==================== design 1
### src/rtl/uart_tx_arbiter.sv
// Round-robin, packet-granular arbiter sharing one uart_tx serializer between
// NUM_REQ byte-stream requesters; the grant is held until the last byte has left.
module uart_tx_arbiter #(
    parameter int unsigned NUM_REQ      = 4,
    parameter int unsigned WORD_LENGTH  = 8,
    parameter int unsigned HOLD_TIMEOUT = 1_000_000,
    localparam int unsigned ID_W        = (NUM_REQ > 1) ? $clog2(NUM_REQ) : 1
) (
    input  logic                           clk,
    input  logic                           reset,
    input  logic [NUM_REQ-1:0]             i_req_valid,
    input  logic [NUM_REQ*WORD_LENGTH-1:0] i_req_data,
    input  logic [NUM_REQ-1:0]             i_req_last,
    output logic [NUM_REQ-1:0]             o_req_ready,
    output logic                           o_tx_start,
    output logic [WORD_LENGTH-1:0]         o_tx_data,
    input  logic                           i_tx_ready,
    output logic                           o_grant_valid,
    output logic [ID_W-1:0]                o_grant_id,
    output logic                           o_pkt_done
);

    localparam int unsigned CNT_W = (HOLD_TIMEOUT > 1) ? $clog2(HOLD_TIMEOUT + 1) : 1;

    typedef enum logic [1:0] {
        S_IDLE,
        S_SEND,
        S_START,
        S_DONE
    } state_t;

    state_t                 r_state,        w_state_next;
    logic [ID_W-1:0]        r_rr_ptr,       w_rr_ptr_next;
    logic [ID_W-1:0]        r_grant_id,     w_grant_id_next;
    logic                   r_grant_valid,  w_grant_valid_next;
    logic                   r_tx_start,     w_tx_start_next;
    logic [WORD_LENGTH-1:0] r_tx_data,      w_tx_data_next;
    logic                   r_pkt_done,     w_pkt_done_next;
    logic                   r_last_flag,    w_last_flag_next;
    logic [CNT_W-1:0]       r_timeout_cnt,  w_timeout_cnt_next;

    logic                   w_found_hi;
    logic                   w_found_lo;
    logic [ID_W-1:0]        w_win_hi;
    logic [ID_W-1:0]        w_win_lo;
    logic                   w_any_req;
    logic [ID_W-1:0]        w_winner;
    logic                   w_sel_valid;
    logic                   w_sel_last;
    logic [WORD_LENGTH-1:0] w_sel_data;
    logic                   w_transfer;
    logic                   w_timeout_hit;
    logic [ID_W-1:0]        w_next_ptr;

    // Round-robin pick: lowest valid index at or above rr_ptr, else wrap to
    // the lowest valid index overall.
    always_comb begin
        w_found_hi = 1'b0;
        w_found_lo = 1'b0;
        w_win_hi   = '0;
        w_win_lo   = '0;
        for (int unsigned i = 0; i < NUM_REQ; i++) begin
            if (i_req_valid[i] && !w_found_hi && (ID_W'(i) >= r_rr_ptr)) begin
                w_found_hi = 1'b1;
                w_win_hi   = ID_W'(i);
            end
            if (i_req_valid[i] && !w_found_lo) begin
                w_found_lo = 1'b1;
                w_win_lo   = ID_W'(i);
            end
        end
        w_any_req = w_found_lo;
        w_winner  = w_found_hi ? w_win_hi : w_win_lo;
    end

    always_comb begin
        w_sel_valid = 1'b0;
        w_sel_last  = 1'b0;
        w_sel_data  = '0;
        o_req_ready = '0;
        for (int unsigned i = 0; i < NUM_REQ; i++) begin
            if (r_grant_id == ID_W'(i)) begin
                w_sel_valid    = i_req_valid[i];
                w_sel_last     = i_req_last[i];
                w_sel_data     = i_req_data[i*WORD_LENGTH +: WORD_LENGTH];
                o_req_ready[i] = (r_state == S_SEND) && i_req_valid[i] && i_tx_ready;
            end
        end
    end

    assign w_transfer    = (r_state == S_SEND) && w_sel_valid && i_tx_ready;
    assign w_timeout_hit = (HOLD_TIMEOUT != 0) &&
                           ((32'(r_timeout_cnt) + 32'd1) == HOLD_TIMEOUT);
    assign w_next_ptr    = (32'(r_grant_id) == (NUM_REQ - 1)) ? '0 : r_grant_id + ID_W'(1);

    always_comb begin
        w_state_next       = r_state;
        w_rr_ptr_next      = r_rr_ptr;
        w_grant_id_next    = r_grant_id;
        w_grant_valid_next = r_grant_valid;
        w_tx_start_next    = r_tx_start;
        w_tx_data_next     = r_tx_data;
        w_pkt_done_next    = 1'b0;
        w_last_flag_next   = r_last_flag;
        w_timeout_cnt_next = r_timeout_cnt;
        case (r_state)
            S_IDLE: begin
                if (w_any_req) begin
                    w_grant_valid_next = 1'b1;
                    w_grant_id_next    = w_winner;
                    w_timeout_cnt_next = '0;
                    w_state_next       = S_SEND;
                end
            end
            S_SEND: begin
                if (w_transfer) begin
                    w_tx_data_next     = w_sel_data;
                    w_last_flag_next   = w_sel_last;
                    w_tx_start_next    = 1'b1;
                    w_timeout_cnt_next = '0;
                    w_state_next       = S_START;
                end else if (w_timeout_hit) begin
                    // Stalled owner: release like a last byte, but no pkt_done.
                    w_grant_valid_next = 1'b0;
                    w_rr_ptr_next      = w_next_ptr;
                    w_timeout_cnt_next = '0;
                    w_state_next       = S_IDLE;
                end else if (HOLD_TIMEOUT != 0) begin
                    w_timeout_cnt_next = r_timeout_cnt + CNT_W'(1);
                end
            end
            S_START: begin
                // uart_tx only takes the byte on a baud tick; busy marks acceptance.
                if (!i_tx_ready) begin
                    w_tx_start_next = 1'b0;
                    w_state_next    = S_DONE;
                end
            end
            S_DONE: begin
                if (i_tx_ready) begin
                    if (r_last_flag) begin
                        w_pkt_done_next    = 1'b1;
                        w_grant_valid_next = 1'b0;
                        w_rr_ptr_next      = w_next_ptr;
                        w_state_next       = S_IDLE;
                    end else begin
                        w_state_next = S_SEND;
                    end
                end
            end
            default: begin
                w_state_next = S_IDLE;
            end
        endcase
    end

    always_ff @(posedge clk or posedge reset) begin
        if (reset) begin
            r_state       <= S_IDLE;
            r_rr_ptr      <= '0;
            r_grant_id    <= '0;
            r_grant_valid <= 1'b0;
            r_tx_start    <= 1'b0;
            r_tx_data     <= '0;
            r_pkt_done    <= 1'b0;
            r_last_flag   <= 1'b0;
            r_timeout_cnt <= '0;
        end else begin
            r_state       <= w_state_next;
            r_rr_ptr      <= w_rr_ptr_next;
            r_grant_id    <= w_grant_id_next;
            r_grant_valid <= w_grant_valid_next;
            r_tx_start    <= w_tx_start_next;
            r_tx_data     <= w_tx_data_next;
            r_pkt_done    <= w_pkt_done_next;
            r_last_flag   <= w_last_flag_next;
            r_timeout_cnt <= w_timeout_cnt_next;
        end
    end

    assign o_tx_start    = r_tx_start;
    assign o_tx_data     = r_tx_data;
    assign o_grant_valid = r_grant_valid;
    assign o_grant_id    = r_grant_id;
    assign o_pkt_done    = r_pkt_done;

    a_ready_onehot: assert property (@(posedge clk) disable iff (reset)
        $onehot0(o_req_ready));
    a_start_owned: assert property (@(posedge clk) disable iff (reset)
        o_tx_start |-> o_grant_valid);
    a_data_stable: assert property (@(posedge clk) disable iff (reset)
        (o_tx_start && $past(o_tx_start)) |-> $stable(o_tx_data));

endmodule

### config.mk
export PLATFORM = sky130hd
export DESIGN_NAME = uart_tx_arbiter
export DESIGN_NICKNAME = d
export VERILOG_FILES = /design/src/rtl/uart_tx_arbiter.sv
export SDC_FILE = /design/constraint.sdc
export NUM_CORES = 1
export LEC_CHECK = 0
export CAP_MARGIN = 5
export CELL_PAD_IN_SITES_DETAIL_PLACEMENT = 0
export CELL_PAD_IN_SITES_GLOBAL_PLACEMENT = 1
export CORE_AREA = 2 2 89 91
export CTS_BUF_LIST = sky130_fd_sc_hd__clkbuf_16
export DETAILED_ROUTE_END_ITERATION = 8
export DIE_AREA = 0 0 91 93
export PLACE_DENSITY = 0.8
export SLEW_MARGIN = 20
export SYNTH_ARGS = -nofsm -noshare
export SYNTH_HDL_FRONTEND = slang
export SYNTH_SLANG_ARGS = --single-unit
### constraint.sdc
create_clock -name clk -period 3.9 [get_ports clk]
set_input_delay 0.39 -clock clk [delete_from_list [all_inputs] [get_ports clk]]
set_output_delay 0.39 -clock clk [all_outputs]
set_load 0.005 [all_outputs]
==> notes.md <==
fresh numbers from the pnr run: status=finished clean, DRT Pass-1 Iters=4, area growth from synthesis to final layout=28.50%, register share after synthesis=0.3522, Syn Inst Count=~350, Clock Power Share=0.216, # setup viols final=0, top cells by count, synth=nand2_1, dfrtp_1, nor2_1, o21ai_0, a21oi_1, number of cells after detailed placement=between 400 and 500, reg2reg start=r_timeout_cnt[4], DR iter-0 viols=~180, Hold Crit Start=o_tx_data[7], EDFF count, synth=0, dpl cell area=approximately 3300 um^2, Pwr per Cell Area=about 500 nW/um^2, Post CTS Setup Buffer Count=0, largest power group=combinational logic
## cell type report
cell class              instances  area [um^2]  area share
clock buffers                   5        125.1     0.03606
clock inverters                 2        10.01    0.002885
inverters                      10        37.54     0.01082
multi-input cells             278         1598      0.4605
flip-flops and latches         38        950.9      0.2741
well taps                     102        127.6     0.03678
repair buffers                 63        620.6      0.1789
## kinds of logic after synthesis
kind of cell / synth area share
adder cells (fa/ha/maj): 0.02780
XOR/XNOR: 0.02271
multiplexers: 0.02595
buffers and inverters: 0.05792
AND-OR/OR-AND: 0.1937
flip-flops: 0.3522
AND/OR/NAND/NOR: 0.3197
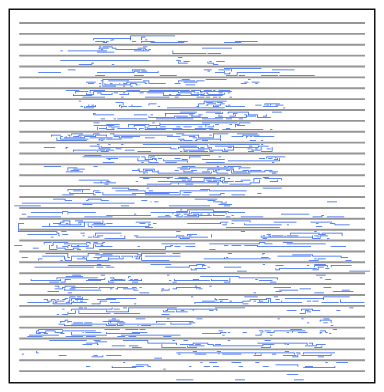
Fig. 1. The metal 1 layer (design 1).
(4 px per um) Supply wires on this layer in gray.
nets with wire on the layer: 385
wire length on this layer: 3,150 um
met1 Use GR: 0.2110
via count: 2,677


==================== design 2
Fig. 2: design 2, the metal 1 layer
(6 px per um) Supply wires on this layer in gray.
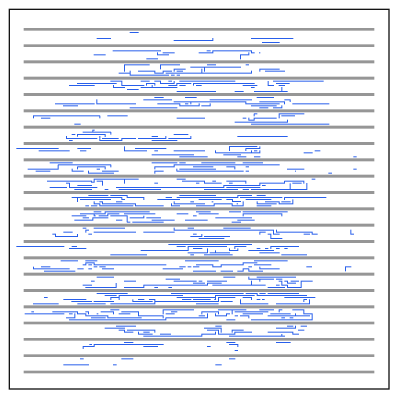
Fig. 3: design 2, signal wires on met2
(4 px per um) Cells faint in the background.
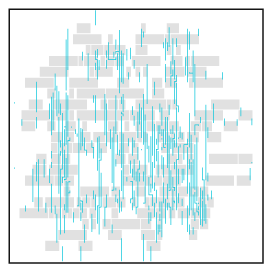
Fig. 4: design 2, the metal 3 layer
(6 px per um)
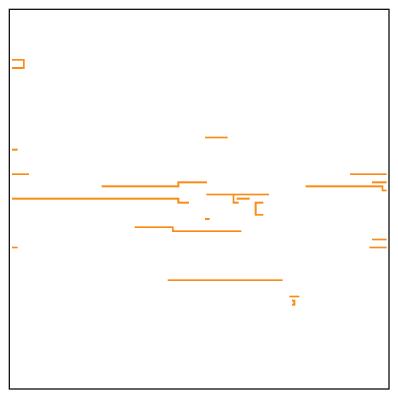
### config.mk
export PLATFORM = sky130hd
export DESIGN_NAME = airlock_sequencer
export DESIGN_NICKNAME = d
export VERILOG_FILES = /design/src/rtl/airlock_sequencer_pkg.sv /design/src/rtl/airlock_sequencer_timer.sv /design/src/rtl/airlock_sequencer.sv
export SDC_FILE = /design/constraint.sdc
export NUM_CORES = 1
export LEC_CHECK = 0
export CAP_MARGIN = 5
export CORE_MARGIN = 2
export CORE_UTILIZATION = 40
export CTS_BUF_LIST = sky130_fd_sc_hd__clkbuf_2 sky130_fd_sc_hd__clkbuf_4 sky130_fd_sc_hd__clkbuf_8
export CTS_CLUSTER_SIZE = 12
export DETAILED_ROUTE_END_ITERATION = 8
export GPL_TIMING_DRIVEN = 0
export MAX_ROUTING_LAYER = met4
export PLACE_DENSITY_LB_ADDON = 0.15
export SLEW_MARGIN = 20
export SYNTH_ARGS = -nofsm -noshare
export SYNTH_HDL_FRONTEND = slang
export SYNTH_SLANG_ARGS = --single-unit
### constraint.sdc
create_clock -name clk -period 2.6 [get_ports clk]
set_input_delay 0.52 -clock clk [delete_from_list [all_inputs] [get_ports clk]]
set_output_delay 0.52 -clock clk [all_outputs]
set_load 0.005 [all_outputs]
### src/rtl/airlock_sequencer_pkg.sv
// airlock_sequencer_pkg: state and transit codes shared by the airlock sequencer
package airlock_sequencer_pkg;
    typedef enum logic [2:0] {IDLE, PREP1, OPEN1, CLOSE1, PREP2, OPEN2, CLOSE2, FAULT} state_t;
    typedef enum logic {ARRIVE = 1'b0, DEPART = 1'b1} dir_t;
    function automatic logic side_inner(dir_t d, logic second);
        return (d == DEPART) ^ second;
    endfunction
endpackage

### src/rtl/airlock_sequencer_timer.sv
// airlock_sequencer_timer: per-state cycle counter with terminal-count compare
module airlock_sequencer_timer #(
    parameter int CW = 8
) (
    input  logic          clk,
    input  logic          reset,
    input  logic          clear,
    input  logic          enable,
    input  logic [CW-1:0] term,
    output logic          done
);
    logic [CW-1:0] count;
    // Restart on every state change, otherwise count cycles spent in the state
    always_ff @(posedge clk)
        if (!reset || clear) count <= '0;
        else if (enable) count <= count + CW'(1);
    assign done = count == term;
endmodule

### src/rtl/airlock_sequencer.sv
// airlock_sequencer: arbitrates arrive/depart transits and sequences doors and pressure
module airlock_sequencer
    import airlock_sequencer_pkg::*;
#(
    parameter int PRESS_TIMEOUT = 32,
    parameter int DOOR_TIMEOUT  = 255,
    parameter int CW            = 8
) (
    input  logic clk,
    input  logic reset,
    input  logic arriveReq,
    input  logic departReq,
    input  logic innerDoorState,
    input  logic outerDoorState,
    input  logic pressurized,
    output logic pressurizeSignal,
    output logic depressurizeSignal,
    output logic innerUnlock,
    output logic outerUnlock,
    output logic busy,
    output logic donePulse,
    output logic abortPulse,
    output logic fault
);
    state_t state, state_nxt;
    dir_t   dir, dir_nxt, last_served;
    logic   pend_arr, pend_dep, grant, inner_was, outer_was, timer_done;
    logic   inner_side, door_open, at_target, door_fault, in_prep;
    logic   nxt_inner, nxt_open, nxt_pulse;

    assign inner_side = side_inner(dir, state inside {PREP2, OPEN2, CLOSE2});
    assign door_open  = inner_side ? innerDoorState : outerDoorState;
    assign at_target  = pressurized == inner_side;
    assign in_prep    = state inside {PREP1, PREP2};
    assign door_fault = (innerDoorState & outerDoorState)
                      | (innerDoorState & ~(innerUnlock | inner_was))
                      | (outerDoorState & ~(outerUnlock | outer_was));
    assign nxt_inner  = side_inner(dir_nxt, state_nxt inside {PREP2, OPEN2, CLOSE2});
    assign nxt_open   = state_nxt inside {OPEN1, CLOSE1, OPEN2, CLOSE2};
    assign nxt_pulse  = (state_nxt inside {PREP1, PREP2}) && state_nxt != state && pressurized != nxt_inner;

    airlock_sequencer_timer #(.CW(CW)) u_timer (
        .clk    (clk),
        .reset  (reset),
        .clear  (state_nxt != state),
        .enable (busy),
        .term   (in_prep ? CW'(PRESS_TIMEOUT - 1) : CW'(DOOR_TIMEOUT - 1)),
        .done   (timer_done)
    );

    // Next state: door-safety violations override the normal transit sequence
    always_comb begin
        state_nxt = state;
        dir_nxt = dir;
        grant = 1'b0;
        if (state != FAULT && door_fault) state_nxt = FAULT;
        else
            case (state)
                IDLE: if (pend_arr | pend_dep) begin
                    grant = 1'b1;
                    dir_nxt = (pend_arr && (!pend_dep || last_served == DEPART)) ? ARRIVE : DEPART;
                    state_nxt = PREP1;
                end
                PREP1:   state_nxt = at_target ? OPEN1 : timer_done ? FAULT : PREP1;
                PREP2:   state_nxt = at_target ? OPEN2 : timer_done ? FAULT : PREP2;
                OPEN1:   state_nxt = door_open ? CLOSE1 : timer_done ? IDLE : OPEN1;
                OPEN2:   state_nxt = door_open ? CLOSE2 : timer_done ? IDLE : OPEN2;
                CLOSE1:  state_nxt = door_open ? CLOSE1 : PREP2;
                CLOSE2:  state_nxt = door_open ? CLOSE2 : IDLE;
                default: state_nxt = FAULT;
            endcase
    end

    // Transit bookkeeping: state, active direction, fairness and latched requests
    always_ff @(posedge clk) begin
        if (!reset) begin
            state <= IDLE;
            dir <= ARRIVE;
            last_served <= DEPART;
            pend_arr <= 1'b0;
            pend_dep <= 1'b0;
        end else begin
            state <= state_nxt;
            dir <= dir_nxt;
            if (state == CLOSE2 && state_nxt == IDLE) last_served <= dir;
            pend_arr <= (grant && dir_nxt == ARRIVE) ? 1'b0 : pend_arr | arriveReq;
            pend_dep <= (grant && dir_nxt == DEPART) ? 1'b0 : pend_dep | departReq;
        end
    end

    // Registered outputs follow the state being entered so they line up with it
    always_ff @(posedge clk) begin
        if (!reset) begin
            pressurizeSignal <= 1'b1;
            depressurizeSignal <= 1'b1;
            innerUnlock <= 1'b0;
            outerUnlock <= 1'b0;
            inner_was <= 1'b0;
            outer_was <= 1'b0;
            busy <= 1'b0;
            donePulse <= 1'b0;
            abortPulse <= 1'b0;
            fault <= 1'b0;
        end else begin
            pressurizeSignal <= ~(nxt_pulse & nxt_inner);
            depressurizeSignal <= ~(nxt_pulse & ~nxt_inner);
            innerUnlock <= nxt_open & nxt_inner;
            outerUnlock <= nxt_open & ~nxt_inner;
            inner_was <= innerUnlock;
            outer_was <= outerUnlock;
            busy <= state_nxt != IDLE;
            donePulse <= state == CLOSE2 && state_nxt == IDLE;
            abortPulse <= (state == OPEN1 || state == OPEN2) && state_nxt == IDLE;
            fault <= state_nxt == FAULT;
        end
    end
endmodule

==> notes.md <==
fresh numbers from the pnr run: # Cells Yosys=between 150 and 200, Resize count post-CTS=3, met1 WL=roughly 1600 um, Vias/cell=5.413, mux share of post-synthesis cell area=0.01435, Netlist cell types=~47, Rows=21, endpoint type of the worst setup path=register, Seq. pwr=around 0.42 mW, well-tap cell count=approximately 46, status=finished clean, EDFF count, synth=0, DRT Pass-1 Iters=4, synthesized area per cell=between 8 and 9 um^2, setup tns final=0 ps
Notes on Fig. 2 above:
share of all routed wire: 51%
wire length on this layer: 1,570 um
main direction: horizontal
longest straight run: 17.9 um
nets with wire on the layer: 187
met1 Use GR: 0.2275
via count: 1,272

Notes on Fig. 3 above:
main direction: vertical
wire length on this layer: 1,340 um
longest straight run: 22.1 um
share of all routed wire: 43%
nets with wire on the layer: 158

Notes on Fig. 4 above:
share of all routed wire: 4.7%
nets with wire on the layer: 16
WL final: 3094 um
met3 Use GR: 0.03929

==> synth_stat cells (2+ instances only) <==
library cell and count:
o211ai_1 2, nand3b_1 2, dfxtp_1 25, nand3_1 6, a21oi_1 6, nor2_1 22, buf_4 2, xnor2_1 8
inv_1 4, xor2_1 6, nand2_1 11, nand4_1 7, and2_1 5, nor4_1 3, or2_2 3, clkbuf_1 2
o2111a_1 2, a211oi_1 2, a31oi_1 2, buf_2 4, a21o_1 3, nor2b_1 2, o2111ai_2 2, o21bai_1 2
nor3_1 5, o21ai_0 5, o21a_1 3, mux2i_1 2

==================== design 3
Fig. 5: design 3, the metal 1 layer
(3 px per um) Supply wires on this layer in gray.
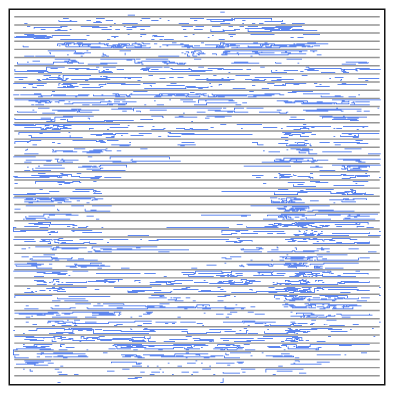
Fig. 6: design 3, signal wires on met2
(2 px per um) Cells faint in the background.
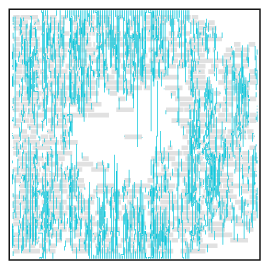
--- src/rtl/mem_wb_pipe_reg.sv ---
// MEM/WB pipeline register: stall/flush control, qualified write enable,
// 3-way write-back data mux and a retired-instruction counter.
module mem_wb_pipe_reg #(
    parameter int DATA_WIDTH     = 32,
    parameter int REG_ADDR_WIDTH = 5,
    parameter int COUNT_WIDTH    = 32,
    parameter int SUPPRESS_R0    = 1
) (
    input  logic                      Clock,
    input  logic                      Reset,
    input  logic                      StallIn,
    input  logic                      FlushIn,
    input  logic                      ValidIn,
    input  logic                      RegWriteIn,
    input  logic [1:0]                MemToRegIn,
    input  logic [DATA_WIDTH-1:0]     ALUResultIn,
    input  logic [DATA_WIDTH-1:0]     MemDataIn,
    input  logic [DATA_WIDTH-1:0]     LinkAddrIn,
    input  logic [REG_ADDR_WIDTH-1:0] WriteRegIn,
    output logic                      ValidOut,
    output logic                      RegWriteOut,
    output logic [1:0]                MemToRegOut,
    output logic [DATA_WIDTH-1:0]     ALUResultOut,
    output logic [DATA_WIDTH-1:0]     MemDataOut,
    output logic [DATA_WIDTH-1:0]     LinkAddrOut,
    output logic [REG_ADDR_WIDTH-1:0] WriteRegOut,
    output logic [DATA_WIDTH-1:0]     WriteDataOut,
    output logic [COUNT_WIDTH-1:0]    RetiredCount
);

    localparam logic SUPPRESS = (SUPPRESS_R0 != 0);

    logic                      valid_q,    valid_d;
    logic                      regwrite_q, regwrite_d;
    logic [1:0]                memtoreg_q, memtoreg_d;
    logic [DATA_WIDTH-1:0]     alu_q,      alu_d;
    logic [DATA_WIDTH-1:0]     mem_q,      mem_d;
    logic [DATA_WIDTH-1:0]     link_q,     link_d;
    logic [REG_ADDR_WIDTH-1:0] wreg_q,     wreg_d;
    logic [COUNT_WIDTH-1:0]    count_q,    count_d;
    logic                      retire;
    logic                      r0_write;

    always_comb begin
        valid_d    = valid_q;
        regwrite_d = regwrite_q;
        memtoreg_d = memtoreg_q;
        alu_d      = alu_q;
        mem_d      = mem_q;
        link_d     = link_q;
        wreg_d     = wreg_q;
        r0_write   = SUPPRESS && (WriteRegIn == '0);

        // A flush only clears control; data fields keep their old contents.
        if (FlushIn) begin
            valid_d    = 1'b0;
            regwrite_d = 1'b0;
            memtoreg_d = 2'b00;
        end else if (!StallIn) begin
            valid_d    = ValidIn;
            regwrite_d = RegWriteIn & ValidIn & ~r0_write;
            memtoreg_d = MemToRegIn;
            alu_d      = ALUResultIn;
            mem_d      = MemDataIn;
            link_d     = LinkAddrIn;
            wreg_d     = WriteRegIn;
        end

        // The current occupant retires whenever it is allowed to leave WB,
        // even if the slot behind it is being flushed.
        retire  = valid_q & ~StallIn;
        count_d = count_q + {{(COUNT_WIDTH-1){1'b0}}, retire};
    end

    always_ff @(posedge Clock or posedge Reset) begin
        if (Reset) begin
            valid_q    <= 1'b0;
            regwrite_q <= 1'b0;
            memtoreg_q <= 2'b00;
            alu_q      <= '0;
            mem_q      <= '0;
            link_q     <= '0;
            wreg_q     <= '0;
            count_q    <= '0;
        end else begin
            valid_q    <= valid_d;
            regwrite_q <= regwrite_d;
            memtoreg_q <= memtoreg_d;
            alu_q      <= alu_d;
            mem_q      <= mem_d;
            link_q     <= link_d;
            wreg_q     <= wreg_d;
            count_q    <= count_d;
        end
    end

    always_comb begin
        WriteDataOut = '0;
        case (memtoreg_q)
            2'b00:   WriteDataOut = alu_q;
            2'b01:   WriteDataOut = mem_q;
            2'b10:   WriteDataOut = link_q;
            default: WriteDataOut = '0;
        endcase
    end

    assign ValidOut     = valid_q;
    assign RegWriteOut  = regwrite_q;
    assign MemToRegOut  = memtoreg_q;
    assign ALUResultOut = alu_q;
    assign MemDataOut   = mem_q;
    assign LinkAddrOut  = link_q;
    assign WriteRegOut  = wreg_q;
    assign RetiredCount = count_q;

endmodule

--- config.mk ---
export PLATFORM = sky130hd
export DESIGN_NAME = mem_wb_pipe_reg
export DESIGN_NICKNAME = d
export VERILOG_FILES = /design/src/rtl/mem_wb_pipe_reg.sv
export SDC_FILE = /design/constraint.sdc
export NUM_CORES = 1
export LEC_CHECK = 0
export CORE_UTILIZATION = 40
export CTS_CLUSTER_SIZE = 25
export DETAILED_ROUTE_END_ITERATION = 10
export PLACE_DENSITY = 0.81
export SYNTH_ARGS = -nofsm -noshare
export SYNTH_HDL_FRONTEND = slang
export SYNTH_SLANG_ARGS = --single-unit
export TNS_END_PERCENT = 50
--- constraint.sdc ---
create_clock -name Clock -period 12.1 [get_ports Clock]
set_clock_uncertainty 0.1 [all_clocks]
set_input_delay 1.815 -clock Clock [delete_from_list [all_inputs] [get_ports Clock]]
set_output_delay 1.815 -clock Clock [all_outputs]
set_load 0.01 [all_outputs]
==> notes.md <==
fresh numbers from the pnr run: Synth area leader=dfrtp_1, Final Max-Slew Violation Tally=0, vias in the first global route=approximately 5,200, status=finished clean, top cells by count, synth=dfrtp_1, mux2_2, nand2_1, area of the multi-input gates=roughly 2500 um^2, register share after synthesis=0.5698, Mapped Area=between 6000 and 7000 um^2, number of cells on the critical path=5, CP endpoint=WriteDataOut[24], OpenROAD warnings=27, Post-Place Setup Slack=between 7000 and 8000 ps, worst hold stages=1, worst setup path class=register to output port, GRT Overall Usage=0.2339, DRC=0
Notes on Fig. 5 above:
nets with wire on the layer: 722
wire length on this layer: 6,740 um
main direction: horizontal
share of all routed wire: 38%
longest straight run: 36.3 um

Notes on Fig. 6 above:
main direction: vertical
share of all routed wire: 51%
longest straight run: 55.8 um

## power by group
group          switching [mW]  internal [mW]
logic                   0.133          0.218
registers              0.0551          0.516
clock network           0.192          0.355
## through the flow
| stage | utilization | cell area (um^2) | cells |
|---|---|---|---|
| 2_1_floorplan | - | 6017 | 468 |
| 3_3_place_gp | 0.6143 | 8962 | 908 |
| 3_5_place_dp | 0.6143 | 8962 | 908 |
| 4_1_cts | 0.6575 | 9592 | 940 |
| 5_1_grt | 0.6575 | 9592 | 940 |
| 6_report | 0.6575 | 9592 | 940 |

==================== design 4
Fig. 7: design 4, the metal 1 layer
(1.5 px per um) Supply wires on this layer in gray.
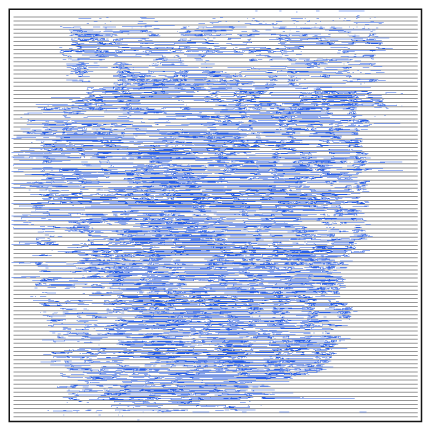
==> config.mk <==
export PLATFORM = sky130hd
export DESIGN_NAME = alu_bist_flat
export DESIGN_NICKNAME = d
export VERILOG_FILES = /design/src/rtl/alu_bist_pkg.sv /design/src/rtl/alu_bist_if.sv /design/src/rtl/alu_bist_ref_model.sv /design/src/rtl/alu_bist.sv /design/src/flat_wrapper.sv
export SDC_FILE = /design/constraint.sdc
export NUM_CORES = 1
export LEC_CHECK = 0
export CAP_MARGIN = 25
export CORE_MARGIN = 2
export CORE_UTILIZATION = 25
export DETAILED_ROUTE_END_ITERATION = 8
export PLACE_DENSITY_LB_ADDON = 0.12
export SLEW_MARGIN = 20
export SYNTH_ARGS = -nofsm -noshare
export SYNTH_HDL_FRONTEND = slang
export SYNTH_SLANG_ARGS = --single-unit
==> constraint.sdc <==
create_clock -name clk -period 10.28 [get_ports clk]
set_input_delay 2.056 -clock clk [delete_from_list [all_inputs] [get_ports clk]]
set_output_delay 2.056 -clock clk [all_outputs]
set_load 0.02 [all_outputs]
==> src/rtl/alu_bist_pkg.sv <==
// Shared definitions for the RV32I ALU self-test: op encodings, LFSR polynomial,
// directed vector table and the LFSR step helper.
package alu_pkg;

    localparam logic [3:0] OP_ADD  = 4'd0;
    localparam logic [3:0] OP_SUB  = 4'd1;
    localparam logic [3:0] OP_AND  = 4'd2;
    localparam logic [3:0] OP_OR   = 4'd3;
    localparam logic [3:0] OP_XOR  = 4'd4;
    localparam logic [3:0] OP_SLL  = 4'd5;
    localparam logic [3:0] OP_SRL  = 4'd6;
    localparam logic [3:0] OP_SRA  = 4'd7;
    localparam logic [3:0] OP_SLT  = 4'd8;
    localparam logic [3:0] OP_SLTU = 4'd9;

    localparam int          NUM_OPS      = 10;
    localparam int          NUM_DIRECTED = 10;
    localparam logic [31:0] LFSR_POLY    = 32'h80200003;

    typedef enum logic [1:0] {
        ST_IDLE = 2'd0,
        ST_RUN  = 2'd1,
        ST_DONE = 2'd2
    } state_t;

    typedef struct packed {
        logic [31:0] a;
        logic [31:0] b;
        logic [3:0]  op;
        logic [31:0] exp;
    } vec_t;

    // Directed vectors carry hand-computed results so the golden model is cross-checked.
    function automatic vec_t dir_vec(input logic [7:0] idx);
        vec_t v;
        case (idx)
            8'd0:    v = '{32'd5,          32'd5,  OP_ADD,  32'd10};
            8'd1:    v = '{32'd66,         32'd11, OP_SUB,  32'd55};
            8'd2:    v = '{32'd5,          32'd6,  OP_AND,  32'd4};
            8'd3:    v = '{32'd5,          32'd6,  OP_OR,   32'd7};
            8'd4:    v = '{32'd6,          32'd2,  OP_XOR,  32'd4};
            8'd5:    v = '{32'd1,          32'd3,  OP_SLL,  32'd8};
            8'd6:    v = '{32'd8,          32'd2,  OP_SRL,  32'd2};
            8'd7:    v = '{32'hFFFFFFF8,   32'd2,  OP_SRA,  32'hFFFFFFFE};
            8'd8:    v = '{32'hFFFFFFFF,   32'd9,  OP_SLT,  32'd1};
            8'd9:    v = '{32'hFFFFFFFF,   32'd9,  OP_SLTU, 32'd0};
            default: v = '0;
        endcase
        return v;
    endfunction

    function automatic logic [31:0] lfsr_step(input logic [31:0] s);
        return {s[30:0], 1'b0} ^ (s[31] ? LFSR_POLY : 32'h0);
    endfunction

endpackage

==> src/rtl/alu_bist_if.sv <==
// Operand/result bus between the self-test initiator (master) and the ALU (slave).
interface alu_bist_if;
    logic [31:0] aluA;
    logic [31:0] aluB;
    logic [3:0]  aluOp;
    logic [31:0] aluResult;
    logic        aluIsEqual;

    modport master (output aluA, output aluB, output aluOp, input aluResult, input aluIsEqual);
    modport slave  (input aluA, input aluB, input aluOp, output aluResult, output aluIsEqual);
endinterface

==> src/rtl/alu_bist_ref_model.sv <==
// Behavioural golden ALU used to predict results of the pseudo-random vectors.
module alu_ref_model
    import alu_pkg::*;
(
    input  logic [31:0] a,
    input  logic [31:0] b,
    input  logic [3:0]  op,
    output logic [31:0] result,
    output logic        equal
);

    // Reference result for one (a, b, op) triple.
    always_comb begin
        result = 32'd0;
        case (op)
            OP_ADD:  result = a + b;
            OP_SUB:  result = a - b;
            OP_AND:  result = a & b;
            OP_OR:   result = a | b;
            OP_XOR:  result = a ^ b;
            OP_SLL:  result = a << b[4:0];
            OP_SRL:  result = a >> b[4:0];
            OP_SRA:  result = $unsigned($signed(a) >>> b[4:0]);
            OP_SLT:  result = {31'd0, ($signed(a) < $signed(b))};
            OP_SLTU: result = {31'd0, (a < b)};
            default: result = 32'd0;
        endcase
    end

    assign equal = (a == b);

endmodule

==> src/rtl/alu_bist.sv <==
// Built-in self-test initiator for the RV32I ALU: streams directed then LFSR vectors,
// checks result and equality flag, and records the failure count and first failure.
module alu_bist
    import alu_pkg::*;
#(
    parameter int          NUM_RANDOM = 16,
    parameter int          LATENCY    = 1,
    parameter logic [31:0] LFSR_SEED  = 32'hACE12468
) (
    input  logic              clk,
    input  logic              rst_n,
    input  logic              start,
    alu_bist_if.master        alu,
    output logic              busy,
    output logic              done,
    output logic              pass,
    output logic [7:0]        failCount,
    output logic [7:0]        firstFailIdx,
    output logic [31:0]       firstFailResult
);

    localparam logic [31:0] SEED_EFF = (LFSR_SEED == 32'd0) ? 32'd1 : LFSR_SEED;
    localparam int          LAT_W    = (LATENCY > 1) ? $clog2(LATENCY) : 1;
    localparam logic [LAT_W-1:0] LAT_LAST = LAT_W'(LATENCY - 1);
    localparam logic [7:0]  LAST_IDX = 8'(NUM_DIRECTED + NUM_RANDOM - 1);

    if (LATENCY < 1) begin : g_lat_chk
        $error("alu_bist: LATENCY must be at least 1");
    end
    if (NUM_DIRECTED + NUM_RANDOM > 255) begin : g_len_chk
        $error("alu_bist: vector count exceeds 8-bit index range");
    end

    state_t            state_r;
    logic [31:0]       a_r, b_r;
    logic [3:0]        op_r;
    logic [7:0]        idx_r;
    logic [LAT_W-1:0]  lat_r;
    logic [31:0]       lfsr_r;
    logic              busy_r, done_r, pass_r;
    logic [7:0]        fc_r, ffi_r;
    logic [31:0]       ffr_r;

    logic [31:0] lfsr_a_s, lfsr_b_s, nxt_a_s, nxt_b_s;
    logic [3:0]  nxt_op_s;
    logic [7:0]  vec_idx_s;
    logic        nxt_rnd_s;
    vec_t        nxt_dv_s, cur_dv_s;
    logic [31:0] ref_res_s, exp_res_s;
    logic        ref_eq_s, fail_s;
    logic [7:0]  fc_nxt_s;

    alu_ref_model u_ref (
        .a      (a_r),
        .b      (b_r),
        .op     (op_r),
        .result (ref_res_s),
        .equal  (ref_eq_s)
    );

    // Next vector to present: index 0 on a fresh start, otherwise the successor.
    always_comb begin
        lfsr_a_s  = lfsr_step(lfsr_r);
        lfsr_b_s  = lfsr_step(lfsr_a_s);
        vec_idx_s = (state_r == ST_RUN) ? (idx_r + 8'd1) : 8'd0;
        nxt_dv_s  = dir_vec(vec_idx_s);
        nxt_rnd_s = (vec_idx_s >= 8'(NUM_DIRECTED));
        if (nxt_rnd_s) begin
            nxt_a_s  = lfsr_a_s;
            nxt_b_s  = lfsr_b_s;
            nxt_op_s = 4'(vec_idx_s % 8'(NUM_OPS));
        end else begin
            nxt_a_s  = nxt_dv_s.a;
            nxt_b_s  = nxt_dv_s.b;
            nxt_op_s = nxt_dv_s.op;
        end
    end

    // Expected response of the vector currently on the bus and the resulting fail count.
    always_comb begin
        cur_dv_s = dir_vec(idx_r);
        if (idx_r < 8'(NUM_DIRECTED)) begin
            exp_res_s = cur_dv_s.exp;
        end else begin
            exp_res_s = ref_res_s;
        end
        fail_s = (alu.aluResult != exp_res_s) || (alu.aluIsEqual != ref_eq_s);
        if (fail_s && (fc_r != 8'hFF)) begin
            fc_nxt_s = fc_r + 8'd1;
        end else begin
            fc_nxt_s = fc_r;
        end
    end

    // Run-control FSM with registered vector and status outputs.
    always_ff @(posedge clk or negedge rst_n) begin
        if (!rst_n) begin
            state_r <= ST_IDLE;
            a_r     <= 32'd0;
            b_r     <= 32'd0;
            op_r    <= 4'd0;
            idx_r   <= 8'd0;
            lat_r   <= '0;
            lfsr_r  <= SEED_EFF;
            busy_r  <= 1'b0;
            done_r  <= 1'b0;
            pass_r  <= 1'b0;
            fc_r    <= 8'd0;
            ffi_r   <= 8'hFF;
            ffr_r   <= 32'd0;
        end else begin
            case (state_r)
                ST_IDLE, ST_DONE: begin
                    if (start) begin
                        state_r <= ST_RUN;
                        a_r     <= nxt_a_s;
                        b_r     <= nxt_b_s;
                        op_r    <= nxt_op_s;
                        idx_r   <= 8'd0;
                        lat_r   <= '0;
                        lfsr_r  <= SEED_EFF;
                        busy_r  <= 1'b1;
                        done_r  <= 1'b0;
                        pass_r  <= 1'b0;
                        fc_r    <= 8'd0;
                        ffi_r   <= 8'hFF;
                        ffr_r   <= 32'd0;
                    end else begin
                        state_r <= state_r;
                    end
                end
                ST_RUN: begin
                    if (lat_r == LAT_LAST) begin
                        fc_r <= fc_nxt_s;
                        if (fail_s && (ffi_r == 8'hFF)) begin
                            ffi_r <= idx_r;
                            ffr_r <= alu.aluResult;
                        end else begin
                            ffi_r <= ffi_r;
                        end
                        if (idx_r == LAST_IDX) begin
                            state_r <= ST_DONE;
                            busy_r  <= 1'b0;
                            done_r  <= 1'b1;
                            pass_r  <= (fc_nxt_s == 8'd0);
                        end else begin
                            idx_r <= vec_idx_s;
                            lat_r <= '0;
                            a_r   <= nxt_a_s;
                            b_r   <= nxt_b_s;
                            op_r  <= nxt_op_s;
                            if (nxt_rnd_s) begin
                                lfsr_r <= lfsr_b_s;
                            end else begin
                                lfsr_r <= lfsr_r;
                            end
                        end
                    end else begin
                        lat_r <= lat_r + 1'b1;
                    end
                end
                default: begin
                    state_r <= ST_IDLE;
                    busy_r  <= 1'b0;
                end
            endcase
        end
    end

    assign alu.aluA        = a_r;
    assign alu.aluB        = b_r;
    assign alu.aluOp       = op_r;
    assign busy            = busy_r;
    assign done            = done_r;
    assign pass            = pass_r;
    assign failCount       = fc_r;
    assign firstFailIdx    = ffi_r;
    assign firstFailResult = ffr_r;

endmodule

==> src/flat_wrapper.sv <==
// flat-port wrapper written by rule: the top's interface ports become plain ports
module alu_bist_flat import alu_pkg::*;
#(
    parameter int          NUM_RANDOM = 16,
    parameter int          LATENCY    = 1,
    parameter logic [31:0] LFSR_SEED  = 32'hACE12468
)
  (clk, rst_n, start, busy, done, pass, failCount, firstFailIdx, firstFailResult, alu_aluA, alu_aluB, alu_aluOp, alu_aluResult, alu_aluIsEqual);
  alu_bist_if alu_i ();
  input  logic clk;
  input  logic rst_n;
  input  logic start;
  output logic busy;
  output logic done;
  output logic pass;
  output logic [7:0] failCount;
  output logic [7:0] firstFailIdx;
  output logic [31:0] firstFailResult;
  output wire logic [$bits(alu_i.aluA)-1:0] alu_aluA;
  output wire logic [$bits(alu_i.aluB)-1:0] alu_aluB;
  output wire logic [$bits(alu_i.aluOp)-1:0] alu_aluOp;
  input wire logic [$bits(alu_i.aluResult)-1:0] alu_aluResult;
  input wire logic [$bits(alu_i.aluIsEqual)-1:0] alu_aluIsEqual;
  assign alu_aluA = alu_i.aluA;
  assign alu_aluB = alu_i.aluB;
  assign alu_aluOp = alu_i.aluOp;
  assign alu_i.aluResult = alu_aluResult;
  assign alu_i.aluIsEqual = alu_aluIsEqual;
  alu_bist #(.NUM_RANDOM(NUM_RANDOM), .LATENCY(LATENCY), .LFSR_SEED(LFSR_SEED)) u_core (.clk(clk), .rst_n(rst_n), .start(start), .alu(alu_i), .busy(busy), .done(done), .pass(pass), .failCount(failCount), .firstFailIdx(firstFailIdx), .firstFailResult(firstFailResult));
endmodule
==> notes.md <==
fresh numbers from the pnr run: mux share of post-synthesis cell area=0.1153, GRT overflow=0, status=finished clean, synth warn=0, well-tap cell count=approximately 950, Commonest flop=dfrtp_1, fin crit period=7404 ps, H-Tree Depth=4, Post CTS Setup Buffer Count=0, # setup viols final=0, Filler Cells Inserted=7,838, Synth Area in Adders=0.07475, met3 Use GR=0.05114, area growth from synthesis to final layout=16.57%, dominant class by area=multi-input combinational cells, diode count=0, met1 Use GR=0.3591, Worst Setup Start Kind=register, post-detail-place hpwl=77,840 um
About Fig. 7:
nets with wire on the layer: 2,303
wire length on this layer: 44.4 mm
longest straight run: 91.5 um
share of all routed wire: 45%


==================== design 5
Fig. 8: design 5, cell outlines without signal wires
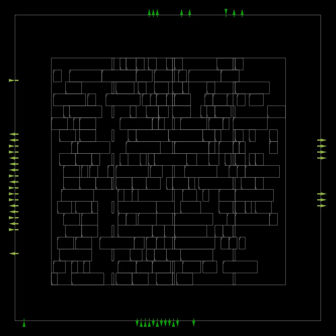
Fig. 9: design 5, the metal 3 layer
(6 px per um)
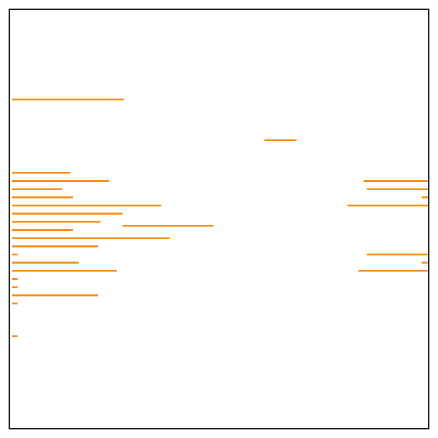
### src/rtl/uart_pkg.sv
// ---------------------------------------------------------------------------
// uart_pkg
// Shared types and defaults for the UART FIFO drain controller.
//   DRAIN_CNT_W   : default width of the sent-word statistics counter
//   drain_state_t : drain FSM state encoding (IDLE / READ / HOLD)
// ---------------------------------------------------------------------------
package uart_pkg;

  localparam int DRAIN_CNT_W = 16;

  typedef enum logic [1:0] {
    ST_IDLE = 2'd0,  // waiting for a start condition
    ST_READ = 2'd1,  // read issued, FIFO data expected this cycle
    ST_HOLD = 2'd2   // word presented to the transmitter
  } drain_state_t;

endpackage

### src/rtl/uart_fifo_drain_ctrl.sv
// ---------------------------------------------------------------------------
// uart_fifo_drain_ctrl
// Drains words from an external FIFO (instantiated alongside by the parent)
// into a UART transmitter, one word at a time.
//
// Optional feature macro: UART_DRAIN_PARITY_DROP_EN
//   defined   : words arriving with i_fifo_parity_error=1 are discarded and
//               o_parity_drop pulses for one cycle.
//   undefined : parity error input is ignored, every word is forwarded,
//               o_parity_drop is tied low.
//
// Ports
//   i_clk, i_rst          : clock (rising edge), synchronous active-high reset
//   i_enable, i_cts       : both must be high to start a new FIFO read
//   i_fifo_empty          : FIFO empty flag
//   o_fifo_rd_req         : one-cycle read request (combinational)
//   i_fifo_data/_valid    : read data, valid one cycle after an accepted read
//   i_fifo_parity_error   : parity error flag of the word on i_fifo_data
//   o_tx_data/o_tx_valid  : word offered to the transmitter
//   i_tx_ready            : transmitter acceptance
//   o_busy                : FSM not idle
//   o_parity_drop         : one-cycle pulse per discarded word
//   o_rd_miss             : one-cycle pulse when a read returned no data
//   o_sent_cnt            : words handed to the transmitter (wrapping)
//   o_dbg_state           : current FSM state, for observation only
//
// Handshake: a TX word transfers on a rising edge where o_tx_valid and
// i_tx_ready are both high; once raised, o_tx_valid and o_tx_data stay
// stable until that transfer. A FIFO read is accepted on the rising edge
// where o_fifo_rd_req is high; i_fifo_valid must accompany the data in the
// following cycle or the read counts as a miss.
// ---------------------------------------------------------------------------
module uart_fifo_drain_ctrl
  import uart_pkg::*;
#(
  parameter int FIFO_DW = 8,
  parameter int CNT_W   = DRAIN_CNT_W
) (
  input  logic               i_clk,
  input  logic               i_rst,
  input  logic               i_enable,
  input  logic               i_cts,
  input  logic               i_fifo_empty,
  output logic               o_fifo_rd_req,
  input  logic [FIFO_DW-1:0] i_fifo_data,
  input  logic               i_fifo_valid,
  input  logic               i_fifo_parity_error,
  output logic [FIFO_DW-1:0] o_tx_data,
  output logic               o_tx_valid,
  input  logic               i_tx_ready,
  output logic               o_busy,
  output logic               o_parity_drop,
  output logic               o_rd_miss,
  output logic [CNT_W-1:0]   o_sent_cnt,
  output logic [1:0]         o_dbg_state
);

  drain_state_t state;
  logic         start;
  logic         tx_handoff;
  logic         keep_word;

  always_comb begin
    start      = i_enable && i_cts && !i_fifo_empty;
    tx_handoff = (state == ST_HOLD) && i_tx_ready;
  end

`ifdef UART_DRAIN_PARITY_DROP_EN
  assign keep_word = !i_fifo_parity_error;
`else
  logic parity_err_unused;
  assign keep_word         = 1'b1;
  assign parity_err_unused = i_fifo_parity_error;
  assign o_parity_drop     = 1'b0;
`endif

  // The read request is issued in the same cycle the decision is made so the
  // FIFO data lands exactly while the FSM sits in READ. Gating with i_rst
  // keeps the request low during a reset cycle.
  assign o_fifo_rd_req = !i_rst && start && ((state == ST_IDLE) || tx_handoff);
  assign o_busy        = (state != ST_IDLE);
  assign o_dbg_state   = state;

  always_ff @(posedge i_clk) begin
    if (i_rst) begin
      state      <= ST_IDLE;
      o_tx_data  <= '0;
      o_tx_valid <= 1'b0;
      o_rd_miss  <= 1'b0;
      o_sent_cnt <= '0;
`ifdef UART_DRAIN_PARITY_DROP_EN
      o_parity_drop <= 1'b0;
`endif
    end else begin
      o_rd_miss <= 1'b0;
`ifdef UART_DRAIN_PARITY_DROP_EN
      o_parity_drop <= 1'b0;
`endif
      case (state)
        ST_IDLE: begin
          if (start) state <= ST_READ;
        end
        ST_READ: begin
          if (!i_fifo_valid) begin
            o_rd_miss <= 1'b1;
            state     <= ST_IDLE;
          end else if (keep_word) begin
            o_tx_data  <= i_fifo_data;
            o_tx_valid <= 1'b1;
            state      <= ST_HOLD;
          end else begin
`ifdef UART_DRAIN_PARITY_DROP_EN
            o_parity_drop <= 1'b1;
`endif
            state <= ST_IDLE;
          end
        end
        ST_HOLD: begin
          // Enable/CTS only gate new reads; the held word always completes.
          if (i_tx_ready) begin
            o_tx_valid <= 1'b0;
            o_sent_cnt <= o_sent_cnt + CNT_W'(1);
            state      <= start ? ST_READ : ST_IDLE;
          end
        end
        default: state <= ST_IDLE;
      endcase
    end
  end

endmodule

### config.mk
export PLATFORM = sky130hd
export DESIGN_NAME = uart_fifo_drain_ctrl
export DESIGN_NICKNAME = d
export VERILOG_FILES = /design/src/rtl/uart_pkg.sv /design/src/rtl/uart_fifo_drain_ctrl.sv
export SDC_FILE = /design/constraint.sdc
export NUM_CORES = 1
export LEC_CHECK = 0
export CAP_MARGIN = 20
export CORE_MARGIN = 8
export CORE_UTILIZATION = 42
export DETAILED_ROUTE_END_ITERATION = 8
export GPL_TIMING_DRIVEN = 0
export PLACE_DENSITY = 0.77
export SETUP_SLACK_MARGIN = 0.1
export SYNTH_ARGS = -nofsm -noshare
export SYNTH_HDL_FRONTEND = slang
export SYNTH_SLANG_ARGS = --single-unit
### constraint.sdc
create_clock -name i_clk -period 2 [get_ports i_clk]
set_clock_uncertainty 0.1 [all_clocks]
set_input_delay 0.2 -clock i_clk [delete_from_list [all_inputs] [get_ports i_clk]]
set_output_delay 0.2 -clock i_clk [all_outputs]
set_load 0.1 [all_outputs]
==> notes.md <==
fresh numbers from the pnr run: register share after synthesis=0.4638, Flops after synth=28, status=finished clean, Synth Area in XOR/XNOR=0.06522, # setup viols final=0, CLK BUF=4, Logic family by area=simple AND/OR/NAND/NOR gates, dominant class by area=multi-input combinational cells, RSZ-0062 raised after global routing=no, number of multi-input logic gates=between 90 and 100, Core Box Area=between 2000 and 3000 um^2, sequential power share=0.560, EDFF count, synth=0, Yosys top cell area share=0.4638, drt wl/cell=approximately 15 um, area of the multi-input gates=between 600 and 700 um^2
About Fig. 8:
flop share of the area: 0.3416
well-tap cell count: 31
fin cells: 207

About Fig. 9:
nets with wire on the layer: 27
share of all routed wire: 9.1%

-- layer usage --
metal,vias up,track usage,part of all wire
met5,-,0,0
met1,500,0.1339,0.39
met3,2,0.05866,0.091
met4,0,0.05134,0.0066
met2,28,0.2449,0.51
li1,537,-,-
-- what timing repair did --
| action | in CTS | in global routing |
|---|---|---|
| gates resized | 60 | 27 |
| setup buffers | 0 | 0 |
| hold buffers | 0 | 0 |
| endpoints found under the hold margin | 0 | 0 |
| endpoints found under the setup margin | 30 | 21 |

==================== design 6
Fig. 10: design 6, the metal 1 layer
(6 px per um) Supply wires on this layer in gray.
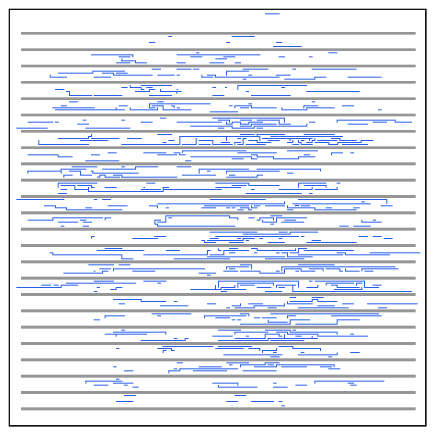
$ cat config.mk
export PLATFORM = sky130hd
export DESIGN_NAME = hazard_scoreboard
export DESIGN_NICKNAME = d
export VERILOG_FILES = /design/src/rtl/hazard_scoreboard.sv
export SDC_FILE = /design/constraint.sdc
export NUM_CORES = 1
export LEC_CHECK = 0
export CORE_MARGIN = 1.5
export CORE_UTILIZATION = 40
export CTS_CLUSTER_SIZE = 30
export DETAILED_ROUTE_END_ITERATION = 10
export PLACE_DENSITY = 0.67
export SLEW_MARGIN = 20
export SYNTH_ARGS = -nofsm -noshare
export SYNTH_HDL_FRONTEND = slang
export SYNTH_SLANG_ARGS = --single-unit
export TNS_END_PERCENT = 1
$ cat constraint.sdc
create_clock -name clk -period 2.4 [get_ports clk]
set_input_delay 0.48 -clock clk [delete_from_list [all_inputs] [get_ports clk]]
set_output_delay 0.48 -clock clk [all_outputs]
set_load 0.005 [all_outputs]
$ cat src/rtl/hazard_scoreboard.sv
// hazard_scoreboard
//   Tracks in-flight register writes from issue (ID->EX) to writeback across
//   DEPTH post-ID slots (slot 0 = EX ... slot DEPTH-1 = WB). Each cycle it
//   decides whether the instruction in ID stalls. When forwarding is enabled,
//   it also picks the forwarding source for each operand.
//
// Ports
//   clk, rst                 clock; asynchronous active-high reset
//   id_valid                 ID holds a real instruction
//   id_rs1/id_rs2            source registers; *_used marks a real read
//   id_rd, id_regwrite       destination and write enable of the ID instruction
//   id_memread               ID instruction is a load (data ready from slot 1)
//   flush                    squash ID and slot 0 this cycle
//   stall                    hold IF/ID, bubble into EX
//   issue                    id_valid & ~stall & ~flush
//   fwd_sel1/fwd_sel2        0 = register file, k = result of slot k-1
//   stall_count              saturating count of stalled cycles
module hazard_scoreboard #(
  parameter int REG_ADDR_W = 5,
  parameter int DEPTH      = 3,
  parameter int FORWARD    = 0,
  parameter int CNT_W      = 16,
  parameter int SEL_W      = $clog2(DEPTH+1)
) (
  input  logic                  clk,
  input  logic                  rst,
  input  logic                  id_valid,
  input  logic [REG_ADDR_W-1:0] id_rs1,
  input  logic [REG_ADDR_W-1:0] id_rs2,
  input  logic                  id_rs1_used,
  input  logic                  id_rs2_used,
  input  logic [REG_ADDR_W-1:0] id_rd,
  input  logic                  id_regwrite,
  input  logic                  id_memread,
  input  logic                  flush,
  output logic                  stall,
  output logic                  issue,
  output logic [SEL_W-1:0]      fwd_sel1,
  output logic [SEL_W-1:0]      fwd_sel2,
  output logic [CNT_W-1:0]      stall_count
);

  typedef struct packed {
    logic                  vld;
    logic [REG_ADDR_W-1:0] rd;
    logic                  ld;
  } slot_t;

  slot_t            slot_q [DEPTH];
  slot_t            slot_d [DEPTH];
  logic [DEPTH-1:0] hit1, hit2;
  logic             haz;
  logic [CNT_W-1:0] cnt_q, cnt_d;

  // A hit needs a nonzero source, so comparing rd against it also enforces
  // the "live slot means rd != 0" rule without a separate term.
  always_comb begin
    hit1 = '0;
    hit2 = '0;
    for (int k = 0; k < DEPTH; k++) begin
      hit1[k] = id_valid && id_rs1_used && (id_rs1 != '0) &&
                slot_q[k].vld && (slot_q[k].rd == id_rs1);
      hit2[k] = id_valid && id_rs2_used && (id_rs2 != '0) &&
                slot_q[k].vld && (slot_q[k].rd == id_rs2);
    end
  end

  always_comb begin
    if (FORWARD == 0) haz = (|hit1) || (|hit2);
    else              haz = (hit1[0] || hit2[0]) && slot_q[0].ld;  // load-use only
    stall = haz && !flush;
    issue = id_valid && !haz && !flush;

    // Scan oldest to youngest so the youngest matching slot overwrites.
    fwd_sel1 = '0;
    fwd_sel2 = '0;
    if (FORWARD != 0) begin
      for (int k = DEPTH-1; k >= 0; k--) begin
        if (hit1[k]) fwd_sel1 = SEL_W'(k+1);
        if (hit2[k]) fwd_sel2 = SEL_W'(k+1);
      end
    end
  end

  // Slots always shift; a stall only withholds the new entry. Writes to
  // register 0 never become valid. A flush kills the current EX entry on
  // its way into slot 1.
  always_comb begin
    slot_d[0] = '0;
    if (issue && id_regwrite && (id_rd != '0))
      slot_d[0] = '{vld: 1'b1, rd: id_rd, ld: id_memread};
    for (int k = 1; k < DEPTH; k++)
      slot_d[k] = (k == 1 && flush) ? '0 : slot_q[k-1];
  end

  always_comb begin
    cnt_d = cnt_q;
    if (stall && (cnt_q != '1)) cnt_d = cnt_q + 1'b1;
  end

  always_ff @(posedge clk or posedge rst) begin
    if (rst) begin
      for (int k = 0; k < DEPTH; k++) slot_q[k] <= '0;
      cnt_q <= '0;
    end else begin
      for (int k = 0; k < DEPTH; k++) slot_q[k] <= slot_d[k];
      cnt_q <= cnt_d;
    end
  end

  assign stall_count = cnt_q;

endmodule

==> notes.md <==
fresh numbers from the pnr run: Worst setup startpoint=id_rs1[1], Vias/cell=5.033, Insertion Delay late pin=approximately 280 ps, status=finished with violations, final hold violations=0, Hold Crit Start=slot_d[6], RSZ-0062 raised after global routing=yes, clock skew=between 3 and 4 ps, Max IR drop VDD=307.0 uV, pin count of the biggest net entering global routing=35, diode count=0, Synth Area in XOR/XNOR=0.2150, # setup viols final=2, Final Max-Slew Violation Tally=0, OpenROAD warnings=29, dominant class by area=multi-input combinational cells, Crit path max-delay family=simple AND/OR/NAND/NOR gates, RePlAce Congestion=0.8744, final antenna-violating net count=0, met1 Use GR=0.2469, final instance area=between 2000 and 3000 um^2, mux share of post-synthesis cell area=0.01857, Die Height=roughly 69 um, Largest register FFs=16, violated checks=setup timing, chip width=a little under 70 um, final worst slack=-193.1 ps, vias in the first global route=1,413, number of cells after detailed placement=approximately 260, drt wl/cell=between 15 and 20 um
## Picture notes: Fig. 10
longest straight run: 21.2 um
nets with wire on the layer: 220
wire length on this layer: 1,890 um
main direction: horizontal
share of all routed wire: 45%
via count: 1,384
WL final: 4230 um

-- Yosys cell counts, drive strengths merged --
master,number
dfrtp,34
xor2,29
xnor2,14
nand3,11
nor4,7
and2,6
nor2b,6
buf,5
and3,4
nand2,4
nand4,4
nor3,4
or4,3
a31o,2
clkbuf,2
inv,2
mux2,2
nor2,2
nor3b,2
o211ai,2
a21boi,1
a31oi,1
and3b,1
and4,1
and4b,1
conb,1
ha,1
mux2i,1
nand2b,1
o21a,1
or3,1
-- what timing repair did --
action	in CTS	in global routing
setup endpoints to repair	20	6
setup buffers	6	0
resized	45	9
pin swaps	15	9

==================== design 7
Fig. 11: design 7, the metal 1 layer
(4 px per um) Supply wires on this layer in gray.
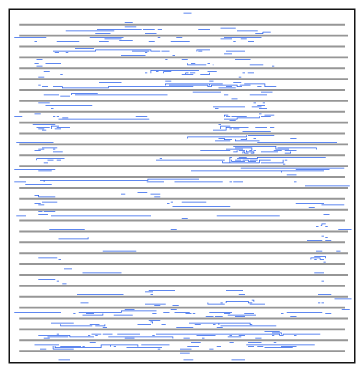
Fig. 12: design 7, signal wires on met2
(3 px per um) Cells faint in the background.
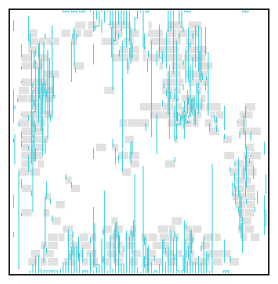
Fig. 13: design 7, the metal 3 layer
(4 px per um)
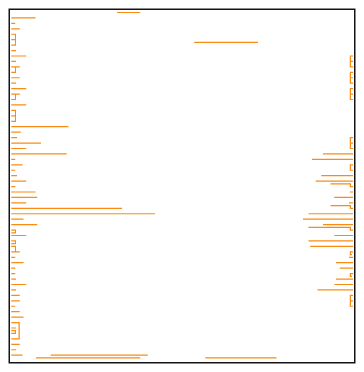
**src/rtl/tachyon_fetch_arb_pkg.sv**
```systemverilog
// tachyon_mem_pkg: shared index-width helper and grant one-hot type for the Tachyon memory arbiters
package tachyon_mem_pkg;

    localparam int MAX_CORES = 16;

    typedef struct packed {
        logic                 dbg;
        logic [MAX_CORES-1:0] core;
    } grant_t;

    function automatic int CORE_IDX_W(input int n);
        return (n > 1) ? $clog2(n) : 1;
    endfunction

endpackage

```
**src/rtl/tachyon_fetch_arb_if.sv**
```systemverilog
// tachyon_fetch_arb_if: core fetch, debug and RAM signals of the fetch arbiter
interface tachyon_fetch_arb_if #(
    parameter int NR_CORES   = 2,
    parameter int ADDR_WIDTH = 8,
    parameter int DATA_WIDTH = 32
);
    logic [NR_CORES-1:0]            core_req;
    logic [NR_CORES*ADDR_WIDTH-1:0] core_addr;
    logic [NR_CORES-1:0]            core_gnt;
    logic [NR_CORES-1:0]            core_rvalid;
    logic [DATA_WIDTH-1:0]          core_rdata;
    logic                           dbg_req;
    logic                           dbg_wr;
    logic [ADDR_WIDTH-1:0]          dbg_addr;
    logic [DATA_WIDTH-1:0]          dbg_wdata;
    logic                           dbg_gnt;
    logic                           dbg_rvalid;
    logic [DATA_WIDTH-1:0]          dbg_rdata;
    logic                           ram_rd_en;
    logic [ADDR_WIDTH-1:0]          ram_rd_addr;
    logic [DATA_WIDTH-1:0]          ram_rd_data;
    logic                           ram_wr_en;
    logic [ADDR_WIDTH-1:0]          ram_wr_addr;
    logic [DATA_WIDTH-1:0]          ram_wr_data;

    // Cores, debug port and RAM side
    modport master (
        output core_req, core_addr, dbg_req, dbg_wr, dbg_addr, dbg_wdata, ram_rd_data,
        input  core_gnt, core_rvalid, core_rdata, dbg_gnt, dbg_rvalid, dbg_rdata,
        input  ram_rd_en, ram_rd_addr, ram_wr_en, ram_wr_addr, ram_wr_data
    );

    // Arbiter side
    modport slave (
        input  core_req, core_addr, dbg_req, dbg_wr, dbg_addr, dbg_wdata, ram_rd_data,
        output core_gnt, core_rvalid, core_rdata, dbg_gnt, dbg_rvalid, dbg_rdata,
        output ram_rd_en, ram_rd_addr, ram_wr_en, ram_wr_addr, ram_wr_data
    );

endinterface

```
**src/rtl/tachyon_fetch_arb_rr_pick.sv**
```systemverilog
// tachyon_rr_pick: combinational round-robin picker, first requester after last_i wins
module tachyon_rr_pick
    import tachyon_mem_pkg::*;
#(
    parameter int N = 2,
    parameter int W = CORE_IDX_W(N)
) (
    input  logic [N-1:0] req_i,
    input  logic [W-1:0] last_i,
    output logic [N-1:0] gnt_o,
    output logic [W-1:0] idx_o
);

    logic [W-1:0] c;

    // Scan from farthest to nearest so the closest requester after last_i overwrites the rest
    always_comb begin
        gnt_o = '0;
        idx_o = '0;
        c     = '0;
        for (int k = N; k >= 1; k--) begin
            c = W'((int'(last_i) + k) % N);
            if (req_i[c]) begin
                gnt_o = N'(1) << c;
                idx_o = c;
            end
        end
    end

endmodule

```
**src/rtl/tachyon_fetch_arb.sv**
```systemverilog
// tachyon_fetch_arb: round-robin core fetch arbiter with bounded-priority debug channel onto SimRAM
module tachyon_fetch_arb
    import tachyon_mem_pkg::*;
#(
    parameter int NR_CORES   = 2,
    parameter int ADDR_WIDTH = 8,
    parameter int DATA_WIDTH = 32,
    parameter int DBG_BURST  = 4
) (
    input  logic           clk,
    input  logic           rst,
    tachyon_fetch_arb_if.slave bus
);

    localparam int IW = CORE_IDX_W(NR_CORES);
    localparam int BW = $clog2(DBG_BURST + 1);

    logic [IW-1:0]       last_q, last_d, pick_idx;
    logic [NR_CORES-1:0] pick_gnt;
    logic [BW-1:0]       burst_q, burst_d;
    grant_t              rsp_q, rsp_d;
    logic                any_core, dbg_win, core_win;

    tachyon_rr_pick #(.N(NR_CORES), .W(IW)) u_pick (
        .req_i  (bus.core_req),
        .last_i (last_q),
        .gnt_o  (pick_gnt),
        .idx_o  (pick_idx)
    );

    // Grant selection, RAM steering and next-state; reset masks grants and pending read returns
    always_comb begin
        any_core         = |bus.core_req;
        dbg_win          = ~rst & bus.dbg_req & (~any_core | (burst_q < BW'(DBG_BURST)));
        core_win         = ~rst & any_core & ~dbg_win;
        bus.core_gnt     = core_win ? pick_gnt : '0;
        bus.dbg_gnt      = dbg_win;
        bus.ram_rd_en    = core_win | (dbg_win & ~bus.dbg_wr);
        bus.ram_rd_addr  = core_win ? bus.core_addr[pick_idx*ADDR_WIDTH +: ADDR_WIDTH]
                         : bus.ram_rd_en ? bus.dbg_addr : '0;
        bus.ram_wr_en    = dbg_win & bus.dbg_wr;
        bus.ram_wr_addr  = bus.ram_wr_en ? bus.dbg_addr : '0;
        bus.ram_wr_data  = bus.ram_wr_en ? bus.dbg_wdata : '0;
        bus.core_rvalid  = rst ? '0 : rsp_q.core[NR_CORES-1:0];
        bus.dbg_rvalid   = ~rst & rsp_q.dbg;
        bus.core_rdata   = bus.ram_rd_data;
        bus.dbg_rdata    = bus.ram_rd_data;
        last_d           = core_win ? pick_idx : last_q;
        burst_d          = (core_win | ~any_core) ? '0
                         : (dbg_win && burst_q < BW'(DBG_BURST)) ? burst_q + BW'(1) : burst_q;
        rsp_d.dbg        = dbg_win & ~bus.dbg_wr;
        rsp_d.core       = MAX_CORES'(bus.core_gnt);
    end

    // Arbitration state; last_core resets to the top index so core 0 goes first
    always_ff @(posedge clk) begin
        if (rst) begin
            last_q  <= IW'(NR_CORES - 1);
            burst_q <= '0;
            rsp_q   <= '0;
        end else begin
            last_q  <= last_d;
            burst_q <= burst_d;
            rsp_q   <= rsp_d;
        end
    end

endmodule

```
**src/flat_wrapper.sv**
```systemverilog
// flat-port wrapper written by rule: the top's interface ports become plain ports
module tachyon_fetch_arb_flat import tachyon_mem_pkg::*;
#(
    parameter int NR_CORES   = 2,
    parameter int ADDR_WIDTH = 8,
    parameter int DATA_WIDTH = 32,
    parameter int DBG_BURST  = 4
)
  (clk, rst, bus_core_req, bus_core_addr, bus_dbg_req, bus_dbg_wr, bus_dbg_addr, bus_dbg_wdata, bus_ram_rd_data, bus_core_gnt, bus_core_rvalid, bus_core_rdata, bus_dbg_gnt, bus_dbg_rvalid, bus_dbg_rdata, bus_ram_rd_en, bus_ram_rd_addr, bus_ram_wr_en, bus_ram_wr_addr, bus_ram_wr_data);
  tachyon_fetch_arb_if #(.NR_CORES(NR_CORES), .ADDR_WIDTH(ADDR_WIDTH), .DATA_WIDTH(DATA_WIDTH)) bus_i ();
  input  logic clk;
  input  logic rst;
  input wire logic [$bits(bus_i.core_req)-1:0] bus_core_req;
  input wire logic [$bits(bus_i.core_addr)-1:0] bus_core_addr;
  input wire logic [$bits(bus_i.dbg_req)-1:0] bus_dbg_req;
  input wire logic [$bits(bus_i.dbg_wr)-1:0] bus_dbg_wr;
  input wire logic [$bits(bus_i.dbg_addr)-1:0] bus_dbg_addr;
  input wire logic [$bits(bus_i.dbg_wdata)-1:0] bus_dbg_wdata;
  input wire logic [$bits(bus_i.ram_rd_data)-1:0] bus_ram_rd_data;
  output wire logic [$bits(bus_i.core_gnt)-1:0] bus_core_gnt;
  output wire logic [$bits(bus_i.core_rvalid)-1:0] bus_core_rvalid;
  output wire logic [$bits(bus_i.core_rdata)-1:0] bus_core_rdata;
  output wire logic [$bits(bus_i.dbg_gnt)-1:0] bus_dbg_gnt;
  output wire logic [$bits(bus_i.dbg_rvalid)-1:0] bus_dbg_rvalid;
  output wire logic [$bits(bus_i.dbg_rdata)-1:0] bus_dbg_rdata;
  output wire logic [$bits(bus_i.ram_rd_en)-1:0] bus_ram_rd_en;
  output wire logic [$bits(bus_i.ram_rd_addr)-1:0] bus_ram_rd_addr;
  output wire logic [$bits(bus_i.ram_wr_en)-1:0] bus_ram_wr_en;
  output wire logic [$bits(bus_i.ram_wr_addr)-1:0] bus_ram_wr_addr;
  output wire logic [$bits(bus_i.ram_wr_data)-1:0] bus_ram_wr_data;
  assign bus_i.core_req = bus_core_req;
  assign bus_i.core_addr = bus_core_addr;
  assign bus_i.dbg_req = bus_dbg_req;
  assign bus_i.dbg_wr = bus_dbg_wr;
  assign bus_i.dbg_addr = bus_dbg_addr;
  assign bus_i.dbg_wdata = bus_dbg_wdata;
  assign bus_i.ram_rd_data = bus_ram_rd_data;
  assign bus_core_gnt = bus_i.core_gnt;
  assign bus_core_rvalid = bus_i.core_rvalid;
  assign bus_core_rdata = bus_i.core_rdata;
  assign bus_dbg_gnt = bus_i.dbg_gnt;
  assign bus_dbg_rvalid = bus_i.dbg_rvalid;
  assign bus_dbg_rdata = bus_i.dbg_rdata;
  assign bus_ram_rd_en = bus_i.ram_rd_en;
  assign bus_ram_rd_addr = bus_i.ram_rd_addr;
  assign bus_ram_wr_en = bus_i.ram_wr_en;
  assign bus_ram_wr_addr = bus_i.ram_wr_addr;
  assign bus_ram_wr_data = bus_i.ram_wr_data;
  tachyon_fetch_arb #(.NR_CORES(NR_CORES), .ADDR_WIDTH(ADDR_WIDTH), .DATA_WIDTH(DATA_WIDTH), .DBG_BURST(DBG_BURST)) u_core (.clk(clk), .rst(rst), .bus(bus_i));
endmodule
```
**config.mk**
```make
export PLATFORM = sky130hd
export DESIGN_NAME = tachyon_fetch_arb_flat
export DESIGN_NICKNAME = d
export VERILOG_FILES = /design/src/rtl/tachyon_fetch_arb_pkg.sv /design/src/rtl/tachyon_fetch_arb_if.sv /design/src/rtl/tachyon_fetch_arb_rr_pick.sv /design/src/rtl/tachyon_fetch_arb.sv /design/src/flat_wrapper.sv
export SDC_FILE = /design/constraint.sdc
export NUM_CORES = 1
export LEC_CHECK = 0
export CAP_MARGIN = 25
export CORE_AREA = 2 2 84 86
export CTS_CLUSTER_DIAMETER = 100
export CTS_CLUSTER_SIZE = 12
export DETAILED_ROUTE_END_ITERATION = 12
export DIE_AREA = 0 0 86 88
export PLACE_DENSITY = 0.84
export SLEW_MARGIN = 10
export SYNTH_ARGS = -nofsm -noshare
export SYNTH_HDL_FRONTEND = slang
export SYNTH_HIERARCHICAL = 1
export SYNTH_SLANG_ARGS = --single-unit
```
**constraint.sdc**
```tcl
create_clock -name clk -period 3.2 [get_ports clk]
set_clock_uncertainty 0.15 [all_clocks]
set_input_delay 0.64 -clock clk [delete_from_list [all_inputs] [get_ports clk]]
set_output_delay 0.64 -clock clk [all_outputs]
set_load 0.02 [all_outputs]
```
==> notes.md <==
fresh numbers from the pnr run: reg2reg end=u_core/last_q, final core occ=0.3284, reg2reg start=u_core/burst_q[2], port bufs=approximately 120, Post-synth ARST share=0, Mapped Area=approximately 1300 um^2, DRT Pass-1 Iters=2, Worst-Margin Slew=244.8 ps, CTS tree=built, OpenROAD warnings=26, largest power group=combinational logic, hold path endpoint=u_core/burst_q[0], status=finished clean, final instance area=approximately 2200 um^2, Netlist cell types=28, Max Clk Rate=0.3229 GHz, Core Box Area=roughly 6600 um^2, Worst Hold Class=register to register, Largest regs=u_core/burst_q (3), u_core/rsp_q (3), u_core/last_q (1), CTS Buf Count=3, mux share of post-synthesis cell area=0.05948, fin crit period=between 3000 and 4000 ps, drt wl/cell=13.69 um, final antenna-violating net count=0, P_clk=between 0.1 and 0.15 mW, Pwr per Cell Area=between 150 and 200 nW/um^2, GRT overflow=0, Post-Place Setup Slack=-187.8 ps
## Picture notes: Fig. 11
main direction: horizontal
longest straight run: 33.1 um
share of all routed wire: 36%
wire length on this layer: 1,500 um
nets with wire on the layer: 245

## Picture notes: Fig. 12
nets with wire on the layer: 262
longest straight run: 37.7 um
main direction: vertical
wire length on this layer: 2,090 um

## Picture notes: Fig. 13
nets with wire on the layer: 73
longest straight run: 35.6 um
main direction: horizontal
met3 Use GR: 0.04336
WL final: 4190 um
via count: 1,192

==> per-layer routing <==
layer	GRT usage	vias to the layer above	routed length, um
met1	0.1120	513	1503
li1	-	588	-
met4	0.03896	0	112
met2	0.1846	66	2088
met5	0	-	0
met3	0.04336	25	486
==> cell type report <==
type,count,area share
Sequential cell,7,0.06422
Clock buffer,4,0.02064
Tap cell,80,0.04587
Timing Repair Buffer,128,0.5631
Multi-Input combinational cell,84,0.3010
Inverter,3,0.005161
==> critical path: stages <==
cell             delay, ps
clkdlybuf4s50_1        490
o21ai_1                230
and4b_4                290
buf_12                 160
and2_1                 130
dlygate4sd2_1          350

==================== design 8
### config.mk
export PLATFORM = sky130hd
export DESIGN_NAME = camera_seq
export DESIGN_NICKNAME = d
export VERILOG_FILES = /design/src/rtl/camera_seq.sv
export SDC_FILE = /design/constraint.sdc
export NUM_CORES = 1
export LEC_CHECK = 0
export ABC_AREA = 1
export CAP_MARGIN = 0
export CORE_ASPECT_RATIO = 0.8
export CORE_UTILIZATION = 53
export DETAILED_ROUTE_END_ITERATION = 10
export GPL_TIMING_DRIVEN = 0
export PLACE_DENSITY = 0.75
export SLEW_MARGIN = 20
export SYNTH_ARGS = -nofsm -noshare
export SYNTH_HDL_FRONTEND = slang
export SYNTH_SLANG_ARGS = --single-unit
export TNS_END_PERCENT = 100
### constraint.sdc
create_clock -name clk -period 1.6 [get_ports clk]
set_clock_uncertainty 0.15 [all_clocks]
set_input_delay 0.48 -clock clk [delete_from_list [all_inputs] [get_ports clk]]
set_output_delay 0.48 -clock clk [all_outputs]
set_load 0.02 [all_outputs]
### src/rtl/camera_seq.sv
// camera_seq: camera power-up/power-down sequencer and camera master-clock
// divider.
//
// The divider turns the system clock into the camera clock. The block drives
// the sensor power-down and reset pins in the required order, and tells the
// capture logic when the sensor may be configured.
//
// Optional build macro: CAMSEQ_WATCHDOG_EN. When it is defined, a missing
// vsync while READY sets the sticky `fault` output and powers the sensor down.
// When it is undefined, `vsync` is unused and `fault` is tied to 0.
//
// Ports:
//   clk         in  system clock (40 MHz)
//   rst         in  synchronous active-high reset
//   start       in  power-up request (single-cycle pulse)
//   stop        in  power-down request (single-cycle pulse; wins over start)
//   vsync       in  frame sync, already in the clk domain (watchdog only)
//   clkCameraSS out camera master clock, clk / (2*DIV_HALF), 50% duty
//   camPwdn     out sensor power-down, 1 = powered down
//   camRstN     out sensor reset, active low
//   ready       out sensor powered, clocked and out of reset
//   busy        out sequencing in progress
//   fault       out sticky watchdog fault
module camera_seq #(
  parameter int DIV_HALF   = 1,
  parameter int T_PWR      = 400,
  parameter int T_RST      = 800,
  parameter int T_SETTLE   = 1000,
  parameter int CNT_W      = 16,
  parameter int WDOG_TICKS = 4000000
) (
  input  logic clk,
  input  logic rst,
  input  logic start,
  input  logic stop,
  input  logic vsync,
  output logic clkCameraSS,
  output logic camPwdn,
  output logic camRstN,
  output logic ready,
  output logic busy,
  output logic fault
);

  typedef enum logic [2:0] {
    OFF, PWRUP, CLKUP, RSTREL, READY, PWRDN, CLKSTOP
  } state_t;

  localparam logic [CNT_W-1:0] LD_PWR    = CNT_W'(T_PWR - 1);
  localparam logic [CNT_W-1:0] LD_RST    = CNT_W'(T_RST - 1);
  localparam logic [CNT_W-1:0] LD_SETTLE = CNT_W'(T_SETTLE - 1);
  localparam logic [7:0]       DIV_LAST  = 8'(DIV_HALF - 1);

  state_t           state, nxt;
  logic [CNT_W-1:0] cnt, ld_val;
  logic             ld;
  logic [7:0]       div_cnt;
  logic             clk_en;
  logic             gate;
  logic             wd_trip;

`ifdef CAMSEQ_WATCHDOG_EN
  // The frame watchdog counts READY cycles since the last vsync rising edge.
  // A rising edge wins over a trip in the same cycle.
  logic        vsync_d;
  logic        vs_rise;
  logic [31:0] wd_cnt;

  assign vs_rise = vsync && !vsync_d;
  assign wd_trip = (state == READY) && !vs_rise && (wd_cnt == 32'(WDOG_TICKS - 1));

  always_ff @(posedge clk) begin
    if (rst) begin
      vsync_d <= 1'b0;
      wd_cnt  <= '0;
      fault   <= 1'b0;
    end else begin
      vsync_d <= vsync;
      if (state != READY || vs_rise) wd_cnt <= '0;
      else                           wd_cnt <= wd_cnt + 32'd1;
      if (wd_trip)                              fault <= 1'b1;
      else if (state == OFF && nxt == PWRUP)    fault <= 1'b0;
    end
  end
`else
  logic unused_vsync;
  assign unused_vsync = vsync;
  assign wd_trip      = 1'b0;
  assign fault        = 1'b0;
`endif

  // The clock may only be gated on a low phase. This means a high phase is
  // never truncated, except by rst.
  assign gate = (state == CLKSTOP) && !clkCameraSS;

  always_comb begin
    nxt    = state;
    ld     = 1'b0;
    ld_val = '0;
    unique case (state)
      OFF: if (start && !stop) begin
        nxt = PWRUP; ld = 1'b1; ld_val = LD_PWR;
      end
      PWRUP: if (stop) begin
        nxt = PWRDN; ld = 1'b1; ld_val = LD_RST;
      end else if (cnt == '0) begin
        nxt = CLKUP; ld = 1'b1; ld_val = LD_RST;
      end
      CLKUP: if (stop) begin
        nxt = PWRDN; ld = 1'b1; ld_val = LD_RST;
      end else if (cnt == '0) begin
        nxt = RSTREL; ld = 1'b1; ld_val = LD_SETTLE;
      end
      RSTREL: if (stop) begin
        nxt = PWRDN; ld = 1'b1; ld_val = LD_RST;
      end else if (cnt == '0) begin
        nxt = READY;
      end
      READY: if (stop || wd_trip) begin
        nxt = PWRDN; ld = 1'b1; ld_val = LD_RST;
      end
      PWRDN: if (cnt == '0) nxt = CLKSTOP;
      CLKSTOP: if (gate) nxt = OFF;
      default: nxt = OFF;
    endcase
  end

  always_ff @(posedge clk) begin
    if (rst) begin
      state       <= OFF;
      cnt         <= '0;
      div_cnt     <= '0;
      clk_en      <= 1'b0;
      clkCameraSS <= 1'b0;
      camPwdn     <= 1'b1;
      camRstN     <= 1'b0;
      ready       <= 1'b0;
      busy        <= 1'b0;
    end else begin
      state <= nxt;
      if (ld)              cnt <= ld_val;
      else if (cnt != '0)  cnt <= cnt - 1'b1;

      // The enable is only raised on the normal PWRUP->CLKUP path. A stop
      // during PWRUP powers the sensor down without ever clocking it.
      if (state == PWRUP && nxt == CLKUP) clk_en <= 1'b1;
      else if (gate)                      clk_en <= 1'b0;

      if (!clk_en || gate) begin
        div_cnt     <= '0;
        clkCameraSS <= 1'b0;
      end else if (div_cnt == DIV_LAST) begin
        div_cnt     <= '0;
        clkCameraSS <= ~clkCameraSS;
      end else begin
        div_cnt     <= div_cnt + 8'd1;
      end

      // The pin outputs are registered from the next state, so they line up
      // with the state register.
      camPwdn <= (nxt == OFF);
      camRstN <= (nxt == RSTREL) || (nxt == READY);
      ready   <= (nxt == READY);
      busy    <= !((nxt == OFF) || (nxt == READY));
    end
  end

endmodule
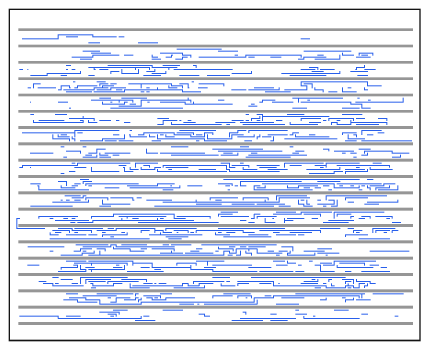
Fig. 14. The metal 1 layer (design 8).
(6 px per um) Supply wires on this layer in gray.
share of all routed wire: 47%
longest straight run: 22.5 um
nets with wire on the layer: 308
wire length on this layer: 2,280 um
main direction: horizontal
met1 Use GR: 0.3284
WL final: 4892 um
via count: 1,841

==> notes.md <==
fresh numbers from the pnr run: number of cells after detailed placement=between 300 and 400, setup tns final=-1567 ps, worst hold stages=1, Sw Ratio=0.4305, # setup viols final=21, area growth from synthesis to final layout=38.25%, Top cell excl fill/tap=nand2_1, Top cells excl fill/tap=nand2_1, inv_1, nor2_1, Post-synth ARST share=0, Bufs on Longest Clock Path=2, status=finished with violations, post-detail-place hpwl=between 2000 and 3000 um, violated checks=setup timing, period utilisation layout=1.077, Critical Path AT=between 1500 and 2000 ps, diode count=0, Pwr per Cell Area=1848 nW/um^2, final worst slack=-123.0 ps, Insertion Delay late pin=roughly 290 ps, sequential power share=0.256, H-Tree Depth=2, GRT busiest layer=met2, dpl cell area=1991 um^2, Worst Hold Class=register to register, most used cell along the critical path=nand2_4, DR iter-0 viols=roughly 65, switching power=a little over 2 mW, # Max-Cap Violations=0
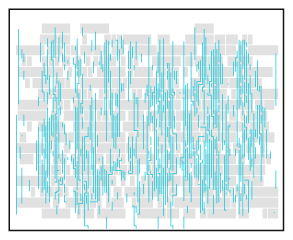
Fig. 15. Signal wires on met2 (design 8).
(4 px per um) Cells faint in the background.
longest straight run: 28.1 um
nets with wire on the layer: 267
wire length on this layer: 2,420 um
met2 GRT Util: 0.4281

-- cell type report --
class	instances	area [um^2]
timing repair buffer	35	311.5
clock inverter	2	10.01
sequential	33	684.4
inverter	39	146.4
buffer	4	31.28
clock buffer	6	72.57
fill	211	651.9
tap	40	50.05
multi-input combinational	195	1262
-- worst max-delay path: cells and delay by family (launching register included) --
family	cells	cell delay [ps]
buffers and inverters	1	120
DFF	1	390
and+or+nand+nor	10	990
-- cell families after synthesis --
kind of cell,synth area share
simple gates,0.3987
xor+xnor,0.06128
buf+inv,0.09360
other cells,0.002018
compound gates,0.06869
fa+ha+maj,0.02020
flops,0.3556

==================== design 9
Fig. 16: design 9, the metal 1 layer
(4 px per um) Supply wires on this layer in gray.
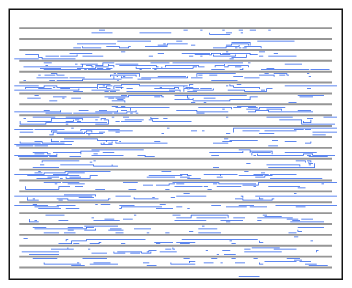
Fig. 17: design 9, signal wires on met2
(3 px per um) Cells faint in the background.
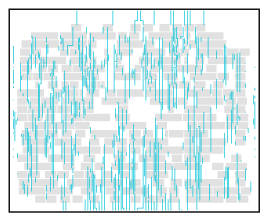
Fig. 18: design 9, the metal 3 layer
(4 px per um)
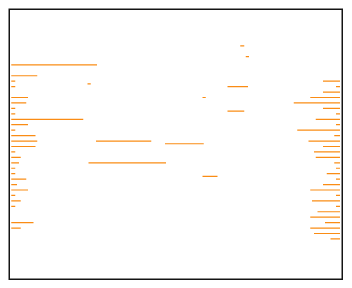
==> config.mk <==
export PLATFORM = sky130hd
export DESIGN_NAME = control_sequencer
export DESIGN_NICKNAME = d
export VERILOG_FILES = /design/src/rtl/cu_pkg.sv /design/src/rtl/control_sequencer_status_reg.sv /design/src/rtl/control_sequencer.sv
export SDC_FILE = /design/constraint.sdc
export NUM_CORES = 1
export LEC_CHECK = 0
export CAP_MARGIN = 30
export CORE_ASPECT_RATIO = 0.8
export CORE_MARGIN = 2
export CORE_UTILIZATION = 45
export DETAILED_ROUTE_END_ITERATION = 8
export GPL_ROUTABILITY_DRIVEN = 0
export GPL_TIMING_DRIVEN = 1
export MAX_ROUTING_LAYER = met4
export PLACE_DENSITY = 0.85
export SKIP_CTS_REPAIR_TIMING = 1
export SYNTH_ARGS = -nofsm -noshare
export SYNTH_HDL_FRONTEND = slang
export SYNTH_HIERARCHICAL = 1
export SYNTH_SLANG_ARGS = --single-unit
export TNS_END_PERCENT = 100
==> constraint.sdc <==
create_clock -name clock -period 3.6 [get_ports clock]
set_input_delay 0.72 -clock clock [delete_from_list [all_inputs] [get_ports clock]]
set_output_delay 0.72 -clock clock [all_outputs]
set_load 0.03 [all_outputs]
==> src/rtl/cu_pkg.sv <==
`default_nettype none
// ============================================================================
// Module   : cu_pkg
// Purpose  : Shared control-unit definitions. These are the sequencer state
//            encodings and the status-word bit positions that the sequencer
//            and all instruction decoders use.
// Revision : 1.0 - initial release
// ============================================================================
package cu_pkg;

  // Sequencer state. The decoders see the raw 2-bit value on the state
  // port, so the encodings below are fixed.
  typedef enum logic [1:0] {
    ST_FETCH = 2'b00,
    ST_EXEC0 = 2'b01,
    ST_EXEC1 = 2'b10,
    ST_EXEC2 = 2'b11
  } cu_state_e;

  // ALU flag vector layout {V,C,N,Z}
  localparam int FLAG_W = 4;
  localparam int FLAG_Z = 0;
  localparam int FLAG_N = 1;
  localparam int FLAG_C = 2;
  localparam int FLAG_V = 3;

  // Status word layout {V,C,N,Z latched, Z live}
  localparam int STATUS_W       = 5;
  localparam int STATUS_Z_LIVE  = 0;
  localparam int STATUS_FLAG_LO = 1;
  localparam int STATUS_FLAG_HI = 4;

  // True for any execute-phase state.
  function automatic logic is_exec(input cu_state_e s);
    return (s != ST_FETCH);
  endfunction

endpackage : cu_pkg
`default_nettype wire

==> src/rtl/control_sequencer_status_reg.sv <==
`default_nettype none
// ============================================================================
// Module   : status_reg
// Purpose  : Latched ALU flag register. It has a load enable and an
//            asynchronous active-high reset.
// Revision : 1.0 - initial release
// ============================================================================
module status_reg
  import cu_pkg::*;
(
  input  logic              clk_i,
  input  logic              rst_i,
  input  logic              load_i,
  input  logic [FLAG_W-1:0] d_i,
  output logic [FLAG_W-1:0] q_o
);

  logic [FLAG_W-1:0] flags_q;
  logic [FLAG_W-1:0] flags_d;

  // When load is enabled, take the new flags. Otherwise keep the old ones.
  always_comb begin
    flags_d = flags_q;
    if (load_i) begin
      flags_d = d_i;
    end
  end

  // Flag storage. Reset clears it at once, without waiting for the clock.
  always_ff @(posedge clk_i or posedge rst_i) begin
    if (rst_i) begin
      flags_q <= '0;
    end else begin
      flags_q <= flags_d;
    end
  end

  assign q_o = flags_q;

endmodule : status_reg
`default_nettype wire

==> src/rtl/control_sequencer.sv <==
`default_nettype none
// ============================================================================
// Module   : control_sequencer
// Purpose  : Microsequencer for the control unit. It fetches instructions
//            into I and walks the execute states using the next-state field
//            from the active decoder. It also latches ALU flags on request
//            and counts retired instructions. It does not decode any
//            instruction fields.
// Revision : 1.0 - initial release
// ============================================================================
module control_sequencer
  import cu_pkg::*;
#(
  parameter int RETIRE_W = 16
) (
  input  logic                clock,
  input  logic                reset,
  input  logic [31:0]         instr_in,
  input  logic                instr_valid,
  input  logic [1:0]          ns_in,
  input  logic                status_load_in,
  input  logic [FLAG_W-1:0]   alu_flags,
  input  logic                hold,
  output logic                fetch_req,
  output logic [1:0]          state,
  output logic [31:0]         I,
  output logic [STATUS_W-1:0] status,
  output logic [RETIRE_W-1:0] retired
);

  cu_state_e           state_q;
  logic [31:0]         instr_q;
  logic [RETIRE_W-1:0] retired_q;
  logic [RETIRE_W-1:0] retired_d;
  logic [FLAG_W-1:0]   flags_q;

  logic exec_adv;    // an execute state that advances on this edge
  logic retire_now;  // the instruction finishes on this edge
  logic flag_load;   // decoder asked for a flag latch in an active exec cycle

  assign exec_adv   = is_exec(state_q) && !hold;
  assign retire_now = exec_adv && (cu_state_e'(ns_in) == ST_FETCH);
  assign flag_load  = exec_adv && status_load_in;

  // The counter wraps naturally modulo 2^RETIRE_W.
  always_comb begin
    retired_d = retired_q;
    if (retire_now) begin
      retired_d = retired_q + RETIRE_W'(1);
    end
  end

  // Sequencer FSM. In FETCH it waits for the fetch acknowledge and captures
  // the instruction. In the exec states it follows the decoder's next state.
  // While hold is high nothing changes. Reset aborts the current instruction
  // without retiring it.
  always_ff @(posedge clock or posedge reset) begin
    if (reset) begin
      state_q   <= ST_FETCH;
      instr_q   <= '0;
      retired_q <= '0;
    end else if (!hold) begin
      case (state_q)
        ST_FETCH: begin
          if (instr_valid) begin
            instr_q <= instr_in;
            state_q <= ST_EXEC0;
          end
        end
        default: begin
          state_q <= cu_state_e'(ns_in);
        end
      endcase
      retired_q <= retired_d;
    end
  end

  status_reg u_status_reg (
    .clk_i  (clock),
    .rst_i  (reset),
    .load_i (flag_load),
    .d_i    (alu_flags),
    .q_o    (flags_q)
  );

  // Gate the fetch request with reset. During reset the state already reads
  // FETCH, but memory must not see a request.
  assign fetch_req = (state_q == ST_FETCH) && !hold && !reset;

  assign state   = state_q;
  assign I       = instr_q;
  assign retired = retired_q;

  // Live Z lets a compare-and-branch use the current result in the same cycle.
  assign status[STATUS_FLAG_HI:STATUS_FLAG_LO] = flags_q;
  assign status[STATUS_Z_LIVE]                 = alu_flags[FLAG_Z];

endmodule : control_sequencer
`default_nettype wire

==> notes.md <==
fresh numbers from the pnr run: reg2reg start=retired[0], worst setup path class=primary input to output port, Bufs on Longest Clock Path=2, CLK BUF=7, Clock Tree Root=clkbuf_8, die area=~5600 um^2, fin crit period=2979 ps, Insertion Delay late pin=300 ps, number of cells on the critical path=3, combinational share of cell area=0.2489, status=finished clean, Flops after synth=between 50 and 60, cells on worst reg2reg path=5, Seq. pwr=0.983 mW, Yosys top cell area share=0.6034, CTS tree=built, synthesized area per cell=about 14 um^2, EDFF count, synth=0
Notes on Fig. 16 above:
wire length on this layer: 2,240 um
longest straight run: 25.8 um
share of all routed wire: 47%

Notes on Fig. 17 above:
main direction: vertical
wire length on this layer: 2,200 um
longest straight run: 33.7 um
share of all routed wire: 46%
nets with wire on the layer: 277
via count: 1,605
WL final: 4808 um
met2 GRT Util: 0.3044

Notes on Fig. 18 above:
nets with wire on the layer: 60
longest straight run: 21.2 um
share of all routed wire: 6.0%
wire length on this layer: 287 um
main direction: horizontal

stage by stage:
| stage | cell area (um^2) | power [mW] | cells | worst slack, ps | hold slack [ps] |
|---|---|---|---|---|---|
| floorplan | 2240 | 1.701 | 158 | 1211 | 486.1 |
| global placement | 3278 | 2.257 | 312 | 635.8 | 461.2 |
| detailed placement | 3298 | 2.298 | 313 | 615.4 | 462.5 |
| CTS | 3393 | 2.655 | 321 | 631.5 | 478.0 |
| global route | 3393 | 2.760 | 321 | 545.2 | 493.9 |
| finish | 3393 | 2.619 | 321 | 620.9 | 471.0 |

==================== design 10
Fig. 19: design 10, the metal 1 layer
(4 px per um) Supply wires on this layer in gray.
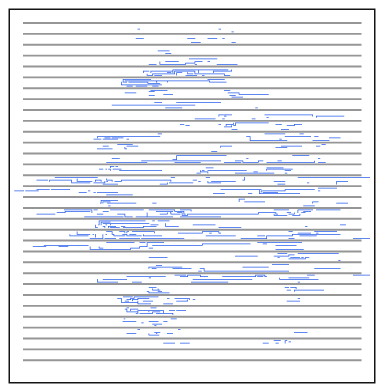
Fig. 20: design 10, signal wires on met2
(3 px per um) Cells faint in the background.
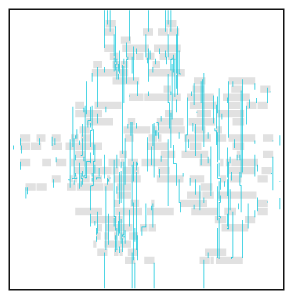
Fig. 21: design 10, the metal 3 layer
(4 px per um)
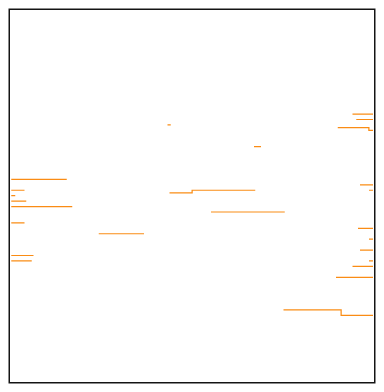
**src/rtl/serial_add_sub.sv**
```systemverilog
// Bit-serial WIDTH-bit adder/subtractor.
// One combinational full_adder is time-multiplexed across the operand bits,
// LSB first; subtraction is a + ~b + 1 via operand inversion and carry seed.

// Single-bit combinational full adder; the only arithmetic in this block.
module full_adder (
    input  logic a,
    input  logic b,
    input  logic c_in,
    output logic sum,
    output logic carry_out
);

    // Sum and majority-carry of the three input bits
    always_comb begin
        sum       = a ^ b ^ c_in;
        carry_out = (a & b) | (a & c_in) | (b & c_in);
    end

endmodule

module serial_add_sub #(
    parameter int WIDTH = 8
) (
    input  logic             clk,
    input  logic             rst,
    input  logic             start,
    input  logic             sub,
    input  logic [WIDTH-1:0] a,
    input  logic [WIDTH-1:0] b,
    output logic             busy,
    output logic             done,
    output logic [WIDTH-1:0] result,
    output logic             carry_out,
    output logic             zero,
    output logic             overflow
);

    localparam int CNT_W = (WIDTH > 1) ? $clog2(WIDTH) : 1;
    localparam logic [CNT_W-1:0] LAST = CNT_W'(WIDTH - 1);

    typedef enum logic [1:0] {
        IDLE = 2'd0,
        RUN  = 2'd1,
        DONE = 2'd2
    } state_t;

    state_t           state;
    logic [WIDTH-1:0] opa;
    logic [WIDTH-1:0] opb;
    logic [WIDTH-1:0] acc;
    logic             cy;
    logic [CNT_W-1:0] cnt;

    logic             fa_sum;
    logic             fa_co;
    logic [WIDTH-1:0] next_acc;

    full_adder u_fa (
        .a         (opa[0]),
        .b         (opb[0]),
        .c_in      (cy),
        .sum       (fa_sum),
        .carry_out (fa_co)
    );

    // Accumulator after shifting the current sum bit into the MSB
    always_comb begin
        next_acc = {fa_sum, acc[WIDTH-1:1]};
    end

    // Operation sequencer, serial datapath and registered result/flags
    always_ff @(posedge clk or posedge rst) begin
        if (rst) begin
            state     <= IDLE;
            opa       <= '0;
            opb       <= '0;
            acc       <= '0;
            cy        <= 1'b0;
            cnt       <= '0;
            busy      <= 1'b0;
            done      <= 1'b0;
            result    <= '0;
            carry_out <= 1'b0;
            zero      <= 1'b0;
            overflow  <= 1'b0;
        end else begin
            case (state)
                IDLE, DONE: begin
                    done <= 1'b0;
                    if (start) begin
                        opa   <= a;
                        opb   <= b ^ {WIDTH{sub}};
                        cy    <= sub;
                        cnt   <= '0;
                        busy  <= 1'b1;
                        state <= RUN;
                    end else begin
                        busy  <= 1'b0;
                        state <= IDLE;
                    end
                end
                RUN: begin
                    acc <= next_acc;
                    opa <= opa >> 1;
                    opb <= opb >> 1;
                    cy  <= fa_co;
                    if (cnt == LAST) begin
                        // cy still holds the carry into the MSB at this edge
                        result    <= next_acc;
                        carry_out <= fa_co;
                        overflow  <= cy ^ fa_co;
                        zero      <= (next_acc == '0);
                        busy      <= 1'b0;
                        done      <= 1'b1;
                        state     <= DONE;
                    end else begin
                        cnt <= cnt + 1'b1;
                    end
                end
                default: begin
                    busy  <= 1'b0;
                    done  <= 1'b0;
                    state <= IDLE;
                end
            endcase
        end
    end

endmodule

```
**config.mk**
```make
export PLATFORM = sky130hd
export DESIGN_NAME = serial_add_sub
export DESIGN_NICKNAME = d
export VERILOG_FILES = /design/src/rtl/serial_add_sub.sv
export SDC_FILE = /design/constraint.sdc
export NUM_CORES = 1
export LEC_CHECK = 0
export CAP_MARGIN = 20
export CORE_AREA = 3 3 88 90
export DETAILED_ROUTE_END_ITERATION = 6
export DIE_AREA = 0 0 91 93
export PLACE_DENSITY = 0.46
export SYNTH_ARGS = -nofsm -noshare
export SYNTH_HDL_FRONTEND = slang
export SYNTH_SLANG_ARGS = --single-unit
```
**constraint.sdc**
```tcl
create_clock -name clk -period 2.05 [get_ports clk]
set_input_delay 0.41 -clock clk [delete_from_list [all_inputs] [get_ports clk]]
set_output_delay 0.41 -clock clk [all_outputs]
set_load 0.02 [all_outputs]
```
==> notes.md <==
fresh numbers from the pnr run: # Max-Cap Violations=0, Logic family by area=AND-OR/OR-AND gates, Top cells excl fill/tap=dfrtp_1, clkdlybuf4s50_1, mux2_2, Synth Area in Adders=0.02607, GRT Overall Usage=0.08594, Flops after synth=40, endpoint type of the worst setup path=output port, Worst-path clk slew=70 ps, FF+latch area=around 1000 um^2, worst setup path class=register to output port, cells on worst reg2reg path=3, Met3 Wirelength=between 150 and 200 um, Filler Cells Inserted=~740, status=finished clean, Vias/cell=between 4 and 5, syn_nets=between 150 and 200, pin count of the biggest net entering global routing=roughly 41, Nets=190, Insertion Delay late pin=290 ps, met3 Use GR=0.02655, Leak Pwr=approximately 1.0 nW, crit-path cells=clkdlybuf4s50_1, Bufs on Longest Clock Path=2, nonclk buf count=36, Max Clk Rate=0.5693 GHz
Notes on Fig. 19 above:
nets with wire on the layer: 167
longest straight run: 21.2 um
share of all routed wire: 45%
WL final: 3276 um
via count: 1,120

Notes on Fig. 20 above:
longest straight run: 30.9 um
wire length on this layer: 1,590 um

Notes on Fig. 21 above:
nets with wire on the layer: 22
longest straight run: 18.2 um
main direction: horizontal
wire length on this layer: 168 um
share of all routed wire: 5.1%

[through the flow]
step           worst slack (ps)    util  instance area (um^2)  hold WS [ps]  instances
2_1_floorplan             463.1       -                  1728         449.6        133
3_3_place_gp              257.4  0.3036                  2167         460.4        259
3_5_place_dp              192.6  0.3036                  2167         466.9        259
4_1_cts                   275.1  0.3171                  2263         472.4        266
5_1_grt                   228.7  0.3171                  2263         480.2        266
6_report                  293.5  0.3171                  2263         467.9        266
[sequential cells by signal (all words and copies together), names as in the netlist]
register	cells
opa	8
opb	8
result	8
acc	7
cnt	3
busy	1
carry_out	1
cy	1
overflow	1
state	1
zero	1

==================== design 11
Fig. 22: design 11, the metal 1 layer
(2 px per um) Supply wires on this layer in gray.
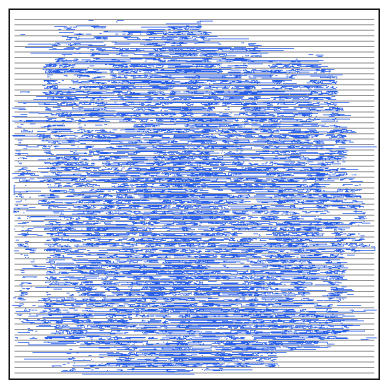
Fig. 23: design 11, signal wires on met2
(1.5 px per um) Cells faint in the background.
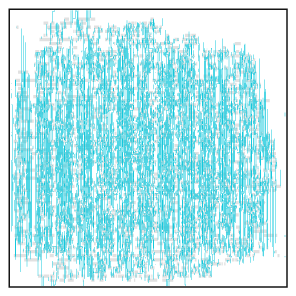
--- config.mk ---
export PLATFORM = sky130hd
export DESIGN_NAME = persist_pattern_gen
export DESIGN_NICKNAME = d
export VERILOG_FILES = /design/src/rtl/persist_pkg.sv /design/src/rtl/persist_frame_ctr.sv /design/src/rtl/persist_pattern_gen.sv
export SDC_FILE = /design/constraint.sdc
export NUM_CORES = 1
export LEC_CHECK = 0
export CAP_MARGIN = 5
export CORE_MARGIN = 2
export CORE_UTILIZATION = 46
export DETAILED_ROUTE_END_ITERATION = 12
export GPL_ROUTABILITY_DRIVEN = 0
export GPL_TIMING_DRIVEN = 0
export HOLD_SLACK_MARGIN = 0.1
export PLACE_DENSITY = 0.62
export SKIP_LAST_GASP = 1
export SLEW_MARGIN = 20
export SYNTH_ARGS = -nofsm -noshare
export SYNTH_HDL_FRONTEND = slang
export SYNTH_SLANG_ARGS = --single-unit
--- constraint.sdc ---
create_clock -name clk -period 7.3 [get_ports clk]
set_clock_uncertainty 0.2 [all_clocks]
set_input_delay 2.19 -clock clk [delete_from_list [all_inputs] [get_ports clk]]
set_output_delay 2.19 -clock clk [all_outputs]
set_load 0.05 [all_outputs]
--- src/rtl/persist_pkg.sv ---
// Shared encodings for the persistence pattern generator: pattern operators,
// brightness levels, palette selection and the 2-bit-per-channel colour type.
package persist_pkg;

    // Coordinate-arithmetic operator that forms the line pattern
    typedef enum logic [1:0] {
        MODE_XOR  = 2'b00,
        MODE_ADD  = 2'b01,
        MODE_SUB  = 2'b10,
        MODE_XNOR = 2'b11
    } mode_e;

    // Per-channel brightness levels for the 2-bit DAC
    localparam logic [1:0] LVL_OFF = 2'd0;
    localparam logic [1:0] LVL_LO  = 2'd1;
    localparam logic [1:0] LVL_MID = 2'd2;
    localparam logic [1:0] LVL_HI  = 2'd3;

    // Palette select: cyan head / yellow trail, or the red/blue swapped variant
    localparam logic PAL_CYAN = 1'b0;
    localparam logic PAL_SWAP = 1'b1;

    typedef struct packed {
        logic [1:0] r;
        logic [1:0] g;
        logic [1:0] b;
    } rgb_t;

endpackage

--- src/rtl/persist_frame_ctr.sv ---
// Frame counter with tick/step/pause arbitration and the per-frame shadow
// copies of the animation controls. Controls only change on frame_tick so a
// frame is always rendered with one consistent set of settings.
module persist_frame_ctr
    import persist_pkg::*;
#(
    parameter int CNT_W = 9
) (
    input  logic             clk,
    input  logic             rst_n,
    input  logic             frame_tick,
    input  logic             step,
    input  logic             pause,
    input  logic [1:0]       mode_in,
    input  logic             palette_in,
    input  logic [1:0]       speed_in,
    input  logic             dir_in,
    output logic [CNT_W-1:0] frame_no,
    output mode_e            mode_s,
    output logic             palette_s,
    output logic             dir_s
);

    logic [CNT_W-1:0] frame_q, frame_d;
    logic [CNT_W-1:0] inc;
    mode_e            mode_q, mode_d;
    logic             palette_q, palette_d;
    logic [1:0]       speed_q, speed_d;
    logic             dir_q, dir_d;

    // Next counter value (uses the pre-tick speed/direction) and shadow capture
    always_comb begin
        inc = '0;
        if (!pause && frame_tick) begin
            inc = CNT_W'({1'b0, speed_q}) + CNT_W'(1);
        end else if (pause && step) begin
            inc = CNT_W'(1);
        end
        frame_d   = dir_q ? (frame_q - inc) : (frame_q + inc);
        mode_d    = mode_q;
        palette_d = palette_q;
        speed_d   = speed_q;
        dir_d     = dir_q;
        if (frame_tick) begin
            mode_d    = mode_e'(mode_in);
            palette_d = palette_in;
            speed_d   = speed_in;
            dir_d     = dir_in;
        end
    end

    // Counter and shadow registers
    always_ff @(posedge clk or negedge rst_n) begin
        if (!rst_n) begin
            frame_q   <= '0;
            mode_q    <= MODE_XOR;
            palette_q <= PAL_CYAN;
            speed_q   <= 2'd0;
            dir_q     <= 1'b0;
        end else begin
            frame_q   <= frame_d;
            mode_q    <= mode_d;
            palette_q <= palette_d;
            speed_q   <= speed_d;
            dir_q     <= dir_d;
        end
    end

    assign frame_no  = frame_q;
    assign mode_s    = mode_q;
    assign palette_s = palette_q;
    assign dir_s     = dir_q;

endmodule

--- src/rtl/persist_pattern_gen.sv ---
// Moving line-pattern renderer with an N_LAG-frame phosphor trail. Each pixel
// is compared against the pattern of the current frame and the N_LAG-1
// previous ones; the youngest matching frame decides brightness and tint.
module persist_pattern_gen
    import persist_pkg::*;
#(
    parameter int N_LAG  = 15,
    parameter int CNT_W  = 9,
    parameter int ACT_W  = 512,
    parameter int ACT_H  = 480,
    parameter int L3_END = 3,
    parameter int L2_END = 7
) (
    input  logic             clk,
    input  logic             rst_n,
    input  logic [9:0]       hpos,
    input  logic [9:0]       vpos,
    input  logic             display_on,
    input  logic             frame_tick,
    input  logic [1:0]       mode,
    input  logic             palette,
    input  logic [1:0]       speed,
    input  logic             dir,
    input  logic             pause,
    input  logic             step,
    output logic [1:0]       r,
    output logic [1:0]       g,
    output logic [1:0]       b,
    output logic [CNT_W-1:0] frame_no
);

    localparam logic [10:0] ACT_W_L = 11'(ACT_W);
    localparam logic [10:0] ACT_H_L = 11'(ACT_H);

    mode_e            mode_s;
    logic             palette_s;
    logic             dir_s;
    logic [CNT_W-1:0] frame_w;

    persist_frame_ctr #(.CNT_W(CNT_W)) u_ctr (
        .clk        (clk),
        .rst_n      (rst_n),
        .frame_tick (frame_tick),
        .step       (step),
        .pause      (pause),
        .mode_in    (mode),
        .palette_in (palette),
        .speed_in   (speed),
        .dir_in     (dir),
        .frame_no   (frame_w),
        .mode_s     (mode_s),
        .palette_s  (palette_s),
        .dir_s      (dir_s)
    );

    assign frame_no = frame_w;

    function automatic logic [CNT_W-1:0] pattern_val(input mode_e m,
                                                     input logic [CNT_W-1:0] v,
                                                     input logic [CNT_W-1:0] f);
        case (m)
            MODE_XOR:  pattern_val = v ^ f;
            MODE_ADD:  pattern_val = v + f;
            MODE_SUB:  pattern_val = v - f;
            default:   pattern_val = ~(v ^ f);
        endcase
    endfunction

    function automatic logic [1:0] level_for(input logic [5:0] idx);
        if (int'(idx) < L3_END)      level_for = LVL_HI;
        else if (int'(idx) < L2_END) level_for = LVL_MID;
        else                         level_for = LVL_LO;
    endfunction

    logic [CNT_W-1:0] v, h, f;
    logic             hit;
    logic [5:0]       hit_idx;
    logic             in_area;
    logic [1:0]       lvl;
    rgb_t             pix;
    logic [1:0]       r_d, g_d, b_d;
    logic [1:0]       r_q, g_q, b_q;

    // Priority match over trail frames (scan high to low so lowest index wins) and colour mapping
    always_comb begin
        v       = vpos[CNT_W-1:0];
        h       = hpos[CNT_W-1:0];
        f       = '0;
        hit     = 1'b0;
        hit_idx = '0;
        for (int i = N_LAG - 1; i >= 0; i--) begin
            f = dir_s ? (frame_w + CNT_W'(i)) : (frame_w - CNT_W'(i));
            if (h == pattern_val(mode_s, v, f)) begin
                hit     = 1'b1;
                hit_idx = 6'(i);
            end
        end
        in_area = display_on && ({1'b0, hpos} < ACT_W_L) && ({1'b0, vpos} < ACT_H_L);
        lvl     = (hit_idx == 6'd0) ? LVL_HI : level_for(hit_idx);
        pix     = '{r: LVL_OFF, g: LVL_OFF, b: LVL_OFF};
        if (hit && in_area) begin
            if (hit_idx == 6'd0) pix = '{r: LVL_OFF, g: lvl, b: lvl};
            else                 pix = '{r: lvl, g: lvl, b: LVL_OFF};
        end
        r_d = pix.r;
        g_d = pix.g;
        b_d = pix.b;
        if (palette_s == PAL_SWAP) begin
            r_d = pix.b;
            b_d = pix.r;
        end
    end

    // Registered colour outputs, one cycle behind the pixel coordinates
    always_ff @(posedge clk or negedge rst_n) begin
        if (!rst_n) begin
            r_q <= LVL_OFF;
            g_q <= LVL_OFF;
            b_q <= LVL_OFF;
        end else begin
            r_q <= r_d;
            g_q <= g_d;
            b_q <= b_d;
        end
    end

    assign r = r_q;
    assign g = g_q;
    assign b = b_q;

endmodule

==> notes.md <==
fresh numbers from the pnr run: synthesis area per yosys=14,940 um^2, Crit path max-delay family=simple AND/OR/NAND/NOR gates, die area=33,940 um^2, Netlist cell types=around 100, fraction of area in non-clock buffers=0.06527, cts hold-fix bufs=0, FF+latch area=~540 um^2, DR iter-0 viols=2,827, top sig layer=met5, clock-cell share of area=0.004832, GRT busiest layer=met2, Filler Cells Inserted=between 3,000 and 4,000, DRC=0, synth warn=0, Insertion Delay late pin=approximately 270 ps, Max Clk Rate=between 0.1 and 0.15 GHz, WL final=just under 80,000 um, CP endpoint=b[0], status=finished clean, Top cell excl fill/tap=xnor2_1, dpl cell area=~16,000 um^2, nonclk buf count=roughly 160, number of cells on the critical path=18, met3 Use GR=0.1656, Req. time, crit path=7250 ps, crit-path max cell delay=approximately 650 ps, Bufs on Longest Clock Path=2, GRT Overall Usage=0.4520
About Fig. 22:
wire length on this layer: 27.6 mm
nets with wire on the layer: 2,162

About Fig. 23:
nets with wire on the layer: 1,923
main direction: vertical
share of all routed wire: 39%
wire length on this layer: 30.2 mm
longest straight run: 109 um

registers in the layout (all words and copies together), names as in the netlist:
name             cells
u_ctr.frame_no       9
u_ctr.mode_s         2
u_ctr.speed_q        2
u_ctr.palette_s      1
u_ctr.dir_s          1
g                    2
b                    2
r                    2
repair_timing:
item                                    4_1_cts  5_1_grt
endpoints found under the setup margin        6        6
gates cloned                                  0        0
pin swaps                                     0        3
setup buffers                                 1        2
resized                                      24       47

==================== design 12
<file path="src/rtl/tx_arb_pkg.sv">
// Shared types and word packing for the TX FIFO write arbiter.
package tx_arb_pkg;

  typedef enum logic [2:0] {
    IDLE,
    HEADER,
    PAYLOAD,
    TRAILER,
    DRAIN
  } state_t;

  localparam logic [7:0] HDR_MARK = 8'hBC;
  localparam logic [7:0] TRL_MARK = 8'hDC;

  function automatic logic [31:0] pack_hdr(
    input logic [3:0]  g,
    input logic [15:0] fc
  );
    return {HDR_MARK, g, 4'h0, fc};
  endfunction

  function automatic logic [31:0] pack_trl(
    input logic [3:0]  g,
    input logic        tr,
    input logic [15:0] wc
  );
    return {TRL_MARK, g, tr, 3'b000, wc};
  endfunction

endpackage

</file>
<file path="src/rtl/rr_arbiter.sv">
// Round-robin picker: first set request at or above the pointer, with wrap.
module rr_arbiter #(
  parameter int N = 4
) (
  input  logic [N-1:0] i_req,
  input  logic [3:0]   i_ptr,
  output logic [3:0]   o_idx,
  output logic         o_any
);

  logic [31:0] w_req;
  logic [4:0]  w_j;

  assign w_req = 32'(i_req);

  always_comb begin
    o_idx = '0;
    o_any = 1'b0;
    w_j   = '0;
    for (int i = 0; i < N; i++) begin
      w_j = 5'(i) + {1'b0, i_ptr};
      if (w_j >= 5'(N)) w_j = w_j - 5'(N);
      if (!o_any && w_req[w_j]) begin
        o_any = 1'b1;
        o_idx = w_j[3:0];
      end
    end
  end

endmodule

</file>
<file path="src/rtl/tx_fifo_write_arbiter.sv">
// Shares the TX FIFO between packet sources; frames each packet
// with header/trailer words and truncates over-long packets.
module tx_fifo_write_arbiter
  import tx_arb_pkg::*;
#(
  parameter int N_REQ         = 4,
  parameter int MAX_PKT_WORDS = 16
) (
  input  logic                clk40MHz_i,
  input  logic                rst_n_i,
  input  logic                enable_i,
  input  logic [N_REQ-1:0]    req_valid_i,
  input  logic [N_REQ*32-1:0] req_data_i,
  input  logic [N_REQ-1:0]    req_last_i,
  output logic [N_REQ-1:0]    req_ready_o,
  input  logic                tx_fifo_full_i,
  output logic [31:0]         tx_fifo_wdata_o,
  output logic                tx_fifo_wr_n_o,
  output logic [3:0]          grant_o,
  output logic                busy_o,
  output logic [15:0]         frame_cnt_o
);

  localparam logic [15:0] MAX_W    = 16'(MAX_PKT_WORDS);
  localparam logic [3:0]  LAST_IDX = 4'(N_REQ - 1);

  state_t      r_state;
  logic [3:0]  r_grant;
  logic [3:0]  r_rr_ptr;
  logic [15:0] r_frame_cnt;
  logic [15:0] r_word_cnt;
  logic        r_trunc;

  logic        w_vld;
  logic        w_last;
  logic [31:0] w_data;
  logic        w_emit;
  logic        w_wr;
  logic        w_rdy;
  logic [31:0] w_wdata;
  logic [3:0]  w_idx;
  logic        w_any;

  rr_arbiter #(.N(N_REQ)) u_rr (
    .i_req (req_valid_i),
    .i_ptr (r_rr_ptr),
    .o_idx (w_idx),
    .o_any (w_any)
  );

  assign w_vld  = 1'(req_valid_i >> r_grant);
  assign w_last = 1'(req_last_i >> r_grant);
  assign w_data = 32'(req_data_i >> {r_grant, 5'd0});

  always_comb begin
    w_emit  = 1'b0;
    w_wdata = '0;
    w_rdy   = 1'b0;
    unique case (r_state)
      HEADER: begin
        w_emit  = 1'b1;
        w_wdata = pack_hdr(r_grant, r_frame_cnt);
      end
      PAYLOAD: begin
        w_emit  = w_vld;
        w_wdata = w_data;
        w_rdy   = !tx_fifo_full_i;
      end
      TRAILER: begin
        w_emit  = 1'b1;
        w_wdata = pack_trl(r_grant, r_trunc, r_word_cnt);
      end
      DRAIN:   w_rdy = 1'b1;
      default: ;
    endcase
    // Outputs go quiet the moment reset is asserted.
    if (!rst_n_i) begin
      w_emit  = 1'b0;
      w_wdata = '0;
      w_rdy   = 1'b0;
    end
  end

  assign w_wr            = w_emit && !tx_fifo_full_i;
  assign tx_fifo_wr_n_o  = !w_wr;
  assign tx_fifo_wdata_o = w_wdata;
  assign req_ready_o     = w_rdy ? (N_REQ'(1) << r_grant) : '0;
  assign grant_o         = r_grant;
  assign busy_o          = rst_n_i && (r_state != IDLE);
  assign frame_cnt_o     = r_frame_cnt;

  always_ff @(posedge clk40MHz_i) begin
    if (!rst_n_i) begin
      r_state     <= IDLE;
      r_grant     <= '0;
      r_rr_ptr    <= '0;
      r_frame_cnt <= '0;
      r_word_cnt  <= '0;
      r_trunc     <= 1'b0;
    end else begin
      unique case (r_state)
        IDLE: if (enable_i && w_any) begin
          r_grant  <= w_idx;
          r_rr_ptr <= (w_idx == LAST_IDX) ? 4'd0 : w_idx + 4'd1;
          r_state  <= HEADER;
        end
        HEADER: if (w_wr) begin
          r_frame_cnt <= r_frame_cnt + 16'd1;
          r_word_cnt  <= '0;
          r_state     <= PAYLOAD;
        end
        PAYLOAD: if (w_wr) begin
          r_word_cnt <= r_word_cnt + 16'd1;
          if (w_last) begin
            r_trunc <= 1'b0;
            r_state <= TRAILER;
          end else if (r_word_cnt + 16'd1 == MAX_W) begin
            r_trunc <= 1'b1;
            r_state <= TRAILER;
          end
        end
        TRAILER: if (w_wr) begin
          r_state <= r_trunc ? DRAIN : IDLE;
        end
        DRAIN: if (w_vld && w_last) begin
          r_state <= IDLE;
        end
        default: r_state <= IDLE;
      endcase
    end
  end

endmodule
</file>
<file path="config.mk">
export PLATFORM = sky130hd
export DESIGN_NAME = tx_fifo_write_arbiter
export DESIGN_NICKNAME = d
export VERILOG_FILES = /design/src/rtl/tx_arb_pkg.sv /design/src/rtl/rr_arbiter.sv /design/src/rtl/tx_fifo_write_arbiter.sv
export SDC_FILE = /design/constraint.sdc
export NUM_CORES = 1
export LEC_CHECK = 0
export CORE_ASPECT_RATIO = 0.8
export CORE_MARGIN = 2
export CORE_UTILIZATION = 39
export CTS_BUF_LIST = sky130_fd_sc_hd__clkbuf_4 sky130_fd_sc_hd__clkbuf_8
export DETAILED_ROUTE_END_ITERATION = 8
export GPL_TIMING_DRIVEN = 1
export PLACE_DENSITY_LB_ADDON = 0.3
export SYNTH_ARGS = -nofsm -noshare
export SYNTH_HDL_FRONTEND = slang
export SYNTH_SLANG_ARGS = --single-unit
</file>
<file path="constraint.sdc">
create_clock -name clk40MHz_i -period 3.99 [get_ports clk40MHz_i]
set_input_delay 0.9975 -clock clk40MHz_i [delete_from_list [all_inputs] [get_ports clk40MHz_i]]
set_output_delay 0.9975 -clock clk40MHz_i [all_outputs]
set_load 0.01 [all_outputs]
</file>
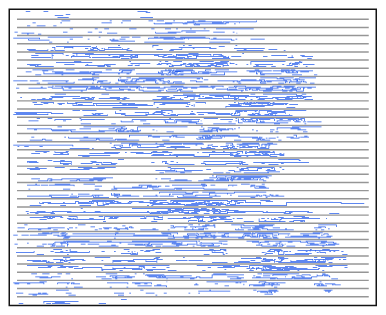
Fig. 24. The metal 1 layer (design 12).
(3 px per um) Supply wires on this layer in gray.
longest straight run: 38.6 um
main direction: horizontal
wire length on this layer: 5,790 um

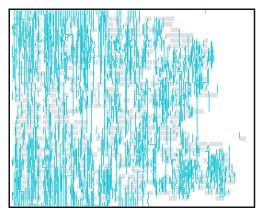
Fig. 25. Signal wires on met2 (design 12).
(2 px per um) Cells faint in the background.
share of all routed wire: 51%
main direction: vertical
wire length on this layer: 7,580 um

==> notes.md <==
fresh numbers from the pnr run: status=finished clean, final antenna-violating net count=0, post-detail-place hpwl=12,060 um, crit path max-delay cell type=clkdlybuf4s50_1, sequential power share=0.297, Ports=198, Top cells excl fill/tap=clkdlybuf4s50_1, nor2_1, dfxtp_1, switching power=roughly 0.68 mW, Flops after synth=44, Synth area leader=dfxtp_1, Core Box Area=approximately 11,000 um^2, Synth Area in Adders=0.04619, dpl cell area=about 6400 um^2, endpoint type of the worst setup path=output port, RSZ-0062 raised after global routing=no, Fin Hold WS=roughly 550 ps, Bufs on Longest Clock Path=2, Worst Hold Class=register to register, initial antenna violation count=0, DR iter-0 viols=roughly 330, Sw Ratio=0.3587, Total Power=1.902 mW
-- cell type report --
type / instances / area, um^2
well taps: 144 / 180.2
clock buffers: 7 / 96.34
repair buffers: 208 / 2067
inverters: 15 / 56.30
flip-flops and latches: 44 / 883.3
multi-input cells: 408 / 3196
fillers: 948 / 4369
-- metal layers --
metal | track usage | part of all wire | vias up | wire length, um
li1 | - | - | 2193 | -
met1 | 0.3093 | 0.39 | 2178 | 5792
met2 | 0.4366 | 0.51 | 169 | 7582
met3 | 0.06484 | 0.077 | 22 | 1135
met4 | 0.06366 | 0.021 | 0 | 309
met5 | 0 | 0 | - | 0

==================== design 13
Fig. 26: design 13, the metal 1 layer
(3 px per um) Supply wires on this layer in gray.
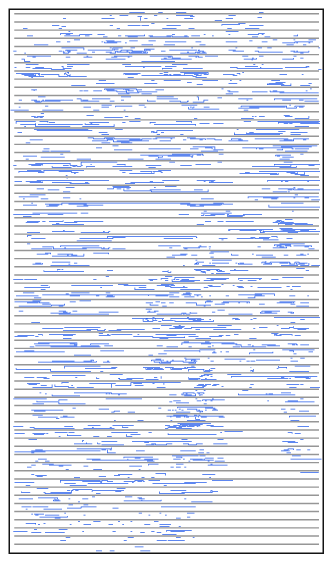
Fig. 27: design 13, signal wires on met2
(2 px per um) Cells faint in the background.
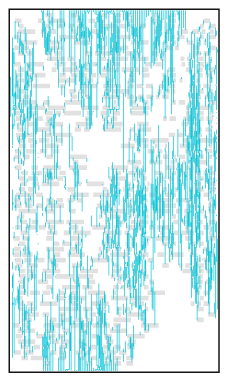
## src/rtl/mem_arbiter_pkg.sv

```systemverilog
// Shared types and defaults for the two-master memory arbiter.
package mem_arbiter_pkg;

   typedef enum logic [1:0] {
      ST_IDLE = 2'd0,
      ST_REQ  = 2'd1,
      ST_WAIT = 2'd2
   } state_e;

   typedef enum logic {
      OWN_I = 1'b0,
      OWN_D = 1'b1
   } owner_e;

   localparam int unsigned TIMEOUT_DEFAULT = 255;

endpackage

```

## src/rtl/mem_arbiter_bus_timeout.sv

```systemverilog
// Transaction age counter: cleared when a transaction starts, flags the last allowed cycle.
module bus_timeout
   import mem_arbiter_pkg::*;
#(
   parameter int unsigned TIMEOUT = TIMEOUT_DEFAULT
) (
   input  logic clk,
   input  logic rst_n,
   input  logic clr,
   input  logic en,
   output logic expired
);

   logic [15:0] cnt_q, cnt_d;

   always_comb begin
      cnt_d = cnt_q;
      if (clr) begin
         cnt_d = '0;
      end else if (en && !expired) begin
         cnt_d = cnt_q + 16'd1;
      end
   end

   always_ff @(posedge clk or negedge rst_n) begin
      if (!rst_n) begin
         cnt_q <= '0;
      end else begin
         cnt_q <= cnt_d;
      end
   end

   assign expired = (cnt_q == 16'(TIMEOUT - 1));

endmodule

```

## src/rtl/mem_arbiter.sv

```systemverilog
// Round-robin arbiter sharing one memory port between fetch (I) and data (D) masters.
// state   | meaning
// IDLE    | no transaction; pick an owner and latch its request bundle
// REQ     | m_req driven with latched bundle, waiting for m_gnt
// WAIT    | accepted, waiting for m_rvalid (or timeout abort)
module mem_arbiter
   import mem_arbiter_pkg::*;
#(
   parameter int unsigned TIMEOUT = TIMEOUT_DEFAULT
) (
   input  logic        clk,
   input  logic        rst,
   input  logic        i_req,
   input  logic [31:0] i_addr,
   output logic        i_gnt,
   output logic        i_rvalid,
   output logic [31:0] i_rdata,
   output logic        i_err,
   input  logic        d_req,
   input  logic        d_we,
   input  logic [3:0]  d_be,
   input  logic [31:0] d_addr,
   input  logic [31:0] d_wdata,
   output logic        d_gnt,
   output logic        d_rvalid,
   output logic [31:0] d_rdata,
   output logic        d_err,
   output logic        m_req,
   output logic        m_we,
   output logic [3:0]  m_be,
   output logic [31:0] m_addr,
   output logic [31:0] m_wdata,
   input  logic        m_gnt,
   input  logic        m_rvalid,
   input  logic [31:0] m_rdata
);

   state_e      state_q, state_d;
   owner_e      owner_q, owner_d, last_q, last_d, pick;
   logic [31:0] addr_q, addr_d, wdata_q, wdata_d;
   logic        we_q, we_d;
   logic [3:0]  be_q, be_d;
   logic        any_req, tmo_clr, tmo_en, tmo_expired;
   logic        done, abort, gnt_w, rv_w;
   logic [31:0] rdata_w;

   assign any_req = i_req | d_req;
   assign tmo_clr = (state_q == ST_IDLE) && any_req;
   assign tmo_en  = (state_q != ST_IDLE);
   assign done    = (state_q == ST_WAIT) && m_rvalid;
   // A response landing on the last allowed cycle wins over the abort.
   assign abort   = tmo_en && tmo_expired && !done;

   bus_timeout #(.TIMEOUT(TIMEOUT)) u_timeout (
      .clk     (clk),
      .rst_n   (rst),
      .clr     (tmo_clr),
      .en      (tmo_en),
      .expired (tmo_expired)
   );

   always_comb begin
      pick = OWN_I;
      if (i_req && d_req) begin
         pick = (last_q == OWN_I) ? OWN_D : OWN_I;
      end else if (d_req) begin
         pick = OWN_D;
      end

      state_d = state_q;
      owner_d = owner_q;
      last_d  = last_q;
      addr_d  = addr_q;
      we_d    = we_q;
      be_d    = be_q;
      wdata_d = wdata_q;

      unique case (state_q)
         ST_IDLE: begin
            if (any_req) begin
               state_d = ST_REQ;
               owner_d = pick;
               last_d  = pick;
               if (pick == OWN_D) begin
                  addr_d  = d_addr;
                  we_d    = d_we;
                  be_d    = d_be;
                  wdata_d = d_wdata;
               end else begin
                  addr_d  = i_addr;
                  we_d    = 1'b0;
                  be_d    = 4'hF;
                  wdata_d = '0;
               end
            end
         end
         ST_REQ: begin
            if (abort) begin
               state_d = ST_IDLE;
            end else if (m_gnt) begin
               state_d = ST_WAIT;
            end
         end
         ST_WAIT: begin
            if (done || abort) begin
               state_d = ST_IDLE;
            end
         end
         default: state_d = ST_IDLE;
      endcase
   end

   always_ff @(posedge clk or negedge rst) begin
      if (!rst) begin
         state_q <= ST_IDLE;
         owner_q <= OWN_I;
         last_q  <= OWN_I;
         addr_q  <= '0;
         we_q    <= 1'b0;
         be_q    <= '0;
         wdata_q <= '0;
      end else begin
         state_q <= state_d;
         owner_q <= owner_d;
         last_q  <= last_d;
         addr_q  <= addr_d;
         we_q    <= we_d;
         be_q    <= be_d;
         wdata_q <= wdata_d;
      end
   end

   assign m_req   = (state_q == ST_REQ) && !abort;
   assign m_addr  = addr_q;
   assign m_we    = we_q;
   assign m_be    = be_q;
   assign m_wdata = wdata_q;

   assign gnt_w   = m_req && m_gnt;
   assign rv_w    = done || abort;
   assign rdata_w = done ? m_rdata : '0;

   assign i_gnt    = gnt_w && (owner_q == OWN_I);
   assign i_rvalid = rv_w  && (owner_q == OWN_I);
   assign i_err    = abort && (owner_q == OWN_I);
   assign i_rdata  = (owner_q == OWN_I) ? rdata_w : '0;
   assign d_gnt    = gnt_w && (owner_q == OWN_D);
   assign d_rvalid = rv_w  && (owner_q == OWN_D);
   assign d_err    = abort && (owner_q == OWN_D);
   assign d_rdata  = (owner_q == OWN_D) ? rdata_w : '0;

endmodule

```

## config.mk

```make
export PLATFORM = sky130hd
export DESIGN_NAME = mem_arbiter
export DESIGN_NICKNAME = d
export VERILOG_FILES = /design/src/rtl/mem_arbiter_pkg.sv /design/src/rtl/mem_arbiter_bus_timeout.sv /design/src/rtl/mem_arbiter.sv
export SDC_FILE = /design/constraint.sdc
export NUM_CORES = 1
export LEC_CHECK = 0
export CELL_PAD_IN_SITES_DETAIL_PLACEMENT = 1
export CELL_PAD_IN_SITES_GLOBAL_PLACEMENT = 1
export CORE_ASPECT_RATIO = 1.75
export CORE_UTILIZATION = 25
export CTS_CLUSTER_DIAMETER = 60
export DETAILED_ROUTE_END_ITERATION = 10
export PLACE_DENSITY_LB_ADDON = 0.1
export SLEW_MARGIN = 20
export SYNTH_ARGS = -nofsm -noshare
export SYNTH_HDL_FRONTEND = slang
export SYNTH_HIERARCHICAL = 1
export SYNTH_SLANG_ARGS = --single-unit
```

## constraint.sdc

```tcl
create_clock -name clk -period 2.07 [get_ports clk]
set_input_delay 0.414 -clock clk [delete_from_list [all_inputs] [get_ports clk]]
set_output_delay 0.414 -clock clk [all_outputs]
set_load 0.005 [all_outputs]
```

==> notes.md <==
fresh numbers from the pnr run: status=finished with violations, violated checks=setup timing, Worst setup startpoint=u_timeout/cnt_q[12], FFs & Latches=88, # setup viols final=slightly below 80, switching power=2.697 mW, Post-Place Setup Slack=-632.0 ps, Commonest flop=dfrtp_1, EDFF count, synth=0, DRC=0, Core Util at FP=0.2541, H-Tree Depth=3, Comb group=4.43 mW, crit-path max cell delay=around 530 ps, Post-synth ARST share=1.000, dpl cell area=a little under 8000 um^2, via count=4,359, clock skew=about 6.7 ps, CTS Buf Count=9, Rows=~65, fin cells=approximately 950, Req. time, crit path=roughly 1700 ps, final worst slack=-627.4 ps, P_clk=~1.7 mW, DR iter-0 viols=122, Clock Tree Root=clkbuf_16, CP endpoint=d_rvalid, Vias/cell=4.593
## Picture notes: Fig. 26
share of all routed wire: 32%
longest straight run: 43.7 um

## Picture notes: Fig. 27
share of all routed wire: 57%
nets with wire on the layer: 784
wire length on this layer: 9,780 um
main direction: vertical

==> state kept, by name (all words and copies together), names as in the netlist <==
name and cells:
u_timeout/cnt_q 16, m_we 1, last_q 1, m_wdata 32
m_be 4, state_q 2, m_addr 32
==> placed cells by master, fill, tap and decap left out, types with 8 or more instances in the layout <==
cell / count
and2_1: 57
mux2_1: 12
buf_12: 10
nand4_1: 9
and2_4: 8
mux2_2: 28
clkbuf_16: 9
clkdlybuf4s50_1: 237
buf_4: 42
a22o_1: 33
dfrtp_1: 88
buf_6: 19
mux2_4: 25
buf_2: 30
nor2_1: 12


==> notes/layouts.md <==
Pictures saved along the way, in no particular order.

Pin map.
image #1
(4 px per um) Pins as bars across the die edge, other pins in gray.
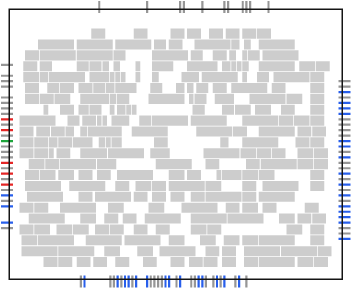
image #2
(4 px per um) Pins as bars across the die edge, other pins in gray.
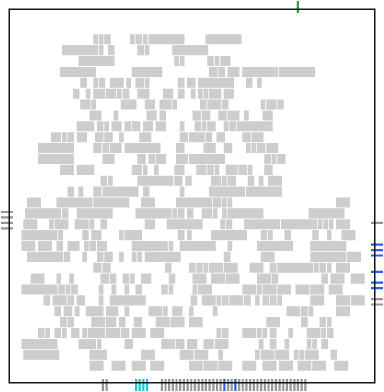
image #3
(6 px per um) Pins as bars across the die edge, other pins in gray.
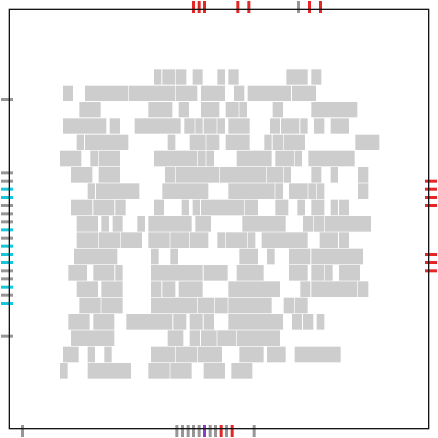
image #4
(4 px per um) Pins as bars across the die edge, other pins in gray.
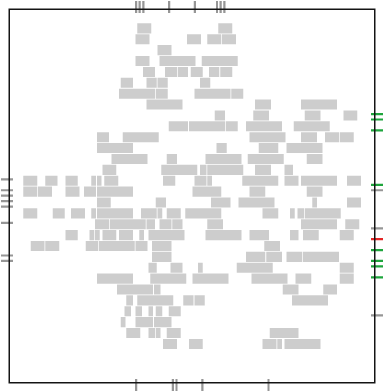
image #5
(6 px per um) Pins as bars across the die edge, other pins in gray.
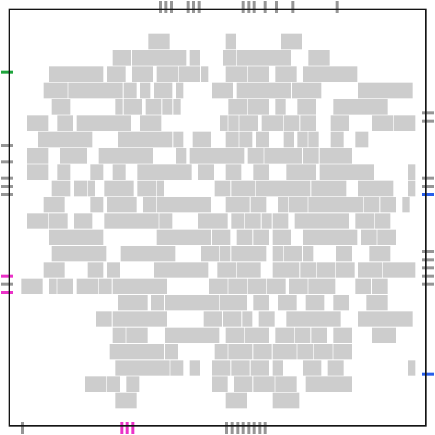
Design 1 is image #2.
Design 5 is image #3.
Design 9 is image #1.
Design 6 is image #5.
Design 10 is image #4.
- most pins: image #1
- fewest pins: image #4

Key to image #2:
[i_req_valid] cyan | pins: 4 | direction: input | edge: bottom
[o_tx_data] blue | pins: 8 | direction: output | edge: 6 right, 2 bottom
[clk] green | pins: 1 | direction: input | edge: top


## Gallery

Met4 routing.
Plate I
(3 px per um) Supply wires on this layer in gray.
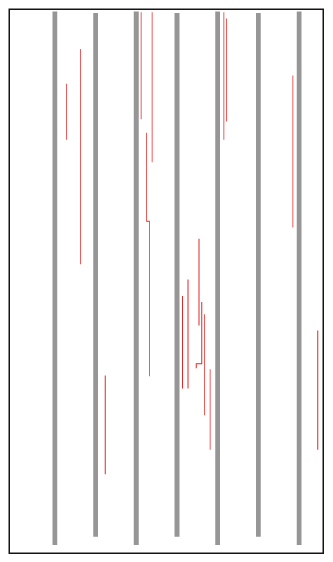
Plate II
(2 px per um) Supply wires on this layer in gray.
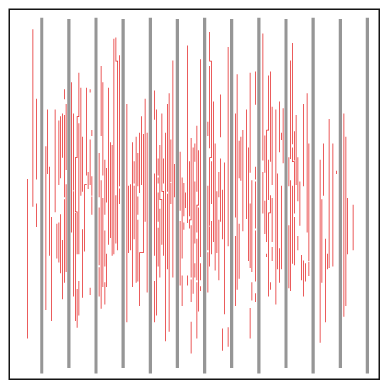
Plate III
(3 px per um) Supply wires on this layer in gray.
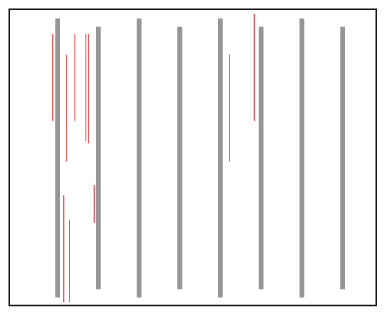
Plate IV
(4 px per um) Supply wires on this layer in gray.
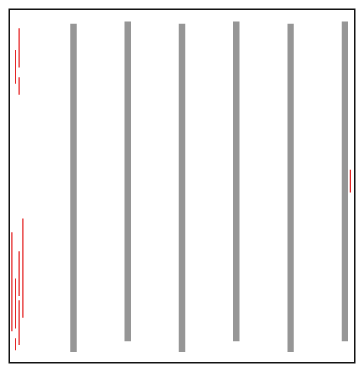
Plate V
(1.5 px per um) Supply wires on this layer in gray.
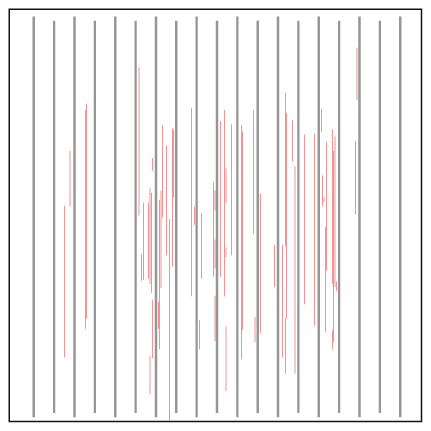
Plate VI
(3 px per um) Supply wires on this layer in gray.
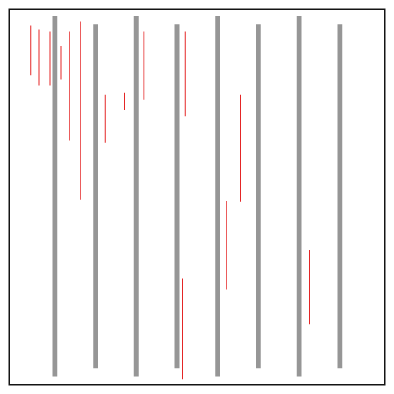
| from | picture |
|---|---|
| design 11 | Plate II |
| design 3 | Plate VI |
| design 13 | Plate I |
| design 7 | Plate IV |
| design 12 | Plate III |
| design 4 | Plate V |
The one with the smallest die is Plate IV.
The one with the largest die is Plate V.

Key to Plate V:
nets with wire on the layer: 55
main direction: vertical
longest straight run: 156 um
share of all routed wire: 4.1%

Power is estimated from default activity; no workload was simulated.
